# ---- lector_instrucciones_flat ----
**lector_instrucciones_flat: wiring heat map**

12 x 21 tiles, from black (low) to pale yellow (high), scaled to the fullest tile. Values are wire area over tile area, all layers added.
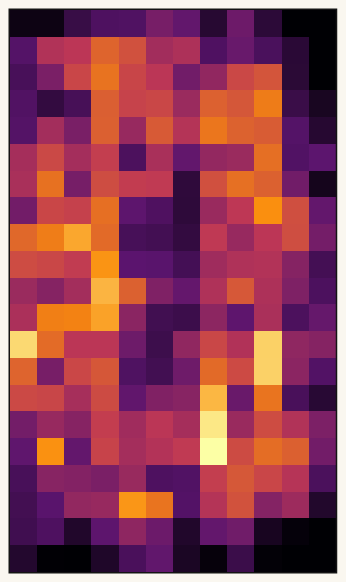
--- config.mk ---
export PLATFORM = sky130hd
export DESIGN_NAME = lector_instrucciones_flat
export DESIGN_NICKNAME = d
export VERILOG_FILES = /design/src/rtl/lector_instrucciones_if.sv /design/src/rtl/lector_instrucciones.sv /design/src/flat_wrapper.sv
export SDC_FILE = /design/constraint.sdc
export NUM_CORES = 1
export LEC_CHECK = 0
export ABC_AREA = 1
export CAP_MARGIN = 15
export CORE_ASPECT_RATIO = 1.75
export CORE_UTILIZATION = 45
export CTS_BUF_LIST = sky130_fd_sc_hd__clkbuf_16
export DETAILED_ROUTE_END_ITERATION = 10
export GPL_ROUTABILITY_DRIVEN = 1
export PLACE_DENSITY = 0.8
export REMOVE_ABC_BUFFERS = 1
export SYNTH_ARGS = -nofsm -noshare
export SYNTH_HDL_FRONTEND = slang
export SYNTH_SLANG_ARGS = --single-unit
--- constraint.sdc ---
create_clock -name clk -period 1.7 [get_ports clk]
set_clock_uncertainty 0.1 [all_clocks]
set_input_delay 0.17 -clock clk [delete_from_list [all_inputs] [get_ports clk]]
set_output_delay 0.17 -clock clk [all_outputs]
set_load 0.02 [all_outputs]
--- src/rtl/lector_instrucciones_if.sv ---
// Instruction-fetch handshake between program_counter, lector_instrucciones and the
// instruction memory. The slave modport is the lector; master covers the PC and memory side.
interface lector_instrucciones_if #(
    parameter int unsigned ANCHO_DIR  = 14,
    parameter int unsigned ANCHO_DATO = 32
);
    logic                  reiniciar;
    logic                  leer_siguiente_inst;
    logic [ANCHO_DIR-1:0]  direccion_siguiente_inst;
    logic                  lectura_completada;
    logic [ANCHO_DATO-1:0] instruccion_actual;
    logic                  ocupado;
    logic                  fin_programa;
    logic                  mem_leer;
    logic [ANCHO_DIR-1:0]  mem_direccion;
    logic [ANCHO_DATO-1:0] mem_dato;

    modport slave (
        input  reiniciar,
        input  leer_siguiente_inst,
        input  direccion_siguiente_inst,
        input  mem_dato,
        output lectura_completada,
        output instruccion_actual,
        output ocupado,
        output fin_programa,
        output mem_leer,
        output mem_direccion
    );

    modport master (
        output reiniciar,
        output leer_siguiente_inst,
        output direccion_siguiente_inst,
        output mem_dato,
        input  lectura_completada,
        input  instruccion_actual,
        input  ocupado,
        input  fin_programa,
        input  mem_leer,
        input  mem_direccion
    );
endinterface

--- src/rtl/lector_instrucciones.sv ---
// Instruction fetch responder: takes one request from program_counter, reads a fixed-latency
// synchronous memory and delivers the word with a one-cycle pulse. One pending request is held.
module lector_instrucciones #(
    parameter int unsigned           ANCHO_DIR    = 14,
    parameter int unsigned           ANCHO_DATO   = 32,
    parameter int unsigned           LATENCIA_MEM = 2,
    parameter logic [ANCHO_DATO-1:0] INST_FIN     = 32'hFFFF_FFFF
) (
    input logic                    clk,
    input logic                    reset,
    lector_instrucciones_if.slave  bus
);

    localparam int unsigned            ANCHO_CNT = $clog2(LATENCIA_MEM) + 1;
    localparam logic [ANCHO_CNT-1:0]   CNT_INI   = ANCHO_CNT'(LATENCIA_MEM - 1);

    typedef enum logic [1:0] {
        StReposo,
        StLeer,
        StEsperar,
        StEntregar
    } estado_t;

    estado_t               r_estado;
    estado_t               w_estado_sig;
    logic [ANCHO_CNT-1:0]  r_cnt;
    logic                  r_pend;
    logic [ANCHO_DIR-1:0]  r_pend_dir;
    logic [ANCHO_DIR-1:0]  r_dir;
    logic [ANCHO_DATO-1:0] r_inst;
    logic                  r_fin;
    logic                  w_captura;

    // Data of the in-flight read is valid on the edge where the counter has run out.
    assign w_captura = (r_estado == StEsperar) && (r_cnt == '0) && !bus.reiniciar;

    always_ff @(posedge clk) begin
        if (reset) begin
            r_estado <= StReposo;
        end else begin
            r_estado <= w_estado_sig;
        end
    end

    always_comb begin
        w_estado_sig = r_estado;
        if (bus.reiniciar) begin
            w_estado_sig = StReposo;
        end else begin
            unique case (r_estado)
                StReposo:   if (bus.leer_siguiente_inst) w_estado_sig = StLeer;
                StLeer:     w_estado_sig = StEsperar;
                StEsperar:  if (r_cnt == '0) w_estado_sig = StEntregar;
                StEntregar: begin
                    if (r_pend || bus.leer_siguiente_inst) begin
                        w_estado_sig = StLeer;
                    end else begin
                        w_estado_sig = StReposo;
                    end
                end
                default:    w_estado_sig = StReposo;
            endcase
        end
    end

    always_comb begin
        bus.mem_leer           = 1'b0;
        bus.lectura_completada = 1'b0;
        bus.ocupado            = r_pend;
        if (r_estado == StLeer)     bus.mem_leer = 1'b1;
        if (r_estado == StEntregar) bus.lectura_completada = 1'b1;
        if (r_estado != StReposo)   bus.ocupado = 1'b1;
    end

    always_ff @(posedge clk) begin
        if (reset) begin
            r_cnt      <= '0;
            r_pend     <= 1'b0;
            r_pend_dir <= '0;
            r_dir      <= '0;
            r_inst     <= '0;
            r_fin      <= 1'b0;
        end else if (bus.reiniciar) begin
            r_cnt      <= '0;
            r_pend     <= 1'b0;
            r_pend_dir <= '0;
            r_fin      <= 1'b0;
        end else begin
            if (r_estado == StLeer) begin
                r_cnt <= CNT_INI;
            end else if ((r_estado == StEsperar) && (r_cnt != '0)) begin
                r_cnt <= r_cnt - 1'b1;
            end

            if (w_captura) begin
                r_inst <= bus.mem_dato;
                if (bus.mem_dato == INST_FIN) r_fin <= 1'b1;
            end

            // A request in the delivery cycle wins over the stored one (last wins).
            unique case (r_estado)
                StReposo: begin
                    if (bus.leer_siguiente_inst) r_dir <= bus.direccion_siguiente_inst;
                end
                StEntregar: begin
                    if (bus.leer_siguiente_inst) begin
                        r_dir <= bus.direccion_siguiente_inst;
                    end else if (r_pend) begin
                        r_dir <= r_pend_dir;
                    end
                    r_pend <= 1'b0;
                end
                default: begin
                    if (bus.leer_siguiente_inst) begin
                        r_pend     <= 1'b1;
                        r_pend_dir <= bus.direccion_siguiente_inst;
                    end
                end
            endcase
        end
    end

    assign bus.mem_direccion      = r_dir;
    assign bus.instruccion_actual = r_inst;
    assign bus.fin_programa       = r_fin;

endmodule
--- src/flat_wrapper.sv ---
// flat-port wrapper written by rule: the top's interface ports become plain ports
module lector_instrucciones_flat 
#(
    parameter int unsigned           ANCHO_DIR    = 14,
    parameter int unsigned           ANCHO_DATO   = 32,
    parameter int unsigned           LATENCIA_MEM = 2,
    parameter logic [ANCHO_DATO-1:0] INST_FIN     = 32'hFFFF_FFFF
)
  (clk, reset, bus_reiniciar, bus_leer_siguiente_inst, bus_direccion_siguiente_inst, bus_mem_dato, bus_lectura_completada, bus_instruccion_actual, bus_ocupado, bus_fin_programa, bus_mem_leer, bus_mem_direccion);
  lector_instrucciones_if #(.ANCHO_DIR(ANCHO_DIR), .ANCHO_DATO(ANCHO_DATO)) bus_i ();
  input logic clk;
  input logic reset;
  input wire logic [$bits(bus_i.reiniciar)-1:0] bus_reiniciar;
  input wire logic [$bits(bus_i.leer_siguiente_inst)-1:0] bus_leer_siguiente_inst;
  input wire logic [$bits(bus_i.direccion_siguiente_inst)-1:0] bus_direccion_siguiente_inst;
  input wire logic [$bits(bus_i.mem_dato)-1:0] bus_mem_dato;
  output wire logic [$bits(bus_i.lectura_completada)-1:0] bus_lectura_completada;
  output wire logic [$bits(bus_i.instruccion_actual)-1:0] bus_instruccion_actual;
  output wire logic [$bits(bus_i.ocupado)-1:0] bus_ocupado;
  output wire logic [$bits(bus_i.fin_programa)-1:0] bus_fin_programa;
  output wire logic [$bits(bus_i.mem_leer)-1:0] bus_mem_leer;
  output wire logic [$bits(bus_i.mem_direccion)-1:0] bus_mem_direccion;
  assign bus_i.reiniciar = bus_reiniciar;
  assign bus_i.leer_siguiente_inst = bus_leer_siguiente_inst;
  assign bus_i.direccion_siguiente_inst = bus_direccion_siguiente_inst;
  assign bus_i.mem_dato = bus_mem_dato;
  assign bus_lectura_completada = bus_i.lectura_completada;
  assign bus_instruccion_actual = bus_i.instruccion_actual;
  assign bus_ocupado = bus_i.ocupado;
  assign bus_fin_programa = bus_i.fin_programa;
  assign bus_mem_leer = bus_i.mem_leer;
  assign bus_mem_direccion = bus_i.mem_direccion;
  lector_instrucciones #(.ANCHO_DIR(ANCHO_DIR), .ANCHO_DATO(ANCHO_DATO), .LATENCIA_MEM(LATENCIA_MEM), .INST_FIN(INST_FIN)) u_core (.clk(clk), .reset(reset), .bus(bus_i));
endmodule
==> impl_summary.log <==
[flow] collecting metrics
[metrics] status: complete, no violations
[metrics] number of instances in the placed design: 550
[metrics] max-capacitance violation count: 0
[metrics] total wire length after detailed routing: 7.29 mm
[metrics] final critical delay including setup and external delays: 1.66 ns
[metrics] proportion of synthesized flip-flops having asynchronous set or reset: 0%
[metrics] total CTS buffers: 9
[metrics] width of the chip: ~62 um
[metrics] mux share of post-synthesis cell area: 0%
[metrics] Simple Share, Synth: 23.0%
[metrics] number of detailed-routing iterations run before antenna repair: 6
[metrics] die height: 106 um
[metrics] Num Clock Sinks: 66
[metrics] standard-cell row count: 37
[metrics] total half-perimeter wirelength after legalization and detailed placement: 5.19 mm
[metrics] total vias in the final route: 2,828
[metrics] number of fillers in the final layout: about 510
[metrics] hold path endpoint: u_core.r_pend_dir[9]
[metrics] warning count from the yosys run: 0
## Picture notes: 'wiring heat map' of lector_instrucciones_flat
fullest tile = 0.46
densest ninth of the die = middle left
nearly empty tiles = 4.8%

-- cell type report --
class	instances	share of cell area, %
multi-input combinational	266	30.0
clock buffer	9	5.32
clock inverter	7	1.45
tap	78	2.30
timing repair buffer	113	27.2
inverter	29	2.57
sequential	66	31.2
-- layout by cell type (no fill, tap or decap), types with 2 or more instances in the layout --
cell type and instances:
inv_2 3, clkbuf_16 10, nand3_1 4, o21ai_0 44
nand2_1 54, clkinv_1 2, clkinvlp_4 2, nor3_1 2
nor2_1 93, ha_2 2, buf_12 3, clkdlybuf4s50_1 96
a21oi_1 19, a211oi_1 3, buf_4 10, ha_1 4
dfxtp_1 65, o21ai_1 19, a31oi_1 11, nand4_1 3
dlygate4sd2_1 2, inv_1 27
-- power breakdown --
group	internal, W	switching [W]	leakage [nW]
Sequential	0.00162	0.0000369	0.537
Combinational	0.000317	0.000325	1.05
Clock	0.00111	0.000637	0.138
-- kinds of logic (layout without fill, tap and decap cells) --
| family | after synthesis | in the layout |
|---|---|---|
| AOI/OAI and AO/OA | 100 | 100 |
| adders and majority gates | 6 | 6 |
| buffers and inverters | 48 | 158 |
| DFF | 66 | 66 |
| and+or+nand+nor | 160 | 160 |

# ---- adder_wide_seq ----
**adder_wide_seq: M3 wires**

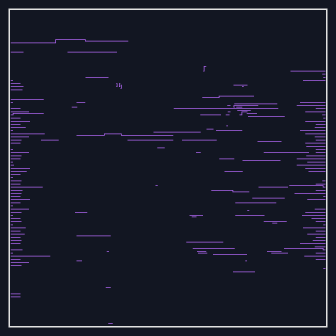
**adder_wide_seq: wiring heat map**

27 x 27 tiles, from black (low) to pale yellow (high), scaled to the fullest tile. Values are wire area over tile area, all layers added.
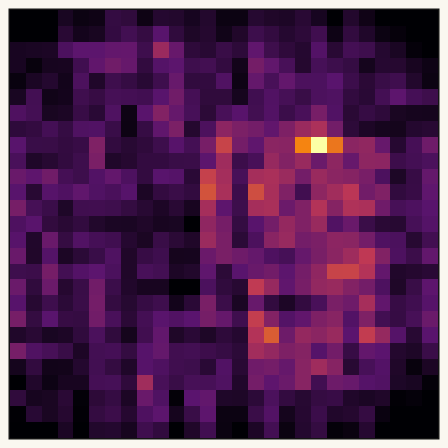
$ cat src/rtl/adder_pkg.sv
// Shared definitions for the adder family: word width and sequencer state encoding.
package adder_pkg;
  localparam int WORD_W = 16;

  typedef enum logic [1:0] {IDLE, RUN, DONE} adder_seq_state_t;
endpackage

$ cat src/rtl/adder_16.sv
// Single 16-bit ripple word adder; the sequencer reuses one instance for every word.
module adder_16 (
  input  logic [15:0] in1,
  input  logic [15:0] in2,
  input  logic        cin,
  output logic [15:0] sum,
  output logic        cout
);
  assign {cout, sum} = {1'b0, in1} + {1'b0, in2} + {16'b0, cin};
endmodule

$ cat src/rtl/adder_wide_seq.sv
// Multi-precision adder sequencer: NUM_WORDS*16-bit a+b+cin, one word per cycle, LSW first.
// Optional feature macro ADDER_OVF_EN adds a registered signed-overflow output ovf.
module adder_wide_seq
  import adder_pkg::*;
#(
  parameter int NUM_WORDS = 4
) (
  input  logic                        clk,
  input  logic                        rst_n,
  input  logic                        in_valid,
  output logic                        in_ready,
  input  logic [NUM_WORDS*WORD_W-1:0] op_a,
  input  logic [NUM_WORDS*WORD_W-1:0] op_b,
  input  logic                        cin,
  output logic                        out_valid,
  input  logic                        out_ready,
  output logic [NUM_WORDS*WORD_W-1:0] sum,
  output logic                        cout
`ifdef ADDER_OVF_EN
  ,
  output logic                        ovf
`endif
);
  localparam int IDX_W = (NUM_WORDS > 1) ? $clog2(NUM_WORDS) : 1;
  localparam logic [IDX_W-1:0] LAST_IDX = IDX_W'(NUM_WORDS - 1);

  adder_seq_state_t  state_q, state_d;
  logic [IDX_W-1:0]  idx_q, idx_d;
  logic              carry_q, carry_d;
  logic              cout_q, cout_d;
  logic [WORD_W-1:0] a_q [NUM_WORDS];
  logic [WORD_W-1:0] a_d [NUM_WORDS];
  logic [WORD_W-1:0] b_q [NUM_WORDS];
  logic [WORD_W-1:0] b_d [NUM_WORDS];
  logic [WORD_W-1:0] sum_q [NUM_WORDS];
  logic [WORD_W-1:0] sum_d [NUM_WORDS];
`ifdef ADDER_OVF_EN
  logic              ovf_q, ovf_d;
`endif

  logic [WORD_W-1:0] add_in1, add_in2, add_sum;
  logic              add_cout;

  assign add_in1 = a_q[idx_q];
  assign add_in2 = b_q[idx_q];

  adder_16 u_adder_16 (
    .in1  (add_in1),
    .in2  (add_in2),
    .cin  (carry_q),
    .sum  (add_sum),
    .cout (add_cout)
  );

  always_comb begin
    state_d = state_q;
    idx_d   = idx_q;
    carry_d = carry_q;
    cout_d  = cout_q;
    a_d     = a_q;
    b_d     = b_q;
    sum_d   = sum_q;
`ifdef ADDER_OVF_EN
    ovf_d   = ovf_q;
`endif
    case (state_q)
      IDLE: begin
        if (in_valid) begin
          for (int w = 0; w < NUM_WORDS; w++) begin
            a_d[w] = op_a[w*WORD_W +: WORD_W];
            b_d[w] = op_b[w*WORD_W +: WORD_W];
          end
          carry_d = cin;
          idx_d   = '0;
          state_d = RUN;
        end
      end
      RUN: begin
        sum_d[idx_q] = add_sum;
        carry_d      = add_cout;
        if (idx_q == LAST_IDX) begin
          cout_d  = add_cout;
`ifdef ADDER_OVF_EN
          // Signed overflow: operands agree in sign but the MSW result does not.
          ovf_d   = (add_in1[WORD_W-1] == add_in2[WORD_W-1]) &&
                    (add_sum[WORD_W-1] != add_in1[WORD_W-1]);
`endif
          idx_d   = '0;
          state_d = DONE;
        end else begin
          idx_d = idx_q + 1'b1;
        end
      end
      DONE: begin
        if (out_ready) state_d = IDLE;
      end
      default: state_d = IDLE;
    endcase
  end

  always_ff @(posedge clk) begin
    if (!rst_n) begin
      state_q <= IDLE;
      idx_q   <= '0;
      carry_q <= 1'b0;
      cout_q  <= 1'b0;
      for (int w = 0; w < NUM_WORDS; w++) sum_q[w] <= '0;
`ifdef ADDER_OVF_EN
      ovf_q   <= 1'b0;
`endif
    end else begin
      state_q <= state_d;
      idx_q   <= idx_d;
      carry_q <= carry_d;
      cout_q  <= cout_d;
      sum_q   <= sum_d;
`ifdef ADDER_OVF_EN
      ovf_q   <= ovf_d;
`endif
    end
  end

  // Operand holding registers carry no reset; they are only read after a capture.
  always_ff @(posedge clk) begin
    a_q <= a_d;
    b_q <= b_d;
  end

  assign in_ready  = (state_q == IDLE) && rst_n;
  assign out_valid = (state_q == DONE);
  assign cout      = cout_q;
`ifdef ADDER_OVF_EN
  assign ovf       = ovf_q;
`endif

  for (genvar w = 0; w < NUM_WORDS; w++) begin : g_sum
    assign sum[w*WORD_W +: WORD_W] = sum_q[w];
  end
endmodule

$ cat config.mk
export PLATFORM = sky130hd
export DESIGN_NAME = adder_wide_seq
export DESIGN_NICKNAME = d
export VERILOG_FILES = /design/src/rtl/adder_pkg.sv /design/src/rtl/adder_16.sv /design/src/rtl/adder_wide_seq.sv
export SDC_FILE = /design/constraint.sdc
export NUM_CORES = 1
export LEC_CHECK = 0
export CAP_MARGIN = 10
export CORE_MARGIN = 4
export CORE_UTILIZATION = 49
export CTS_CLUSTER_SIZE = 14
export DETAILED_ROUTE_END_ITERATION = 8
export PLACE_DENSITY_LB_ADDON = 0.08
export SLEW_MARGIN = 10
export SYNTH_ARGS = -nofsm -noshare
export SYNTH_HDL_FRONTEND = slang
export SYNTH_SLANG_ARGS = --single-unit
$ cat constraint.sdc
create_clock -name clk -period 16.2 [get_ports clk]
set_input_delay 2.43 -clock clk [delete_from_list [all_inputs] [get_ports clk]]
set_output_delay 2.43 -clock clk [all_outputs]
set_load 0.01 [all_outputs]
==> impl_summary.log <==
[flow] collecting metrics
[metrics] proportion of synthesized flip-flops having asynchronous set or reset: 0%
[metrics] maximum number of pins on one net before global-route repair: between 70 and 80
[metrics] switching part of the total: 24.4%
[metrics] cell at the root of the clock tree: clkbuf_16
[metrics] buffer-and-inverter tally for the worst setup path: 4
[metrics] H-Tree Depth: 4
[metrics] Syn Area/Cell: 13.5 um^2
[metrics] number of synthesized register bits: 198
[metrics] reg-to-reg setup timing slack: 12.35 ns
[metrics] number of endpoints failing setup at the final stage: 0
[metrics] most instantiated logic cells after routing: clkdlybuf4s50_1 (199), edfxtp_1 (128), nand2_1 (85), dfxtp_1 (68), a21oi_1 (56)
[metrics] Final Hold Vio Count: 0
[metrics] Critical Path Stages: 5
[metrics] design internal power: 0.000919 W
[metrics] number of different library cells in the post-synthesis netlist: around 60
[metrics] share of power burned in combinational logic: 16.3%
[metrics] Layout area overhead: 34.1%
[metrics] clock network area share: under 10%
[metrics] critical path's top delay family: buffers and inverters
[metrics] status: complete, no violations
Notes on 'M3 wires' of adder_wide_seq above:
main direction = horizontal
wire length on this layer = 1,270 um
longest straight run = 45.1 um
nets with wire on the layer = 147
share of all routed wire = 6.9%

Notes on 'wiring heat map' of adder_wide_seq above:
fullest tile = 0.82
densest ninth of the die = middle right
tiles over half the peak = 1.9%
mean over tiles = 0.16
nearly empty tiles = 5.8%

## synthesized netlist by cell type, types with 10 or more instances
master	number
o21ai_1	10
clkbuf_1	14
nor2_1	29
o21ai_0	13
nand3_1	21
buf_2	15
inv_1	10
edfxtp_1	128
nand2_1	85
dfxtp_1	70
ha_1	19
a21oi_1	56
mux4_2	32
## per-stage QoR
stage                     util, %  setup slack, ns  area (um^2)
after floorplan                 -             3.21         8150
after global placement       63.9             9.41        10300
after detailed placement     63.9             9.37        10300
after CTS                    67.8             9.35        10900
after global routing         67.8             9.25        10900
final                        67.8             9.31        10900
## cell families (layout without fill, tap and decap cells)
family	after synthesis	count (layout)	share of synthesized area, %
AND-OR/OR-AND	133	133	10.8
XOR/XNOR	8	8	0.860
adder cells (fa/ha/maj)	21	21	3.41
buffers and inverters	44	247	2.44
flip-flops	198	198	64.4
multiplexers	33	33	8.97
AND/OR/NAND/NOR	165	165	9.12
## sequential cells by signal, summed over array words and instances (netlist names)
name and cells:
a_q 64, b_q 64, sum 64, idx_q 2
state_q 2, carry_q 1, cout 1
## routing by layer
metal	vias up	track usage, %
met4	0	5.71
met3	24	4.82
met2	225	32.6
met1	2672	26.2
li1	2635	-
met5	-	0

# ---- elevator_call_panel ----
**elevator_call_panel: wiring heat map**

13 x 9 tiles, from black (low) to pale yellow (high), scaled to the fullest tile. Values are wire area over tile area, all layers added.
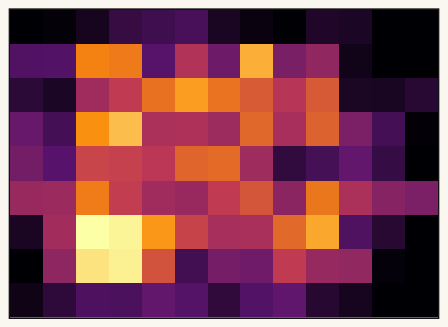
**elevator_call_panel: placement view**

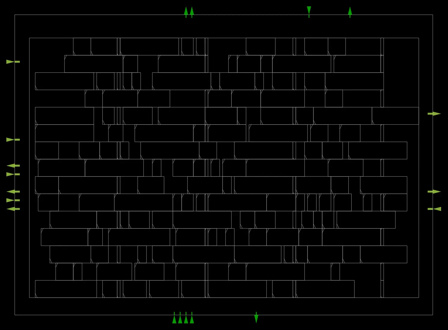
## src/rtl/elevator_call_panel.sv

```systemverilog
`default_nettype none
// ============================================================================
// Module   : elevator_call_panel
// Purpose  : Call-side companion to the elevator controller. Synchronises and
//            debounces raw per-floor call buttons, latches each accepted press
//            as a pending request, clears a request when the car stands at
//            that floor with the door open, times the door-open/wait phases
//            and flags a door that stays open too long.
// Ports    : clk           - clock
//            reset         - asynchronous active-high reset
//            btn           - raw call buttons, one per floor (asynchronous)
//            door          - door-open indication from the controller
//            motor_dir     - 00 stopped, 01 up, 10 down
//            current_floor - car position
//            req_floor     - pending requests, one bit per floor (registered)
//            lamp          - call-acknowledge lamps (mirror of req_floor)
//            pending       - any request pending
//            timer_expired - one-cycle pulse at the end of each door phase
//            door_fault    - sticky door-stuck flag
// Revision : 1.0 - initial release
// ============================================================================
module elevator_call_panel #(
  parameter int NUM_FLOORS      = 3,
  parameter int DEBOUNCE_CYCLES = 4,
  parameter int DOOR_CYCLES     = 8,
  parameter int MAX_DOOR_PHASES = 4
) (
  input  logic                  clk,
  input  logic                  reset,
  input  logic [NUM_FLOORS-1:0] btn,
  input  logic                  door,
  input  logic [1:0]            motor_dir,
  input  logic [1:0]            current_floor,
  output logic [NUM_FLOORS-1:0] req_floor,
  output logic [NUM_FLOORS-1:0] lamp,
  output logic                  pending,
  output logic                  timer_expired,
  output logic                  door_fault
);

  localparam int DC_W = $clog2(DEBOUNCE_CYCLES + 1);
  localparam int TC_W = $clog2(DOOR_CYCLES);
  localparam int PC_W = ($clog2(MAX_DOOR_PHASES + 1) < 1) ? 1 : $clog2(MAX_DOOR_PHASES + 1);

  localparam logic [DC_W-1:0] DC_MAX  = DC_W'(DEBOUNCE_CYCLES);
  localparam logic [DC_W-1:0] DC_ARM  = DC_W'(DEBOUNCE_CYCLES - 1);
  localparam logic [TC_W-1:0] TC_LAST = TC_W'(DOOR_CYCLES - 1);
  localparam logic [PC_W-1:0] PC_MAX  = PC_W'(MAX_DOOR_PHASES);

  logic [NUM_FLOORS-1:0] sync_meta;
  logic [NUM_FLOORS-1:0] sync_out;
  logic [DC_W-1:0]       dc [NUM_FLOORS];
  logic [NUM_FLOORS-1:0] press;
  logic [NUM_FLOORS-1:0] set_req;
  logic [NUM_FLOORS-1:0] clr_req;

  logic [TC_W-1:0]       tc;
  logic [PC_W-1:0]       pc;
  logic                  phase_end;

  // Two-flop synchroniser for the asynchronous buttons
  always_ff @(posedge clk or posedge reset) begin
    if (reset) begin
      sync_meta <= '0;
      sync_out  <= '0;
    end else begin
      sync_meta <= btn;
      sync_out  <= sync_meta;
    end
  end

  generate
    for (genvar i = 0; i < NUM_FLOORS; i++) begin : g_floor
      logic here;

      // Saturating run-length counter; the press fires on the single cycle
      // the run reaches DEBOUNCE_CYCLES, so a held button yields one event.
      always_ff @(posedge clk or posedge reset) begin
        if (reset) begin
          dc[i] <= '0;
        end else if (!sync_out[i]) begin
          dc[i] <= '0;
        end else if (dc[i] != DC_MAX) begin
          dc[i] <= dc[i] + 1'b1;
        end
      end

      // Out-of-range floor codes never match any bit
      assign here       = (current_floor == 2'(i));
      assign press[i]   = sync_out[i] && (dc[i] == DC_ARM);
      // A car already standing at this floor absorbs the call
      assign set_req[i] = press[i] && !((motor_dir == 2'b00) && here);
      assign clr_req[i] = door && here;
    end
  endgenerate

  // Clear has priority over set for the same bit
  always_ff @(posedge clk or posedge reset) begin
    if (reset) begin
      req_floor <= '0;
    end else begin
      req_floor <= (req_floor | set_req) & ~clr_req;
    end
  end

  assign lamp    = req_floor;
  assign pending = |req_floor;

  assign phase_end = door && (tc == TC_LAST);

  // Door phase timer and stuck-door supervision. The phase counter is
  // advanced on the same edge that launches the pulse, so the fault flag
  // rises together with the offending pulse.
  always_ff @(posedge clk or posedge reset) begin
    if (reset) begin
      tc            <= '0;
      pc            <= '0;
      timer_expired <= 1'b0;
      door_fault    <= 1'b0;
    end else begin
      timer_expired <= phase_end;
      if (!door) begin
        tc <= '0;
        pc <= '0;
      end else begin
        tc <= phase_end ? '0 : tc + 1'b1;
        if (phase_end) begin
          if (pc == PC_MAX) begin
            door_fault <= 1'b1;
          end else begin
            pc <= pc + 1'b1;
          end
        end
      end
    end
  end

endmodule
`default_nettype wire

```

## config.mk

```make
export PLATFORM = sky130hd
export DESIGN_NAME = elevator_call_panel
export DESIGN_NICKNAME = d
export VERILOG_FILES = /design/src/rtl/elevator_call_panel.sv
export SDC_FILE = /design/constraint.sdc
export NUM_CORES = 1
export LEC_CHECK = 0
export ABC_CLOCK_PERIOD_IN_PS = 1250
export CORE_ASPECT_RATIO = 0.7
export CORE_MARGIN = 2
export CORE_UTILIZATION = 47
export DETAILED_ROUTE_END_ITERATION = 8
export PLACE_DENSITY_LB_ADDON = 0.12
export SYNTH_ARGS = -nofsm -noshare
export SYNTH_HDL_FRONTEND = slang
export SYNTH_SLANG_ARGS = --single-unit
```

## constraint.sdc

```tcl
create_clock -name clk -period 1.25 [get_ports clk]
set_clock_uncertainty 0.1 [all_clocks]
set_input_delay 0.375 -clock clk [delete_from_list [all_inputs] [get_ports clk]]
set_output_delay 0.375 -clock clk [all_outputs]
set_load 0.05 [all_outputs]
```

==> impl_summary.log <==
[flow] collecting metrics
[metrics] last element of the critical path: pending
[metrics] net count after synthesis: 135
[metrics] transition at the pin with the smallest max-transition slack: approximately 0.3 ns
[metrics] worst r2r path cells: 4
[metrics] Final Hold Vio Count: 0
[metrics] CTS tree: yes
[metrics] status: finished, violations left
[metrics] number of endpoints failing setup at the final stage: 14
[metrics] hold path endpoint: sync_out[0]
[metrics] number of antenna violations at the first check in global routing: 0
[metrics] clkbuf count: 4
[metrics] count of pins on the block boundary: 19
[metrics] number of flip-flops under the largest register name: 9
[metrics] min-delay src: sync_meta[0]
[metrics] register name with the most flops: dc
[metrics] Layout Nets: approximately 170
[metrics] fraction of power consumed by the clock network: 16.1%
[metrics] Static Leak: 0.844 nW
[metrics] Worst Setup Slack, final: -0.241 ns
[metrics] switching part of the total: between 30% and 40%
[metrics] failing checks: setup timing
[metrics] max-capacitance violation count: 0
[metrics] fin area: 1840 um^2
[metrics] WP data required: 0.78 ns
[metrics] part of the cycle the worst path needs: 119%
## Picture notes: 'wiring heat map' of elevator_call_panel
tiles over half the peak = 27%
fullest tile = 0.34
nearly empty tiles = 13%
mean over tiles = 0.12
emptiest ninth of the die = upper right

## Picture notes: 'placement view' of elevator_call_panel
fraction of the core area covered by cells at the end of the flow: 73.5%
number of flip-flops and latches: 26

## cell usage after synthesis, drive strengths merged, types with 3 or more instances
master | number | area (um^2)
a21boi | 3 | 26.3
a21oi | 11 | 55.1
a221oi | 3 | 26.3
buf | 4 | 27.5
dfrtp | 26 | 651
ha | 13 | 163
inv | 17 | 63.8
nand2 | 6 | 22.5
nand3 | 5 | 25.0
## cell families after synthesis
| logic type | Yosys count | synth area share [%] |
|---|---|---|
| adders and majority gates | 13 | 13.0 |
| buffers and inverters | 21 | 7.30 |
| muxes | 2 | 1.60 |
| DFF | 26 | 52.0 |
| AOI/OAI and AO/OA | 24 | 13.3 |
| and+or+nand+nor | 26 | 12.8 |
## timing repair
item                       4_1_cts  5_1_grt
hold endpoints to repair         0        0
setup endpoints to repair       17       22
gates resized                    8       20
buffers inserted                 4        0
pin swaps                        5        6
## per-layer routing
metal / vias up / share of wire (%) / GRT usage (%)
met4: 0 / 0 / 1.25
met2: 16 / 53 / 28.1
met3: 0 / 4.1 / 5.04
li1: 441 / - / -
met5: - / 0 / 0
met1: 446 / 43 / 19.8

# ---- drum_hit_capture ----
**drum_hit_capture: sequential cells colored by netlist name**

Other sequential cells in the stronger gray, the rest of the logic in the fainter gray.
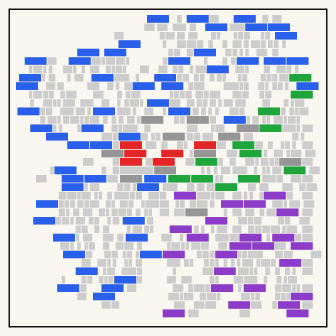
<file path="config.mk">
export PLATFORM = sky130hd
export DESIGN_NAME = drum_hit_capture
export DESIGN_NICKNAME = d
export VERILOG_FILES = /design/src/rtl/drum_hit_capture_pkg.sv /design/src/rtl/drum_hit_capture_debounce.sv /design/src/rtl/drum_hit_capture.sv
export SDC_FILE = /design/constraint.sdc
export NUM_CORES = 1
export LEC_CHECK = 0
export CAP_MARGIN = 10
export CORE_MARGIN = 1
export CORE_UTILIZATION = 50
export DETAILED_ROUTE_END_ITERATION = 8
export PLACE_DENSITY = 0.76
export SETUP_SLACK_MARGIN = 0.5
export SLEW_MARGIN = 0
export SYNTH_ARGS = -nofsm -noshare
export SYNTH_HDL_FRONTEND = slang
export SYNTH_SLANG_ARGS = --single-unit
</file>
<file path="constraint.sdc">
create_clock -name clk -period 4.15 [get_ports clk]
set_clock_uncertainty 0.2 [all_clocks]
set_input_delay 1.245 -clock clk [delete_from_list [all_inputs] [get_ports clk]]
set_output_delay 1.245 -clock clk [all_outputs]
set_load 0.01 [all_outputs]
</file>
<file path="src/rtl/drum_hit_capture_pkg.sv">
// drum_pkg: shared debounce state type, synchroniser depth and counter helpers
package drum_pkg;

    typedef enum logic [1:0] {IDLE, PRESS_WAIT, PRESSED, RELEASE_WAIT} db_state_t;

    localparam int SYNC_STAGES = 2;

    // About 10 ms at a 25.175 MHz pixel clock
    localparam int DEFAULT_DEBOUNCE_CYCLES = 250000;

    function automatic int sat_max(input int w);
        return (1 << w) - 1;
    endfunction

endpackage

</file>
<file path="src/rtl/drum_hit_capture_debounce.sv">
// drum_debounce: one pad's 2-FF synchroniser, debounce FSM, hit pulse and level
module drum_debounce import drum_pkg::*; #(
    parameter int DEBOUNCE_CYCLES = DEFAULT_DEBOUNCE_CYCLES,
    parameter bit ACTIVE_LOW      = 1'b0
) (
    input  logic clk,
    input  logic rst_n_i,
    input  logic pad_raw_i,
    output logic hit_pulse_o,
    output logic hit_level_o
);

    localparam int CW = $clog2(DEBOUNCE_CYCLES + 1);
    localparam logic [CW-1:0] LAST = CW'(DEBOUNCE_CYCLES - 1);

    logic [SYNC_STAGES-1:0] r_sync;
    db_state_t              r_state, w_next;
    logic [CW-1:0]          r_cnt, w_cnt_next;
    logic                   r_pulse, w_fire, w_s;

    assign w_s = r_sync[SYNC_STAGES-1] ^ ACTIVE_LOW;

    // Synchroniser; reset loads the inactive pad level so no false press appears
    always_ff @(posedge clk) begin
        if (!rst_n_i) r_sync <= {SYNC_STAGES{ACTIVE_LOW}};
        else          r_sync <= {r_sync[SYNC_STAGES-2:0], pad_raw_i};
    end

    // State register, qualification counter and registered pulse
    always_ff @(posedge clk) begin
        if (!rst_n_i) begin
            r_state <= IDLE;
            r_cnt   <= '0;
            r_pulse <= 1'b0;
        end else begin
            r_state <= w_next;
            r_cnt   <= w_cnt_next;
            r_pulse <= w_fire;
        end
    end

    // Next state: a change must persist DEBOUNCE_CYCLES synced samples to be accepted
    always_comb begin
        w_next     = r_state;
        w_cnt_next = r_cnt;
        w_fire     = 1'b0;
        case (r_state)
            IDLE: if (w_s) begin
                w_next     = PRESS_WAIT;
                w_cnt_next = CW'(1);
            end
            PRESS_WAIT: if (!w_s) w_next = IDLE;
                else if (r_cnt == LAST) begin
                    w_next = PRESSED;
                    w_fire = 1'b1;
                end else w_cnt_next = r_cnt + CW'(1);
            PRESSED: if (!w_s) begin
                w_next     = RELEASE_WAIT;
                w_cnt_next = CW'(1);
            end
            RELEASE_WAIT: if (w_s) w_next = PRESSED;
                else if (r_cnt == LAST) w_next = IDLE;
                else w_cnt_next = r_cnt + CW'(1);
            default: w_next = IDLE;
        endcase
    end

    // Outputs: level covers the release qualification window too
    always_comb begin
        hit_pulse_o = r_pulse;
        hit_level_o = (r_state == PRESSED) || (r_state == RELEASE_WAIT);
    end

endmodule

</file>
<file path="src/rtl/drum_hit_capture.sv">
// drum_hit_capture: N-pad drum front end (debounce, flash hold, hit counters); HIT_TIMESTAMP_EN adds per-pad hit timestamps
module drum_hit_capture import drum_pkg::*; #(
    parameter int N_PADS          = 3,
    parameter int DEBOUNCE_CYCLES = DEFAULT_DEBOUNCE_CYCLES,
    parameter int FLASH_FRAMES    = 8,
    parameter int CNT_W           = 8,
    parameter bit ACTIVE_LOW      = 1'b0,
    localparam int LP_W           = (N_PADS > 1) ? $clog2(N_PADS) : 1
) (
    input  logic                      clk,
    input  logic                      rst_n_i,
    input  logic [N_PADS-1:0]         pad_raw_i,
    input  logic                      frame_tick_i,
    input  logic                      enable_i,
    input  logic                      clear_i,
`ifdef HIT_TIMESTAMP_EN
    input  logic [5:0]                seconds_i,
    output logic [N_PADS*6-1:0]       last_hit_sec_o,
`endif
    output logic [N_PADS-1:0]         hit_pulse_o,
    output logic [N_PADS-1:0]         hit_level_o,
    output logic [N_PADS-1:0]         flash_o,
    output logic [N_PADS*CNT_W-1:0]   hit_count_o,
    output logic                      any_hit_o,
    output logic [LP_W-1:0]           last_pad_o
);

    localparam int FW = $clog2(FLASH_FRAMES + 1);
    localparam logic [FW-1:0]    FLASH_LOAD = FW'(FLASH_FRAMES);
    localparam logic [CNT_W-1:0] CNT_MAX    = CNT_W'(sat_max(CNT_W));

    logic [LP_W-1:0] r_last, w_first;

    for (genvar i = 0; i < N_PADS; i++) begin : g_pad
        logic [FW-1:0]    r_flash;
        logic [CNT_W-1:0] r_count;

        drum_debounce #(
            .DEBOUNCE_CYCLES (DEBOUNCE_CYCLES),
            .ACTIVE_LOW      (ACTIVE_LOW)
        ) u_db (
            .clk         (clk),
            .rst_n_i     (rst_n_i),
            .pad_raw_i   (pad_raw_i[i]),
            .hit_pulse_o (hit_pulse_o[i]),
            .hit_level_o (hit_level_o[i])
        );

        // Flash hold: a hit (re)loads the frame count, frame ticks run it down
        always_ff @(posedge clk) begin
            if (!rst_n_i)                            r_flash <= '0;
            else if (hit_pulse_o[i])                 r_flash <= FLASH_LOAD;
            else if (frame_tick_i && r_flash != '0)  r_flash <= r_flash - FW'(1);
        end

        // Saturating hit counter; clear wins over a coincident hit
        always_ff @(posedge clk) begin
            if (!rst_n_i || clear_i)                                 r_count <= '0;
            else if (enable_i && hit_pulse_o[i] && r_count != CNT_MAX) r_count <= r_count + CNT_W'(1);
        end

`ifdef HIT_TIMESTAMP_EN
        logic [5:0] r_sec;

        // Timestamp of this pad's most recent hit
        always_ff @(posedge clk) begin
            if (!rst_n_i || clear_i) r_sec <= '0;
            else if (hit_pulse_o[i]) r_sec <= seconds_i;
        end

        assign last_hit_sec_o[i*6 +: 6] = r_sec;
`endif

        assign flash_o[i]                   = (r_flash != '0);
        assign hit_count_o[i*CNT_W +: CNT_W] = r_count;
    end

    assign any_hit_o  = |hit_pulse_o;
    assign last_pad_o = r_last;

    // Priority encoder: lowest pulsing pad index wins
    always_comb begin
        w_first = '0;
        for (int k = N_PADS - 1; k >= 0; k--) if (hit_pulse_o[k]) w_first = LP_W'(k);
    end

    // Most recent hit pad, held between hits and untouched by clear
    always_ff @(posedge clk) begin
        if (!rst_n_i)       r_last <= '0;
        else if (any_hit_o) r_last <= w_first;
    end

endmodule

</file>
==> impl_summary.log <==
[flow] collecting metrics
[metrics] transition at the pin with the smallest max-transition slack: 1.06 ns
[metrics] WP data required: 2.70 ns
[metrics] number of post-CTS setup repair buffers: 0
[metrics] number of buffers inserted for hold repair after clock tree synthesis: 0
[metrics] number of buffer cells added on primary ports: approximately 43
[metrics] H-Tree Depth: 3
[metrics] clock tree buffer depth: 2
[metrics] number of enable-type register cells in the synthesized netlist: 0
[metrics] total CTS buffers: 9
[metrics] Static Leak: 1.90 nW
[metrics] number of detailed-routing iterations run before antenna repair: 4
[metrics] most instantiated flip-flop cell in the synthesis netlist: dfxtp_1
[metrics] cell at the root of the clock tree: clkbuf_8
[metrics] number of instances in the placed design: 742
[metrics] proportion of synthesized flip-flops having asynchronous set or reset: 0%
[metrics] Layout Nets: 637
[metrics] most numerous logic cell after layout: dfxtp_1
[metrics] total die size: 10,400 um^2
[metrics] net count after synthesis: 605
[metrics] final sum of negative setup slack: 0 ns
[metrics] Max-area cell share: between 40% and 50%
[metrics] number of different library cells in the post-synthesis netlist: 53
[metrics] status: complete, no violations
[metrics] cell with the biggest individual delay on the critical path: clkdlybuf4s50_1
[metrics] most instantiated logic cells after routing: dfxtp_1 (107), nor2_1 (70), nand2_1 (52), nand3_1 (45), clkdlybuf4s50_1 (43)
[metrics] total global-route track usage: 20.7%
[metrics] unrepaired setup endpoints after global routing: no
About 'sequential cells colored by netlist name' of drum_hit_capture:
green -> `g_pad.r_flash`  # flops 12, where middle right
purple -> `g_pad.r_count`  # flops 24
blue -> `g_pad.u_db.r_cnt`  # flops 54, where spread over the die
red -> `g_pad.u_db.r_sync`  # flops 6, where center
Seq group: 0.00106 W
sequential share of cell area: 37.6%

cell type report:
| cell class | instances | share of cell area (%) |
|---|---|---|
| repair buffers | 44 | 7.68 |
| clock inverters | 7 | 1.32 |
| flip-flops and latches | 107 | 37.6 |
| multi-input cells | 439 | 47.1 |
| clock buffers | 9 | 2.17 |
| inverters | 19 | 1.25 |
| well taps | 133 | 2.92 |
power by group:
part / switching, W / total, W / internal, W
combinational: 0.0000708 / 0.000134 / 0.0000629
sequential: 0.0000145 / 0.00106 / 0.00104
clock: 0.000361 / 0.000645 / 0.000285
total: 0.000446 / 0.00184 / 0.00139
registers in the layout, indices dropped and copies added, names as in the netlist, named ones only:
name,flops
g_pad.r_count,24
g_pad.u_db.r_state,3
g_pad.r_flash,12
g_pad.u_db.r_cnt,54
g_pad.u_db.r_sync,6
g_pad.u_db.hit_pulse_o,3
last_pad_o,2
final timing paths:
path,to,start,cells past startpoint
setup / recovery,flash_o[1],g_pad[1].r_flash[0],4
hold / removal,g_pad[1].u_db.r_sync[1],g_pad[1].u_db.r_sync[0],1
setup reg to reg,g_pad[1].u_db.r_cnt[4],g_pad[1].u_db.r_cnt[0],6
hold reg to reg,g_pad[1].u_db.r_sync[1],g_pad[1].u_db.r_sync[0],1

# ---- exc_controller ----
**config.mk**
```make
export PLATFORM = sky130hd
export DESIGN_NAME = exc_controller
export DESIGN_NICKNAME = d
export VERILOG_FILES = /design/src/rtl/exc_pkg.sv /design/src/rtl/irq_edge_detect.sv /design/src/rtl/exc_controller.sv
export SDC_FILE = /design/constraint.sdc
export NUM_CORES = 1
export LEC_CHECK = 0
export ABC_AREA = 1
export CAP_MARGIN = 40
export CELL_PAD_IN_SITES_DETAIL_PLACEMENT = 0
export CELL_PAD_IN_SITES_GLOBAL_PLACEMENT = 1
export CORE_MARGIN = 2
export CORE_UTILIZATION = 35
export DETAILED_ROUTE_END_ITERATION = 8
export HOLD_SLACK_MARGIN = 0.15
export PLACE_DENSITY = 0.84
export SLEW_MARGIN = 25
export SYNTH_ARGS = -nofsm -noshare
export SYNTH_HDL_FRONTEND = slang
export SYNTH_HIERARCHICAL = 1
export SYNTH_SLANG_ARGS = --single-unit
```
**constraint.sdc**
```tcl
create_clock -name clk -period 1.3 [get_ports clk]
set_input_delay 0.195 -clock clk [delete_from_list [all_inputs] [get_ports clk]]
set_output_delay 0.195 -clock clk [all_outputs]
set_load 0.1 [all_outputs]
```
**src/rtl/exc_pkg.sv**
```systemverilog
// Shared types and cause-code constants for the exception controller.
package exc_pkg;

    localparam int ESTATUS_W = 4;

    localparam logic [3:0] ESTAT_NONE     = 4'h0;
    localparam logic [3:0] ESTAT_IRQ_BASE = 4'h1;
    localparam logic [3:0] ESTAT_BADOP    = 4'hE;

    typedef enum logic [1:0] {
        IDLE    = 2'd0,
        REQ     = 2'd1,
        SERVICE = 2'd2
    } exc_state_e;

endpackage

```
**src/rtl/irq_edge_detect.sv**
```systemverilog
// Rising-edge detector for the interrupt lines; EXC_IRQ_SYNC_EN inserts a
// two-flop synchronizer ahead of the edge history register.
module irq_edge_detect
    import exc_pkg::*;
#(
    parameter int NIRQ = 4
) (
    input  logic            clk,
    input  logic            reset,
    input  logic [NIRQ-1:0] irq_i,
    output logic [NIRQ-1:0] rise_o
);

    logic [NIRQ-1:0] src_s;
    logic [NIRQ-1:0] irq_q;

`ifdef EXC_IRQ_SYNC_EN
    logic [NIRQ-1:0] sync1_q;
    logic [NIRQ-1:0] sync2_q;

    // Two-stage synchronizer for lines that may be asynchronous to clk.
    always_ff @(posedge clk or negedge reset) begin
        if (!reset) begin
            sync1_q <= '0;
            sync2_q <= '0;
        end else begin
            sync1_q <= irq_i;
            sync2_q <= sync1_q;
        end
    end

    assign src_s = sync2_q;
`else
    assign src_s = irq_i;
`endif

    // Previous-cycle history of the (possibly synchronized) lines.
    always_ff @(posedge clk or negedge reset) begin
        if (!reset) begin
            irq_q <= '0;
        end else begin
            irq_q <= src_s;
        end
    end

    assign rise_o = src_s & ~irq_q;

endmodule

```
**src/rtl/exc_controller.sv**
```systemverilog
// Exception source: latches interrupt edges and invalid-opcode flags, raises
// Exc/EStatus to the datapath and masks new requests until ERet.
// Optional macro EXC_IRQ_SYNC_EN adds an irq synchronizer (see irq_edge_detect).
module exc_controller #(
    parameter int NIRQ      = 4,
    parameter int ESTATUS_W = exc_pkg::ESTATUS_W
) (
    input  logic                 clk,
    input  logic                 reset,
    input  logic [NIRQ-1:0]      irq,
    input  logic [NIRQ-1:0]      irq_mask,
    input  logic                 bad_instr,
    input  logic                 ERet,
    input  logic                 ExcAck,
    output logic                 Exc,
    output logic [ESTATUS_W-1:0] EStatus,
    output logic                 in_handler
);
    import exc_pkg::*;

    if (NIRQ < 1 || NIRQ > 13) begin : g_bad_nirq
        $error("exc_controller: NIRQ must be in 1..13");
    end
    if (ESTATUS_W < 4) begin : g_bad_estatus_w
        $error("exc_controller: ESTATUS_W must be at least 4");
    end

    exc_state_e           state_q, state_d;
    logic [NIRQ-1:0]      pend_q, pend_d, rise_s, elig_s, irq_win_s;
    logic                 pend_bad_q, pend_bad_d;
    logic [NIRQ:0]        win_q, win_d, sel_win_s, clr_s;
    logic [ESTATUS_W-1:0] estatus_q, estatus_d, sel_code_s, irq_code_s;
    logic                 exc_q, exc_d, in_handler_q, in_handler_d;
    logic                 sel_any_s, found_s;

    irq_edge_detect #(.NIRQ(NIRQ)) u_edge (
        .clk    (clk),
        .reset  (reset),
        .irq_i  (irq),
        .rise_o (rise_s)
    );

    // Winner selection: pend_bad first, then lowest-numbered unmasked line.
    always_comb begin
        elig_s     = pend_q & irq_mask;
        irq_code_s = ESTATUS_W'(ESTAT_NONE);
        irq_win_s  = '0;
        found_s    = 1'b0;
        for (int i = 0; i < NIRQ; i++) begin
            if (elig_s[i] && !found_s) begin
                irq_code_s   = ESTATUS_W'(ESTAT_IRQ_BASE) + ESTATUS_W'(i);
                irq_win_s[i] = 1'b1;
                found_s      = 1'b1;
            end else begin
                irq_win_s[i] = 1'b0;
            end
        end
        if (pend_bad_q) begin
            sel_code_s = ESTATUS_W'(ESTAT_BADOP);
            sel_win_s  = {1'b1, {NIRQ{1'b0}}};
        end else begin
            sel_code_s = irq_code_s;
            sel_win_s  = {1'b0, irq_win_s};
        end
        sel_any_s = pend_bad_q | found_s;
    end

    // FSM next state, output next values and pending-bit update.
    always_comb begin
        state_d      = state_q;
        exc_d        = exc_q;
        estatus_d    = estatus_q;
        in_handler_d = in_handler_q;
        win_d        = win_q;
        clr_s        = '0;
        case (state_q)
            IDLE: begin
                if (sel_any_s) begin
                    state_d   = REQ;
                    exc_d     = 1'b1;
                    estatus_d = sel_code_s;
                    win_d     = sel_win_s;
                end else begin
                    state_d = IDLE;
                end
            end
            REQ: begin
                if (ExcAck) begin
                    state_d      = SERVICE;
                    exc_d        = 1'b0;
                    in_handler_d = 1'b1;
                    clr_s        = win_q;
                end else begin
                    state_d = REQ;
                end
            end
            SERVICE: begin
                if (ERet) begin
                    state_d      = IDLE;
                    in_handler_d = 1'b0;
                    estatus_d    = ESTATUS_W'(ESTAT_NONE);
                    win_d        = '0;
                end else begin
                    state_d = SERVICE;
                end
            end
            default: begin
                state_d      = IDLE;
                exc_d        = 1'b0;
                estatus_d    = ESTATUS_W'(ESTAT_NONE);
                in_handler_d = 1'b0;
                win_d        = '0;
            end
        endcase
        // A fresh edge on the line being acknowledged survives the clear.
        pend_d     = (pend_q & ~clr_s[NIRQ-1:0]) | rise_s;
        pend_bad_d = (pend_bad_q & ~clr_s[NIRQ]) | bad_instr;
    end

    // State, pending and registered-output flops.
    always_ff @(posedge clk or negedge reset) begin
        if (!reset) begin
            state_q      <= IDLE;
            pend_q       <= '0;
            pend_bad_q   <= 1'b0;
            win_q        <= '0;
            exc_q        <= 1'b0;
            estatus_q    <= '0;
            in_handler_q <= 1'b0;
        end else begin
            state_q      <= state_d;
            pend_q       <= pend_d;
            pend_bad_q   <= pend_bad_d;
            win_q        <= win_d;
            exc_q        <= exc_d;
            estatus_q    <= estatus_d;
            in_handler_q <= in_handler_d;
        end
    end

    assign Exc        = exc_q;
    assign EStatus    = estatus_q;
    assign in_handler = in_handler_q;

endmodule

```
**exc_controller: wiring heat map**

11 x 11 tiles, from black (low) to pale yellow (high), scaled to the fullest tile. Values are wire area over tile area, all layers added.
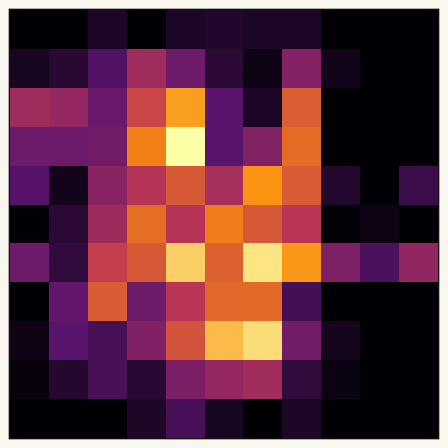
emptiest ninth of the die = lower right
nearly empty tiles = 27%
densest ninth of the die = center
fullest tile = 0.33
mean over tiles = 0.084
total wire length after detailed routing: 1.68 mm
total vias in the final route: 723
total global-route track usage: 11.7%

**exc_controller: placement view**

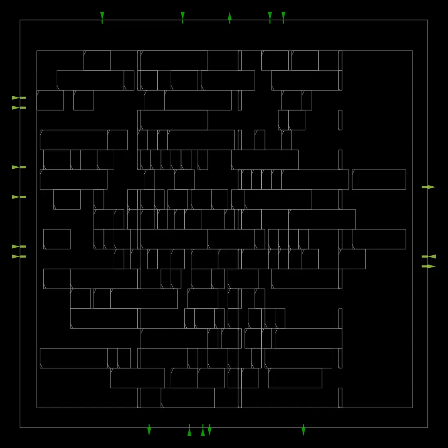
fraction of the core area covered by cells at the end of the flow: 50.9%
number of flip-flops and latches: 21
Well Taps: 30
number of fillers in the final layout: 249

[where the power goes]
group / internal [W] / switching (W) / leakage [nW] / total (W)
clock network: 0.000119 / 0.000191 / 0.0150 / 0.000310
registers: 0.000800 / 0.000178 / 0.245 / 0.000978
logic: 0.000577 / 0.00104 / 0.377 / 0.00161
[cells by family (layout without fill, tap and decap cells)]
logic type,Yosys count,after routing,synth area share [%]
AND-OR/OR-AND,10,10,6.37
buffers and inverters,16,43,6.91
AND/OR/NAND/NOR,58,58,30.9
flip-flops,21,21,55.8
[worst reg2reg max path, delay by kind of cell, from the launching register on]
family	cells	cell delay, ns
DFF	1	0.48
and+or+nand+nor	3	0.49
AOI/OAI and AO/OA	1	0.08
buffers and inverters	1	0.08
[path summary, 6_finish.rpt]
check | cells after the start | slack, ns | end
max | 5 | 0.07 | pend_bad_q
min | 2 | 0.22 | u_edge/irq_q[0]
max reg2reg | 5 | 0.07 | pend_bad_q
min reg2reg | 2 | 0.49 | win_q[3]
max in group asynchronous | 2 | 0.87 | u_edge/irq_q[3]
min in group clk | 1 | 0.35 | u_edge/irq_q[0]
==> impl_summary.log <==
[flow] collecting metrics
[metrics] status: complete, no violations
[metrics] number of global-route vias before repair: 696
[metrics] Signal inverters: 15
[metrics] element type at the critical path end: flip-flop
[metrics] max layer used: met4
[metrics] first element of the critical path: state_q[1]
[metrics] number of detailed-routing iterations run before antenna repair: 4
[metrics] die height: roughly 56 um
[metrics] layout multi-input combinational cell count: roughly 68
[metrics] cell with the biggest individual delay on the critical path: dfrtp_1
[metrics] global routing usage on met3: 2.79%
[metrics] post-CTS clock slew at the launch and capture registers of the worst setup and hold paths: 0.12 ns
[metrics] count of pins on the block boundary: 19
[metrics] number of antenna violations at the first check in global routing: 0
[metrics] relative slew slack: 78.7%
[metrics] max-capacitance violation count: 0
[metrics] GR Layer Usage met1: 14.9%
[metrics] PnR Total Power: between 0.002 and 0.003 W
[metrics] net count after synthesis: between 100 and 150

# ---- sap_cpu_param ----
## src/rtl/sap_cpu_param.sv

```systemverilog
// Parametrised SAP-family CPU core: multi-cycle fetch/decode/execute over a shared
// synchronous single-port RAM, with carry/zero flags, run gating and halt.
module sap_cpu_param #(
    parameter int          DATA_W   = 9,
    parameter int          ADDR_W   = 5,
    parameter int unsigned PC_RESET = 0
) (
    input  logic              i_clk,
    input  logic              i_rst,
    input  logic              i_run,
    output logic [ADDR_W-1:0] o_mem_addr,
    input  logic [DATA_W-1:0] i_mem_rdata,
    output logic [DATA_W-1:0] o_mem_wdata,
    output logic              o_mem_we,
    output logic [DATA_W-1:0] o_out_data,
    output logic              o_out_valid,
    output logic              o_instr_done,
    output logic              o_halted,
    output logic [ADDR_W-1:0] o_pc,
    output logic [DATA_W-1:0] o_acc,
    output logic              o_flag_c,
    output logic              o_flag_z
);

    typedef enum logic [2:0] {S_T1, S_T2, S_T3, S_T4, S_T5, S_T6, S_HALT} state_t;

    localparam logic [3:0] OP_LDA = 4'h1, OP_ADD = 4'h2, OP_SUB = 4'h3, OP_STA = 4'h4,
                           OP_LDI = 4'h5, OP_JMP = 4'h6, OP_JC  = 4'h7, OP_JZ  = 4'h8,
                           OP_OUT = 4'hE, OP_HLT = 4'hF;

    state_t              r_state;
    logic [ADDR_W-1:0]   r_pc;
    logic [ADDR_W+3:0]   r_ir;
    logic [DATA_W-1:0]   r_a;
    logic [DATA_W-1:0]   r_out;
    logic                r_out_valid;
    logic                r_c;
    logic                r_z;

    logic [3:0]          w_op;
    logic [ADDR_W-1:0]   w_opd;
    logic                w_long;
    logic [DATA_W:0]     w_sum;
    logic [DATA_W-1:0]   w_diff;

    assign w_op   = r_ir[ADDR_W+3:ADDR_W];
    assign w_opd  = r_ir[ADDR_W-1:0];
    assign w_long = (w_op == OP_LDA) || (w_op == OP_ADD) || (w_op == OP_SUB);
    assign w_sum  = {1'b0, r_a} + {1'b0, i_mem_rdata};
    assign w_diff = r_a - i_mem_rdata;

    // Operand address is held through T4..T6 so the RAM's one-cycle read lands in T6.
    always_comb begin
        o_mem_addr = r_pc;
        if (r_state == S_T4 || r_state == S_T5 || r_state == S_T6)
            o_mem_addr = w_opd;
    end

    // Reset must suppress a write even if the core sits in T4 of STA.
    assign o_mem_we     = i_rst && (r_state == S_T4) && (w_op == OP_STA);
    assign o_mem_wdata  = r_a;
    assign o_instr_done = ((r_state == S_T4) && !w_long) || (r_state == S_T6);
    assign o_halted     = (r_state == S_HALT);
    assign o_out_data   = r_out;
    assign o_out_valid  = r_out_valid;
    assign o_pc         = r_pc;
    assign o_acc        = r_a;
    assign o_flag_c     = r_c;
    assign o_flag_z     = r_z;

    always_ff @(posedge i_clk) begin
        if (!i_rst) begin
            r_state     <= S_T1;
            r_pc        <= ADDR_W'(PC_RESET);
            r_ir        <= '0;
            r_a         <= '0;
            r_out       <= '0;
            r_out_valid <= 1'b0;
            r_c         <= 1'b0;
            r_z         <= 1'b0;
        end else begin
            r_out_valid <= 1'b0;
            case (r_state)
                S_T1: if (i_run) r_state <= S_T2;
                S_T2: begin
                    r_pc    <= r_pc + 1'b1;
                    r_state <= S_T3;
                end
                S_T3: begin
                    r_ir    <= i_mem_rdata[ADDR_W+3:0];
                    r_state <= S_T4;
                end
                S_T4: begin
                    r_state <= S_T1;
                    case (w_op)
                        OP_LDA, OP_ADD, OP_SUB: r_state <= S_T5;
                        OP_LDI: r_a <= {{(DATA_W-ADDR_W){1'b0}}, w_opd};
                        OP_JMP: r_pc <= w_opd;
                        OP_JC:  if (r_c) r_pc <= w_opd;
                        OP_JZ:  if (r_z) r_pc <= w_opd;
                        OP_OUT: begin
                            r_out       <= r_a;
                            r_out_valid <= 1'b1;
                        end
                        OP_HLT: r_state <= S_HALT;
                        default: ;
                    endcase
                end
                S_T5: r_state <= S_T6;
                S_T6: begin
                    r_state <= S_T1;
                    case (w_op)
                        OP_LDA: begin
                            r_a <= i_mem_rdata;
                            r_z <= (i_mem_rdata == '0);
                        end
                        OP_ADD: begin
                            {r_c, r_a} <= w_sum;
                            r_z        <= (w_sum[DATA_W-1:0] == '0);
                        end
                        OP_SUB: begin
                            r_a <= w_diff;
                            r_c <= (r_a >= i_mem_rdata);
                            r_z <= (w_diff == '0);
                        end
                        default: ;
                    endcase
                end
                S_HALT:  r_state <= S_HALT;
                default: r_state <= S_HALT;
            endcase
        end
    end

endmodule

```

## config.mk

```make
export PLATFORM = sky130hd
export DESIGN_NAME = sap_cpu_param
export DESIGN_NICKNAME = d
export VERILOG_FILES = /design/src/rtl/sap_cpu_param.sv
export SDC_FILE = /design/constraint.sdc
export NUM_CORES = 1
export LEC_CHECK = 0
export CORE_UTILIZATION = 54
export CTS_CLUSTER_SIZE = 28
export DETAILED_ROUTE_END_ITERATION = 16
export MAX_ROUTING_LAYER = met4
export PLACE_DENSITY = 0.84
export SETUP_SLACK_MARGIN = 0.02
export SYNTH_ARGS = -nofsm -noshare
export SYNTH_HDL_FRONTEND = slang
export SYNTH_SLANG_ARGS = --single-unit
```

## constraint.sdc

```tcl
create_clock -name i_clk -period 2.7 [get_ports i_clk]
set_input_delay 0.54 -clock i_clk [delete_from_list [all_inputs] [get_ports i_clk]]
set_output_delay 0.54 -clock i_clk [all_outputs]
set_load 0.01 [all_outputs]
```

**sap_cpu_param: wiring heat map**

15 x 15 tiles, from black (low) to pale yellow (high), scaled to the fullest tile. Values are wire area over tile area, all layers added.
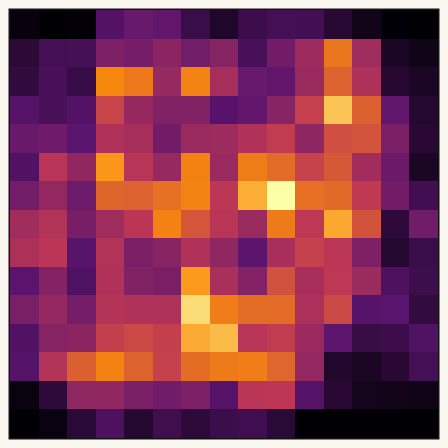
nearly empty tiles = 4.4%
mean over tiles = 0.23
fullest tile = 0.62
emptiest ninth of the die = lower right
tiles over half the peak = 24%

**sap_cpu_param: nets reached from selected ports**

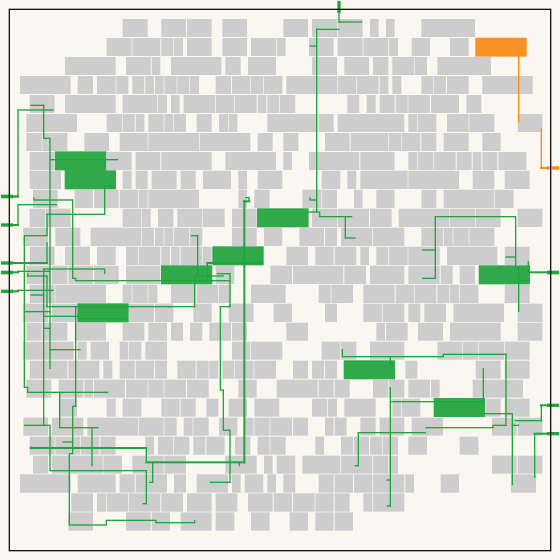
green -> `o_acc`  # bits 9, direction output, edge 5 left, 3 right, 1 top, end cells 9, wire 734 um
orange -> `o_out_valid`  # bits 1, direction output, edge right, end cells 1, wire 17.1 um
number of buffer cells added on primary ports: 54
count of pins on the block boundary: 55

==> impl_summary.log <==
[flow] collecting metrics
[metrics] number of different library cells in the post-synthesis netlist: 66
[metrics] buffer-and-inverter tally for the worst setup path: 3
[metrics] sequential area share after synthesis: approximately a quarter
[metrics] post-placement setup slack: -0.252 ns
[metrics] type of the most critical hold path: flip-flop to flip-flop
[metrics] proportion of synthesized flip-flops having asynchronous set or reset: 0%
[metrics] fin area: 3930 um^2
[metrics] number of fillers in the final layout: 440
[metrics] Final non-clock buffer share: 20.9%
[metrics] Layout Nets: 466
[metrics] switching part of the total: 29.6%
[metrics] share of power burned in combinational logic: 22.1%
[metrics] transition at the pin with the smallest max-transition slack: roughly 0.61 ns
[metrics] FP Core Util: 55.7%
[metrics] ordered list of cells on the worst path: clkdlybuf4s50_1, inv_1, ha_1, nand4_1, o221ai_1, a31oi_1, buf_4, mux2i_1, xnor2_1, o21ai_1
[metrics] fraction of the core area covered by cells at the end of the flow: around 71%
[metrics] design internal power: 0.000920 W
[metrics] number of buffers inserted for hold repair after clock tree synthesis: 0
[metrics] number of pins exceeding their max-slew limit in the final report: 0
[metrics] Layout area overhead: 27.9%
[metrics] sequential cell area: roughly 760 um^2
[metrics] status: complete, no violations
[metrics] final-layout worst hold slack: roughly 0.52 ns
[metrics] element type at the critical path end: flip-flop
[metrics] main logic family after synthesis: simple AND/OR/NAND/NOR gates
[metrics] width of the chip: slightly below 80 um
layer usage:
metal  up-vias  GRT usage, %
met5         -             -
met4         0          12.8
met3        21          4.94
met2       123          49.8
met1      1396          36.0
li1       1437             -
power groups by stage:
stage | logic [W] | registers [W] | clock network, W
floorplan | 0.000188 | 0.000602 | 0
global placement | 0.000276 | 0.000615 | 0
detailed placement | 0.000284 | 0.000616 | 0
CTS | 0.000285 | 0.000604 | 0.000419
global route | 0.000315 | 0.000607 | 0.000451
finish | 0.000289 | 0.000605 | 0.000413
cell usage in the layout (no fill, tap or decap), types with 15 or more instances in the layout:
master and n:
mux2i_1 21, a21oi_1 15, clkdlybuf4s50_1 53, nor2_1 16, ha_1 19, dfxtp_1 36, nor2b_1 25, o21ai_0 15
buf_4 37, inv_1 18, nand2_1 26
registers in the layout (all words and copies together), names as in the netlist:
register and count:
o_flag_z 1, o_acc 9, o_out_data 9, o_flag_c 1, o_pc 5, r_ir 9
o_out_valid 1, r_state 3
what timing repair did:
item | in CTS | in global routing
resized | 1 | 10
pin swaps | 0 | 0
endpoints found under the setup margin | 4 | 10

# ---- alu_result_display_flat ----
**alu_result_display_flat: placement view**

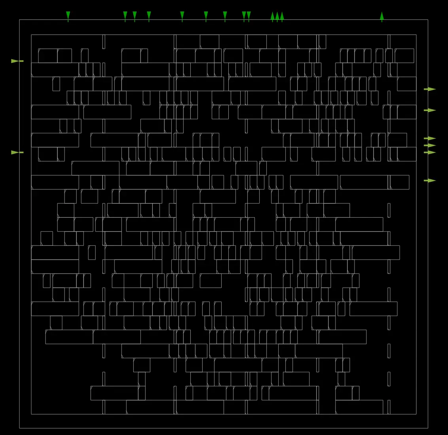
**alu_result_display_flat: M3 wires**

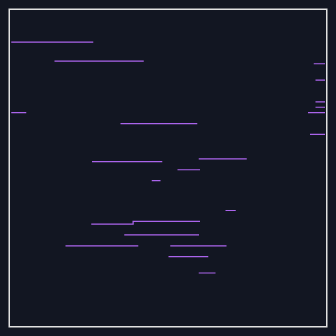
`src/rtl/alu_result_display_pkg.sv`:
```
// Shared constants for the ALU result display: FSM state codes and the hex
// segment table ({g,f,e,d,c,b,a}, active-high).
package alu_disp_pkg;

  localparam int unsigned DATA_W = 8;
  localparam int unsigned NIB_W  = 4;
  localparam int unsigned SEG_W  = 7;
  localparam int unsigned ST_W   = 2;

  localparam logic [ST_W-1:0] S_IDLE    = 2'd0;
  localparam logic [ST_W-1:0] S_SHOW_HI = 2'd1;
  localparam logic [ST_W-1:0] S_SHOW_LO = 2'd2;
  localparam logic [ST_W-1:0] S_GAP     = 2'd3;

  localparam logic [SEG_W-1:0] SEG_BLANK = 7'h00;

  localparam logic [SEG_W-1:0] HEX_SEG [16] = '{
    7'h3F, 7'h06, 7'h5B, 7'h4F, 7'h66, 7'h6D, 7'h7D, 7'h07,
    7'h7F, 7'h6F, 7'h77, 7'h7C, 7'h39, 7'h5E, 7'h79, 7'h71
  };

endpackage

```
`src/rtl/alu_result_display_if.sv`:
```
// ALU result valid/ready channel; the producer is master, the display is slave.
interface alu_result_display_if;
  import alu_disp_pkg::*;

  logic [DATA_W-1:0] res_data;
  logic              res_valid;
  logic              res_ready;

  modport master (output res_data, output res_valid, input res_ready);
  modport slave  (input res_data, input res_valid, output res_ready);
endinterface

```
`src/rtl/alu_result_display_hex_to_seg7.sv`:
```
// Combinational nibble to 7-segment pattern decoder.
module hex_to_seg7
  import alu_disp_pkg::*;
(
  input  logic [NIB_W-1:0] i_nib,
  output logic [SEG_W-1:0] o_seg
);

  assign o_seg = HEX_SEG[i_nib];

endmodule

```
`src/rtl/alu_result_display.sv`:
```
// Holds the last accepted ALU result and cycles it on a 7-segment digit:
// high nibble (dp lit), low nibble, blank gap. ALU_DISP_ZERO_BLANK_EN skips a zero high digit.
module alu_result_display
  import alu_disp_pkg::*;
#(
  parameter int unsigned DWELL_CYCLES = 25_000_000,
  parameter int unsigned GAP_CYCLES   = 12_500_000
)(
  input  logic              clk,
  input  logic              rst,
  alu_result_display_if.slave res_if,
  output logic [SEG_W-1:0]  seg,
  output logic              dp,
  output logic              showing
);

  localparam int unsigned CNT_MAX = (DWELL_CYCLES > GAP_CYCLES) ? DWELL_CYCLES : GAP_CYCLES;
  localparam int unsigned CNT_W   = $clog2(CNT_MAX + 1);
  localparam logic [CNT_W-1:0] DWELL_LAST = CNT_W'(DWELL_CYCLES - 1);
  localparam logic [CNT_W-1:0] GAP_LAST   = CNT_W'(GAP_CYCLES - 1);

`ifdef ALU_DISP_ZERO_BLANK_EN
  localparam bit ZERO_BLANK = 1'b1;
`else
  localparam bit ZERO_BLANK = 1'b0;
`endif

  logic [ST_W-1:0]   r_state;
  logic [DATA_W-1:0] r_held;
  logic [CNT_W-1:0]  r_cnt;

  logic [ST_W-1:0]   w_state_nxt;
  logic [DATA_W-1:0] w_held_nxt;
  logic [CNT_W-1:0]  w_cnt_nxt;
  logic              w_enter_hi;
  logic              w_ready;
  logic              w_xfer;
  logic [NIB_W-1:0]  w_nib;
  logic [SEG_W-1:0]  w_seg;

  // Ready depends on state only so the producer sees no valid->ready path.
  assign w_ready          = (r_state == S_IDLE) || (r_state == S_GAP);
  assign w_xfer           = res_if.res_valid & w_ready;
  assign res_if.res_ready = w_ready;

  always_ff @(posedge clk or posedge rst) begin
    if (rst) begin
      r_state <= S_IDLE;
      r_held  <= '0;
      r_cnt   <= '0;
    end else begin
      r_state <= w_state_nxt;
      r_held  <= w_held_nxt;
      r_cnt   <= w_cnt_nxt;
    end
  end

  always_comb begin
    w_state_nxt = r_state;
    w_held_nxt  = r_held;
    w_cnt_nxt   = r_cnt + CNT_W'(1);
    w_enter_hi  = 1'b0;
    case (r_state)
      S_IDLE: begin
        w_cnt_nxt = '0;
        if (w_xfer) begin
          w_held_nxt = res_if.res_data;
          w_enter_hi = 1'b1;
        end
      end
      S_SHOW_HI: begin
        if (r_cnt == DWELL_LAST) begin
          w_state_nxt = S_SHOW_LO;
          w_cnt_nxt   = '0;
        end
      end
      S_SHOW_LO: begin
        if (r_cnt == DWELL_LAST) begin
          w_state_nxt = S_GAP;
          w_cnt_nxt   = '0;
        end
      end
      S_GAP: begin
        // A new result beats the repeat timeout, even on the last gap cycle.
        if (w_xfer) begin
          w_held_nxt = res_if.res_data;
          w_enter_hi = 1'b1;
        end else if (r_cnt == GAP_LAST) begin
          w_enter_hi = 1'b1;
        end
      end
      default: begin
        w_state_nxt = S_IDLE;
        w_cnt_nxt   = '0;
      end
    endcase
    if (w_enter_hi) begin
      w_cnt_nxt   = '0;
      w_state_nxt = (ZERO_BLANK && (w_held_nxt[7:4] == 4'h0)) ? S_SHOW_LO : S_SHOW_HI;
    end
  end

  assign w_nib = (r_state == S_SHOW_HI) ? r_held[7:4] : r_held[3:0];

  hex_to_seg7 u_hex_to_seg7 (
    .i_nib (w_nib),
    .o_seg (w_seg)
  );

  assign showing = (r_state == S_SHOW_HI) || (r_state == S_SHOW_LO);
  assign seg     = showing ? w_seg : SEG_BLANK;
  assign dp      = (r_state == S_SHOW_HI);

endmodule

```
`src/flat_wrapper.sv`:
```
// flat-port wrapper written by rule: the top's interface ports become plain ports
module alu_result_display_flat import alu_disp_pkg::*;
#(
  parameter int unsigned DWELL_CYCLES = 25_000_000,
  parameter int unsigned GAP_CYCLES   = 12_500_000
)
  (clk, rst, seg, dp, showing, res_if_res_data, res_if_res_valid, res_if_res_ready);
  alu_result_display_if res_if_i ();
  input  logic clk;
  input  logic rst;
  output logic [SEG_W-1:0] seg;
  output logic dp;
  output logic showing;
  input wire logic [$bits(res_if_i.res_data)-1:0] res_if_res_data;
  input wire logic [$bits(res_if_i.res_valid)-1:0] res_if_res_valid;
  output wire logic [$bits(res_if_i.res_ready)-1:0] res_if_res_ready;
  assign res_if_i.res_data = res_if_res_data;
  assign res_if_i.res_valid = res_if_res_valid;
  assign res_if_res_ready = res_if_i.res_ready;
  alu_result_display #(.DWELL_CYCLES(DWELL_CYCLES), .GAP_CYCLES(GAP_CYCLES)) u_core (.clk(clk), .rst(rst), .res_if(res_if_i), .seg(seg), .dp(dp), .showing(showing));
endmodule
```
`config.mk`:
```
export PLATFORM = sky130hd
export DESIGN_NAME = alu_result_display_flat
export DESIGN_NICKNAME = d
export VERILOG_FILES = /design/src/rtl/alu_result_display_pkg.sv /design/src/rtl/alu_result_display_if.sv /design/src/rtl/alu_result_display_hex_to_seg7.sv /design/src/rtl/alu_result_display.sv /design/src/flat_wrapper.sv
export SDC_FILE = /design/constraint.sdc
export NUM_CORES = 1
export LEC_CHECK = 0
export ABC_AREA = 1
export CAP_MARGIN = 30
export CORE_MARGIN = 2
export CORE_UTILIZATION = 45
export CTS_CLUSTER_DIAMETER = 40
export DETAILED_ROUTE_END_ITERATION = 16
export SLEW_MARGIN = 20
export SYNTH_ARGS = -nofsm -noshare
export SYNTH_HDL_FRONTEND = slang
export SYNTH_HIERARCHICAL = 1
export SYNTH_SLANG_ARGS = --single-unit
```
`constraint.sdc`:
```
create_clock -name clk -period 7.46 [get_ports clk]
set_clock_uncertainty 0.2 [all_clocks]
set_input_delay 1.492 -clock clk [delete_from_list [all_inputs] [get_ports clk]]
set_output_delay 1.492 -clock clk [all_outputs]
set_load 0.01 [all_outputs]
```
==> impl_summary.log <==
[flow] collecting metrics
[metrics] status: complete, no violations
[metrics] WP data required: 5.77 ns
[metrics] cell with the biggest individual delay on the critical path: clkdlybuf4s50_1
[metrics] amount of wire on met2 after detailed routing: about 2.3 mm
[metrics] total global-route track usage: 19.3%
[metrics] sequential area share after synthesis: 34.5%
[metrics] design internal power: approximately 0.00056 W
[metrics] number of antenna violations at the first check in global routing: 0
[metrics] floorplan core area: 5470 um^2
[metrics] final critical delay including setup and external delays: 4.56 ns
[metrics] main logic family after synthesis: simple AND/OR/NAND/NOR gates
[metrics] Critical R2R Capture: u_core/r_cnt[7]
[metrics] last element of the critical path: seg[3]
[metrics] RePlAce Congestion: a little under 0.9
[metrics] first element of the critical path: u_core/r_state[1]
[metrics] count of pins on the block boundary: 21
[metrics] worst r2r path cells: 9
[metrics] Syn Area/Cell: 7.14 um^2
[metrics] standard-cell row count: 27
[metrics] cell at the root of the clock tree: clkbuf_8
[metrics] XOR/XNOR Fraction of Synth Area: 7.60%
[metrics] antenna diode count: 0
[metrics] chip area line of the yosys report: 2540 um^2
[metrics] warning count from the yosys run: 6
[metrics] PnR Total Power: about 0.0010 W
[metrics] initial detailed-routing violation count: 63
[metrics] gr ovfl total: 0
About 'placement view' of alu_result_display_flat:
fraction of the core area covered by cells at the end of the flow: 52.7%
number of cells in the finished layout apart from fillers: 451
sequential share of cell area: 30.4%

About 'M3 wires' of alu_result_display_flat:
main direction = horizontal
nets with wire on the layer = 17
share of all routed wire = 3.9%
longest straight run = 22.1 um
total wire length after detailed routing: 5.39 mm
global routing usage on met3: 4.09%
total vias in the final route: 2,111

[cell type report]
class                      instances  area [um^2]
inverter                          50          188
timing repair buffer              21          208
fill                             568         2590
tap                               72         90.1
clock inverter                     2         16.3
sequential                        35          876
multi-input combinational        265         1420
clock buffer                       6         82.6
[cells in the mapped netlist]
library cell | n | area share (%)
nand3_2 | 2 | 0.79
nand2_4 | 2 | 0.89
nand3_1 | 18 | 3.6
buf_4 | 2 | 0.59
nor3b_1 | 2 | 0.59
buf_2 | 1 | 0.20
dfrtp_1 | 35 | 35
nor3_1 | 8 | 1.6
nor2_4 | 1 | 0.44
buf_12 | 1 | 0.79
a21oi_1 | 1 | 0.20
o21ai_4 | 1 | 0.64
ha_1 | 13 | 6.4
xor2_1 | 21 | 7.3
inv_1 | 45 | 6.7
inv_2 | 5 | 0.74
nor3_2 | 1 | 0.39
xnor2_1 | 1 | 0.35
nor3_4 | 1 | 0.64
nand2_1 | 117 | 17
nand2_2 | 5 | 1.2
a21boi_4 | 1 | 0.74
nand4_1 | 12 | 3.0
nor2_2 | 13 | 3.2
o21ai_0 | 4 | 0.79
buf_6 | 1 | 0.44
nor2_1 | 41 | 6.1

# ---- edge_to_rgb ----
**edge_to_rgb: wiring heat map**

16 x 16 tiles, from black (low) to pale yellow (high), scaled to the fullest tile. Values are wire area over tile area, all layers added.
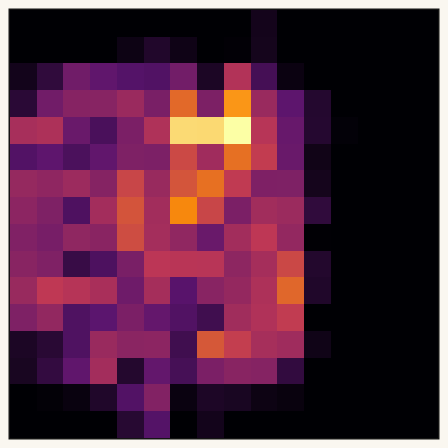
**edge_to_rgb: M3 wires**

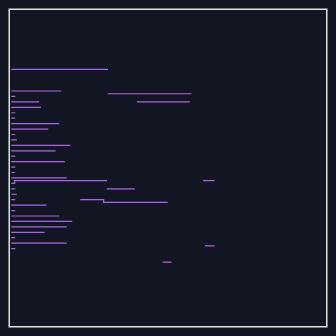
===== config.mk =====
export PLATFORM = sky130hd
export DESIGN_NAME = edge_to_rgb
export DESIGN_NICKNAME = d
export VERILOG_FILES = /design/src/rtl/edge_pkg.sv /design/src/rtl/frame_counter.sv /design/src/rtl/edge_to_rgb.sv
export SDC_FILE = /design/constraint.sdc
export NUM_CORES = 1
export LEC_CHECK = 0
export ABC_AREA = 0
export CELL_PAD_IN_SITES_DETAIL_PLACEMENT = 1
export CELL_PAD_IN_SITES_GLOBAL_PLACEMENT = 1
export CORE_MARGIN = 8
export CORE_UTILIZATION = 39
export DETAILED_ROUTE_END_ITERATION = 10
export PLACE_DENSITY = 0.82
export SYNTH_ARGS = -nofsm -noshare
export SYNTH_HDL_FRONTEND = slang
export SYNTH_SLANG_ARGS = --single-unit
export TNS_END_PERCENT = 30

===== constraint.sdc =====
create_clock -name clock -period 8.85 [get_ports clock]
set_input_delay 2.655 -clock clock [delete_from_list [all_inputs] [get_ports clock]]
set_output_delay 2.655 -clock clock [all_outputs]
set_load 0.005 [all_outputs]

===== src/rtl/edge_pkg.sv =====
`default_nettype none
// ============================================================================
// Module      : edge_pkg
// Description : Shared types and constants for the edge-to-RGB converter:
//               FSM state type, default frame geometry, RGB pixel width and
//               a helper that sizes the frame counters.
// Revision    : 1.0 - initial release
// ============================================================================
package edge_pkg;

    // Converter FSM states
    typedef enum logic [0:0] {
        S_READ  = 1'b0,
        S_WRITE = 1'b1
    } state_t;

    // Default frame geometry
    localparam int c_DEFAULT_IMG_WIDTH  = 720;
    localparam int c_DEFAULT_IMG_HEIGHT = 540;

    // Width of one packed {R,G,B} output pixel
    localparam int c_RGB_WIDTH = 24;

    // Counter width for a dimension of n entries. A dimension of 1 still
    // needs a 1-bit register to stay a legal vector.
    function automatic int cnt_width(input int n);
        return (n > 1) ? $clog2(n) : 1;
    endfunction

endpackage : edge_pkg
`default_nettype wire


===== src/rtl/frame_counter.sv =====
`default_nettype none
// ============================================================================
// Module      : frame_counter
// Description : Column/row position counters for a raster frame. Advances
//               one pixel per i_advance, wrapping col at IMG_WIDTH-1 and row
//               at IMG_HEIGHT-1. Flags the last pixel of the frame and, with
//               EDGE_TO_RGB_BORDER_MASK_EN defined, whether the current
//               pixel lies on the frame border.
// Ports       : clk, rst            - clock, synchronous active-high reset
//               i_advance           - current pixel consumed, step position
//               o_border            - (macro only) current pixel on border
//               o_last_pixel        - current pixel is last of frame
// Config      : EDGE_TO_RGB_BORDER_MASK_EN enables the o_border output
// Revision    : 1.0 - initial release
// ============================================================================
module frame_counter
    import edge_pkg::*;
#(
    parameter int IMG_WIDTH  = c_DEFAULT_IMG_WIDTH,
    parameter int IMG_HEIGHT = c_DEFAULT_IMG_HEIGHT
) (
    input  logic clk,
    input  logic rst,
    input  logic i_advance,
`ifdef EDGE_TO_RGB_BORDER_MASK_EN
    output logic o_border,
`endif
    output logic o_last_pixel
);

    localparam int c_COL_W = cnt_width(IMG_WIDTH);
    localparam int c_ROW_W = cnt_width(IMG_HEIGHT);

    localparam logic [c_COL_W-1:0] c_COL_LAST = c_COL_W'(IMG_WIDTH - 1);
    localparam logic [c_ROW_W-1:0] c_ROW_LAST = c_ROW_W'(IMG_HEIGHT - 1);

    logic [c_COL_W-1:0] r_col;
    logic [c_ROW_W-1:0] r_row;
    logic               w_col_last;
    logic               w_row_last;

    assign w_col_last = (r_col == c_COL_LAST);
    assign w_row_last = (r_row == c_ROW_LAST);

    always_ff @(posedge clk) begin
        if (rst) begin
            r_col <= '0;
            r_row <= '0;
        end else if (i_advance) begin
            if (w_col_last) begin
                r_col <= '0;
                r_row <= w_row_last ? '0 : r_row + c_ROW_W'(1);
            end else begin
                r_col <= r_col + c_COL_W'(1);
            end
        end
    end

    assign o_last_pixel = w_col_last & w_row_last;

`ifdef EDGE_TO_RGB_BORDER_MASK_EN
    assign o_border = (r_col == '0) | w_col_last | (r_row == '0) | w_row_last;
`endif

endmodule : frame_counter
`default_nettype wire


===== src/rtl/edge_to_rgb.sv =====
`default_nettype none
// ============================================================================
// Module      : edge_to_rgb
// Description : Converts an 8-bit edge/grey stream into 24-bit RGB pixels by
//               replicating each byte into R, G and B. One byte is read from
//               a first-word-fall-through FIFO, held in a register, then
//               written to the downstream pixel FIFO (1 pixel / 2 clocks).
//               frame_done pulses on the write of the last pixel of a frame.
// Ports       : clock, reset        - clock, synchronous active-high reset
//               in_rd_en/in_empty/in_dout   - upstream 8-bit FWFT FIFO
//               out_wr_en/out_full/out_din  - downstream 24-bit FIFO
//               frame_done          - last-pixel-of-frame write pulse
// Config      : EDGE_TO_RGB_BORDER_MASK_EN - blacks out border pixels
//               (row 0, last row, col 0, last col); pixels still counted.
// Revision    : 1.0 - initial release
// ============================================================================
module edge_to_rgb
    import edge_pkg::*;
#(
    parameter int IMG_WIDTH  = c_DEFAULT_IMG_WIDTH,
    parameter int IMG_HEIGHT = c_DEFAULT_IMG_HEIGHT
) (
    input  logic                   clock,
    input  logic                   reset,
    output logic                   in_rd_en,
    input  logic                   in_empty,
    input  logic [7:0]             in_dout,
    output logic                   out_wr_en,
    input  logic                   out_full,
    output logic [c_RGB_WIDTH-1:0] out_din,
    output logic                   frame_done
);

    state_t                 r_state;
    state_t                 w_state_next;
    logic [7:0]             r_pix_q;
    logic                   w_rd;
    logic                   w_wr;
    logic                   w_last_pixel;
    logic [c_RGB_WIDTH-1:0] w_pixel;

    // ------------------------------------------------------------------------
    // State and pixel holding register
    // ------------------------------------------------------------------------
    always_ff @(posedge clock) begin
        if (reset) begin
            r_state <= S_READ;
            r_pix_q <= '0;
        end else begin
            r_state <= w_state_next;
            if (w_rd) begin
                r_pix_q <= in_dout;
            end
        end
    end

    // ------------------------------------------------------------------------
    // Next state and strobes. Strobes are forced low during reset because the
    // state register may still hold S_WRITE in the first reset cycle.
    // ------------------------------------------------------------------------
    always_comb begin
        w_state_next = r_state;
        w_rd         = 1'b0;
        w_wr         = 1'b0;
        if (!reset) begin
            case (r_state)
                S_READ: begin
                    if (!in_empty) begin
                        w_rd         = 1'b1;
                        w_state_next = S_WRITE;
                    end
                end
                S_WRITE: begin
                    if (!out_full) begin
                        w_wr         = 1'b1;
                        w_state_next = S_READ;
                    end
                end
                default: begin
                    w_state_next = S_READ;
                end
            endcase
        end
    end

    // ------------------------------------------------------------------------
    // Frame position tracking
    // ------------------------------------------------------------------------
`ifdef EDGE_TO_RGB_BORDER_MASK_EN
    logic w_border;

    frame_counter #(
        .IMG_WIDTH    (IMG_WIDTH),
        .IMG_HEIGHT   (IMG_HEIGHT)
    ) u_frame_counter (
        .clk          (clock),
        .rst          (reset),
        .i_advance    (w_wr),
        .o_border     (w_border),
        .o_last_pixel (w_last_pixel)
    );

    assign w_pixel = w_border ? '0 : {3{r_pix_q}};
`else
    frame_counter #(
        .IMG_WIDTH    (IMG_WIDTH),
        .IMG_HEIGHT   (IMG_HEIGHT)
    ) u_frame_counter (
        .clk          (clock),
        .rst          (reset),
        .i_advance    (w_wr),
        .o_last_pixel (w_last_pixel)
    );

    assign w_pixel = {3{r_pix_q}};
`endif

    // ------------------------------------------------------------------------
    // Outputs: pixel data comes only from the held register, never in_dout
    // ------------------------------------------------------------------------
    assign in_rd_en   = w_rd;
    assign out_wr_en  = w_wr;
    assign out_din    = reset ? '0 : w_pixel;
    assign frame_done = w_wr & w_last_pixel;

endmodule : edge_to_rgb
`default_nettype wire

==> impl_summary.log <==
[flow] collecting metrics
[metrics] worst r2r path cells: 4
[metrics] number of instances in the placed design: 233
[metrics] final-layout worst hold slack: just under 0.5 ns
[metrics] Signal inverters: 5
[metrics] clock tree buffer depth: 2
[metrics] startpoint type of the worst setup path: input pin
[metrics] H-Tree Depth: 2
[metrics] cell at the root of the clock tree: clkbuf_8
[metrics] sequential share of cell area: 30.1%
[metrics] main logic family after synthesis: simple AND/OR/NAND/NOR gates
[metrics] yosys aoi share: 5.80%
[metrics] hold path endpoint: u_frame_counter.r_row[1]
[metrics] status: complete, no violations
[metrics] transition at the pin with the smallest max-transition slack: 0.657 ns
[metrics] total half-perimeter wirelength after legalization and detailed placement: just under 3 mm
[metrics] CTS tree: yes
[metrics] fraction of final layout cells with drive strength greater than 1: 11.5%
[metrics] element type at the critical path end: output pin
[metrics] number of different library cells in the post-synthesis netlist: 36
[metrics] cell type with the largest total area after synthesis: dfxtp_1
[metrics] XOR/XNOR Fraction of Synth Area: 5.08%
[metrics] Syn Area/Cell: around 9.3 um^2
[metrics] number of pins exceeding their max-slew limit in the final report: 0
[metrics] initial detailed-routing violation count: about 48
About 'wiring heat map' of edge_to_rgb:
fullest tile = 0.50
nearly empty tiles = 39%
densest ninth of the die = center
tiles over half the peak = 8.6%
emptiest ninth of the die = upper right
mean over tiles = 0.10

About 'M3 wires' of edge_to_rgb:
main direction = horizontal
share of all routed wire = 7.6%
longest straight run = 23.9 um
wire length on this layer = 297 um
nets with wire on the layer = 35
total vias in the final route: 1,292
global routing usage on met3: 5.98%
total wire length after detailed routing: 3.89 mm

## how the worst max path moves through the flow
stage               slack [ns]         end      from  cells after the start
floorplan                 2.12  frame_done     reset                      4
global placement          1.11  frame_done  out_full                      5
detailed placement        1.01  frame_done  out_full                      5
CTS                       1.02  frame_done  out_full                      5
global route              0.90  frame_done  out_full                      5
finish                    1.02  frame_done  out_full                      5
## cell usage in the layout, fill, tap and decap left out, types with 2 or more instances in the layout
cell type	n
ha_1	2
dfxtp_1	29
clkinv_2	2
nand2b_1	3
nor4_1	7
nand3_1	8
or4_1	2
a21oi_1	6
nor2b_1	10
or3b_1	2
mux2_2	8
nand4_1	4
nor3_1	8
clkbuf_8	5
clkdlybuf4s50_1	38
mux2i_1	4
inv_1	5
nand4bb_1	2
nor4_4	2
nand2_1	9
nor2_1	11
xnor2_1	8
or3_1	2
## power breakdown
group           total, W  internal (W)  switching (W)
Combinational  0.0000300     0.0000187      0.0000113
Clock           0.000103     0.0000543      0.0000490
Sequential      0.000137      0.000135     0.00000243
## worst max-delay path: cells and delay by family
family                 cells  cell delay [ns]
buffers and inverters      2             1.00
AND/OR/NAND/NOR            3             1.52


==> gallery <==
Placement view.
picture 1
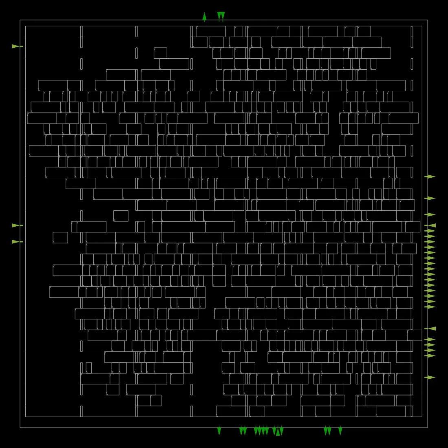
picture 2
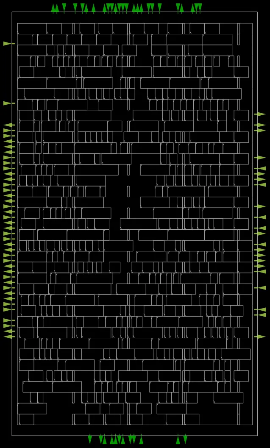
picture 3
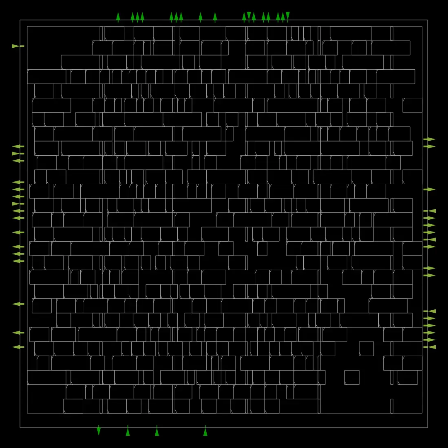
picture 4
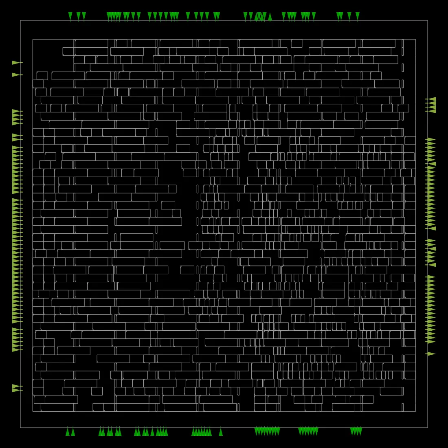
Picture 3 comes from sap_cpu_param.
Picture 2 comes from lector_instrucciones_flat.
Picture 1 comes from drum_hit_capture.
Picture 4 comes from adder_wide_seq.
- most sequential cells: picture 4
- most cells: picture 4


==> notes/layouts.md <==
Pictures saved along the way, in no particular order.

Nets reached from selected ports.
image #1
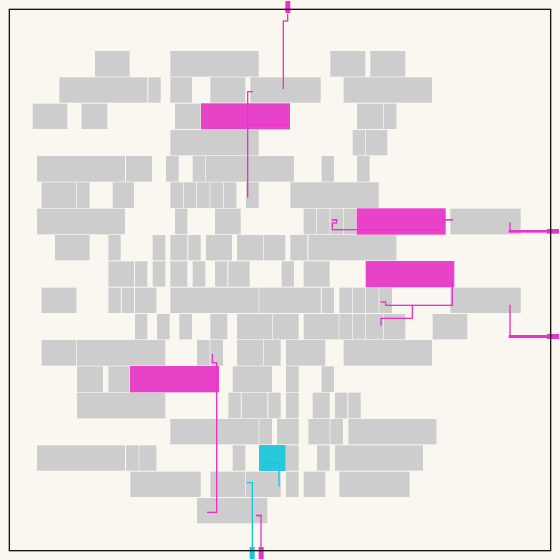
image #2
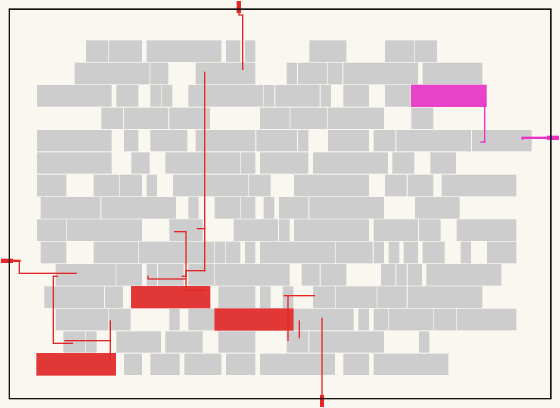
image #3
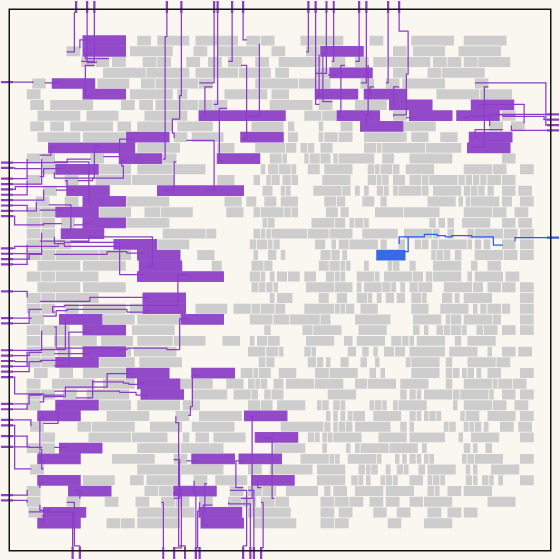
image #4
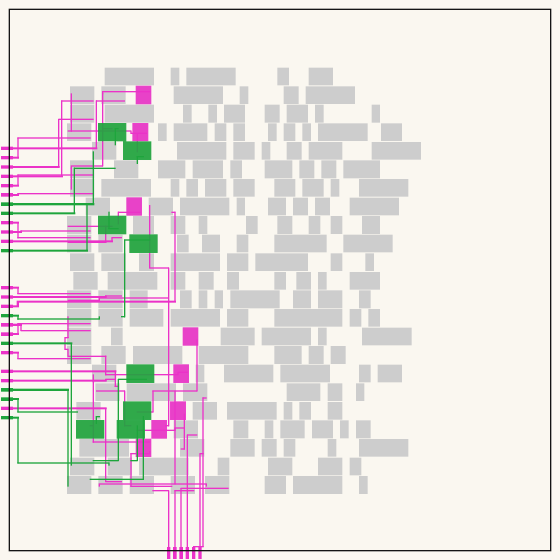
image #5
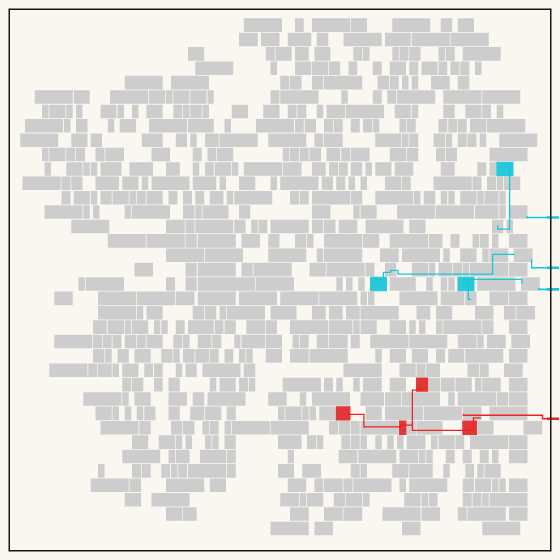
image #6
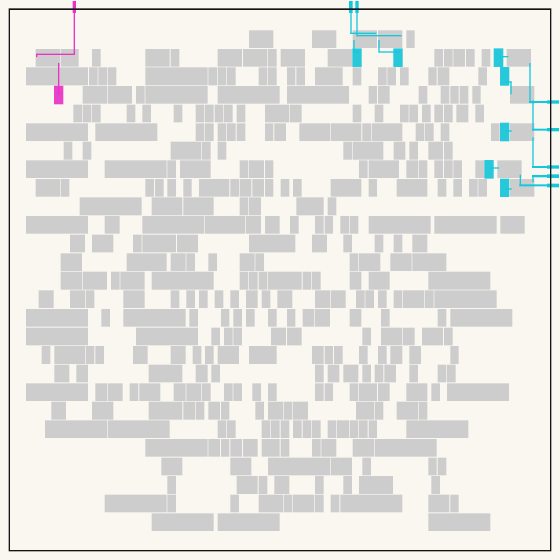
- image #2 = elevator_call_panel
- image #5 = drum_hit_capture
- image #1 = exc_controller
- image #3 = adder_wide_seq
- image #6 = alu_result_display_flat
- image #4 = edge_to_rgb

Power and IR drop assume default switching activity.
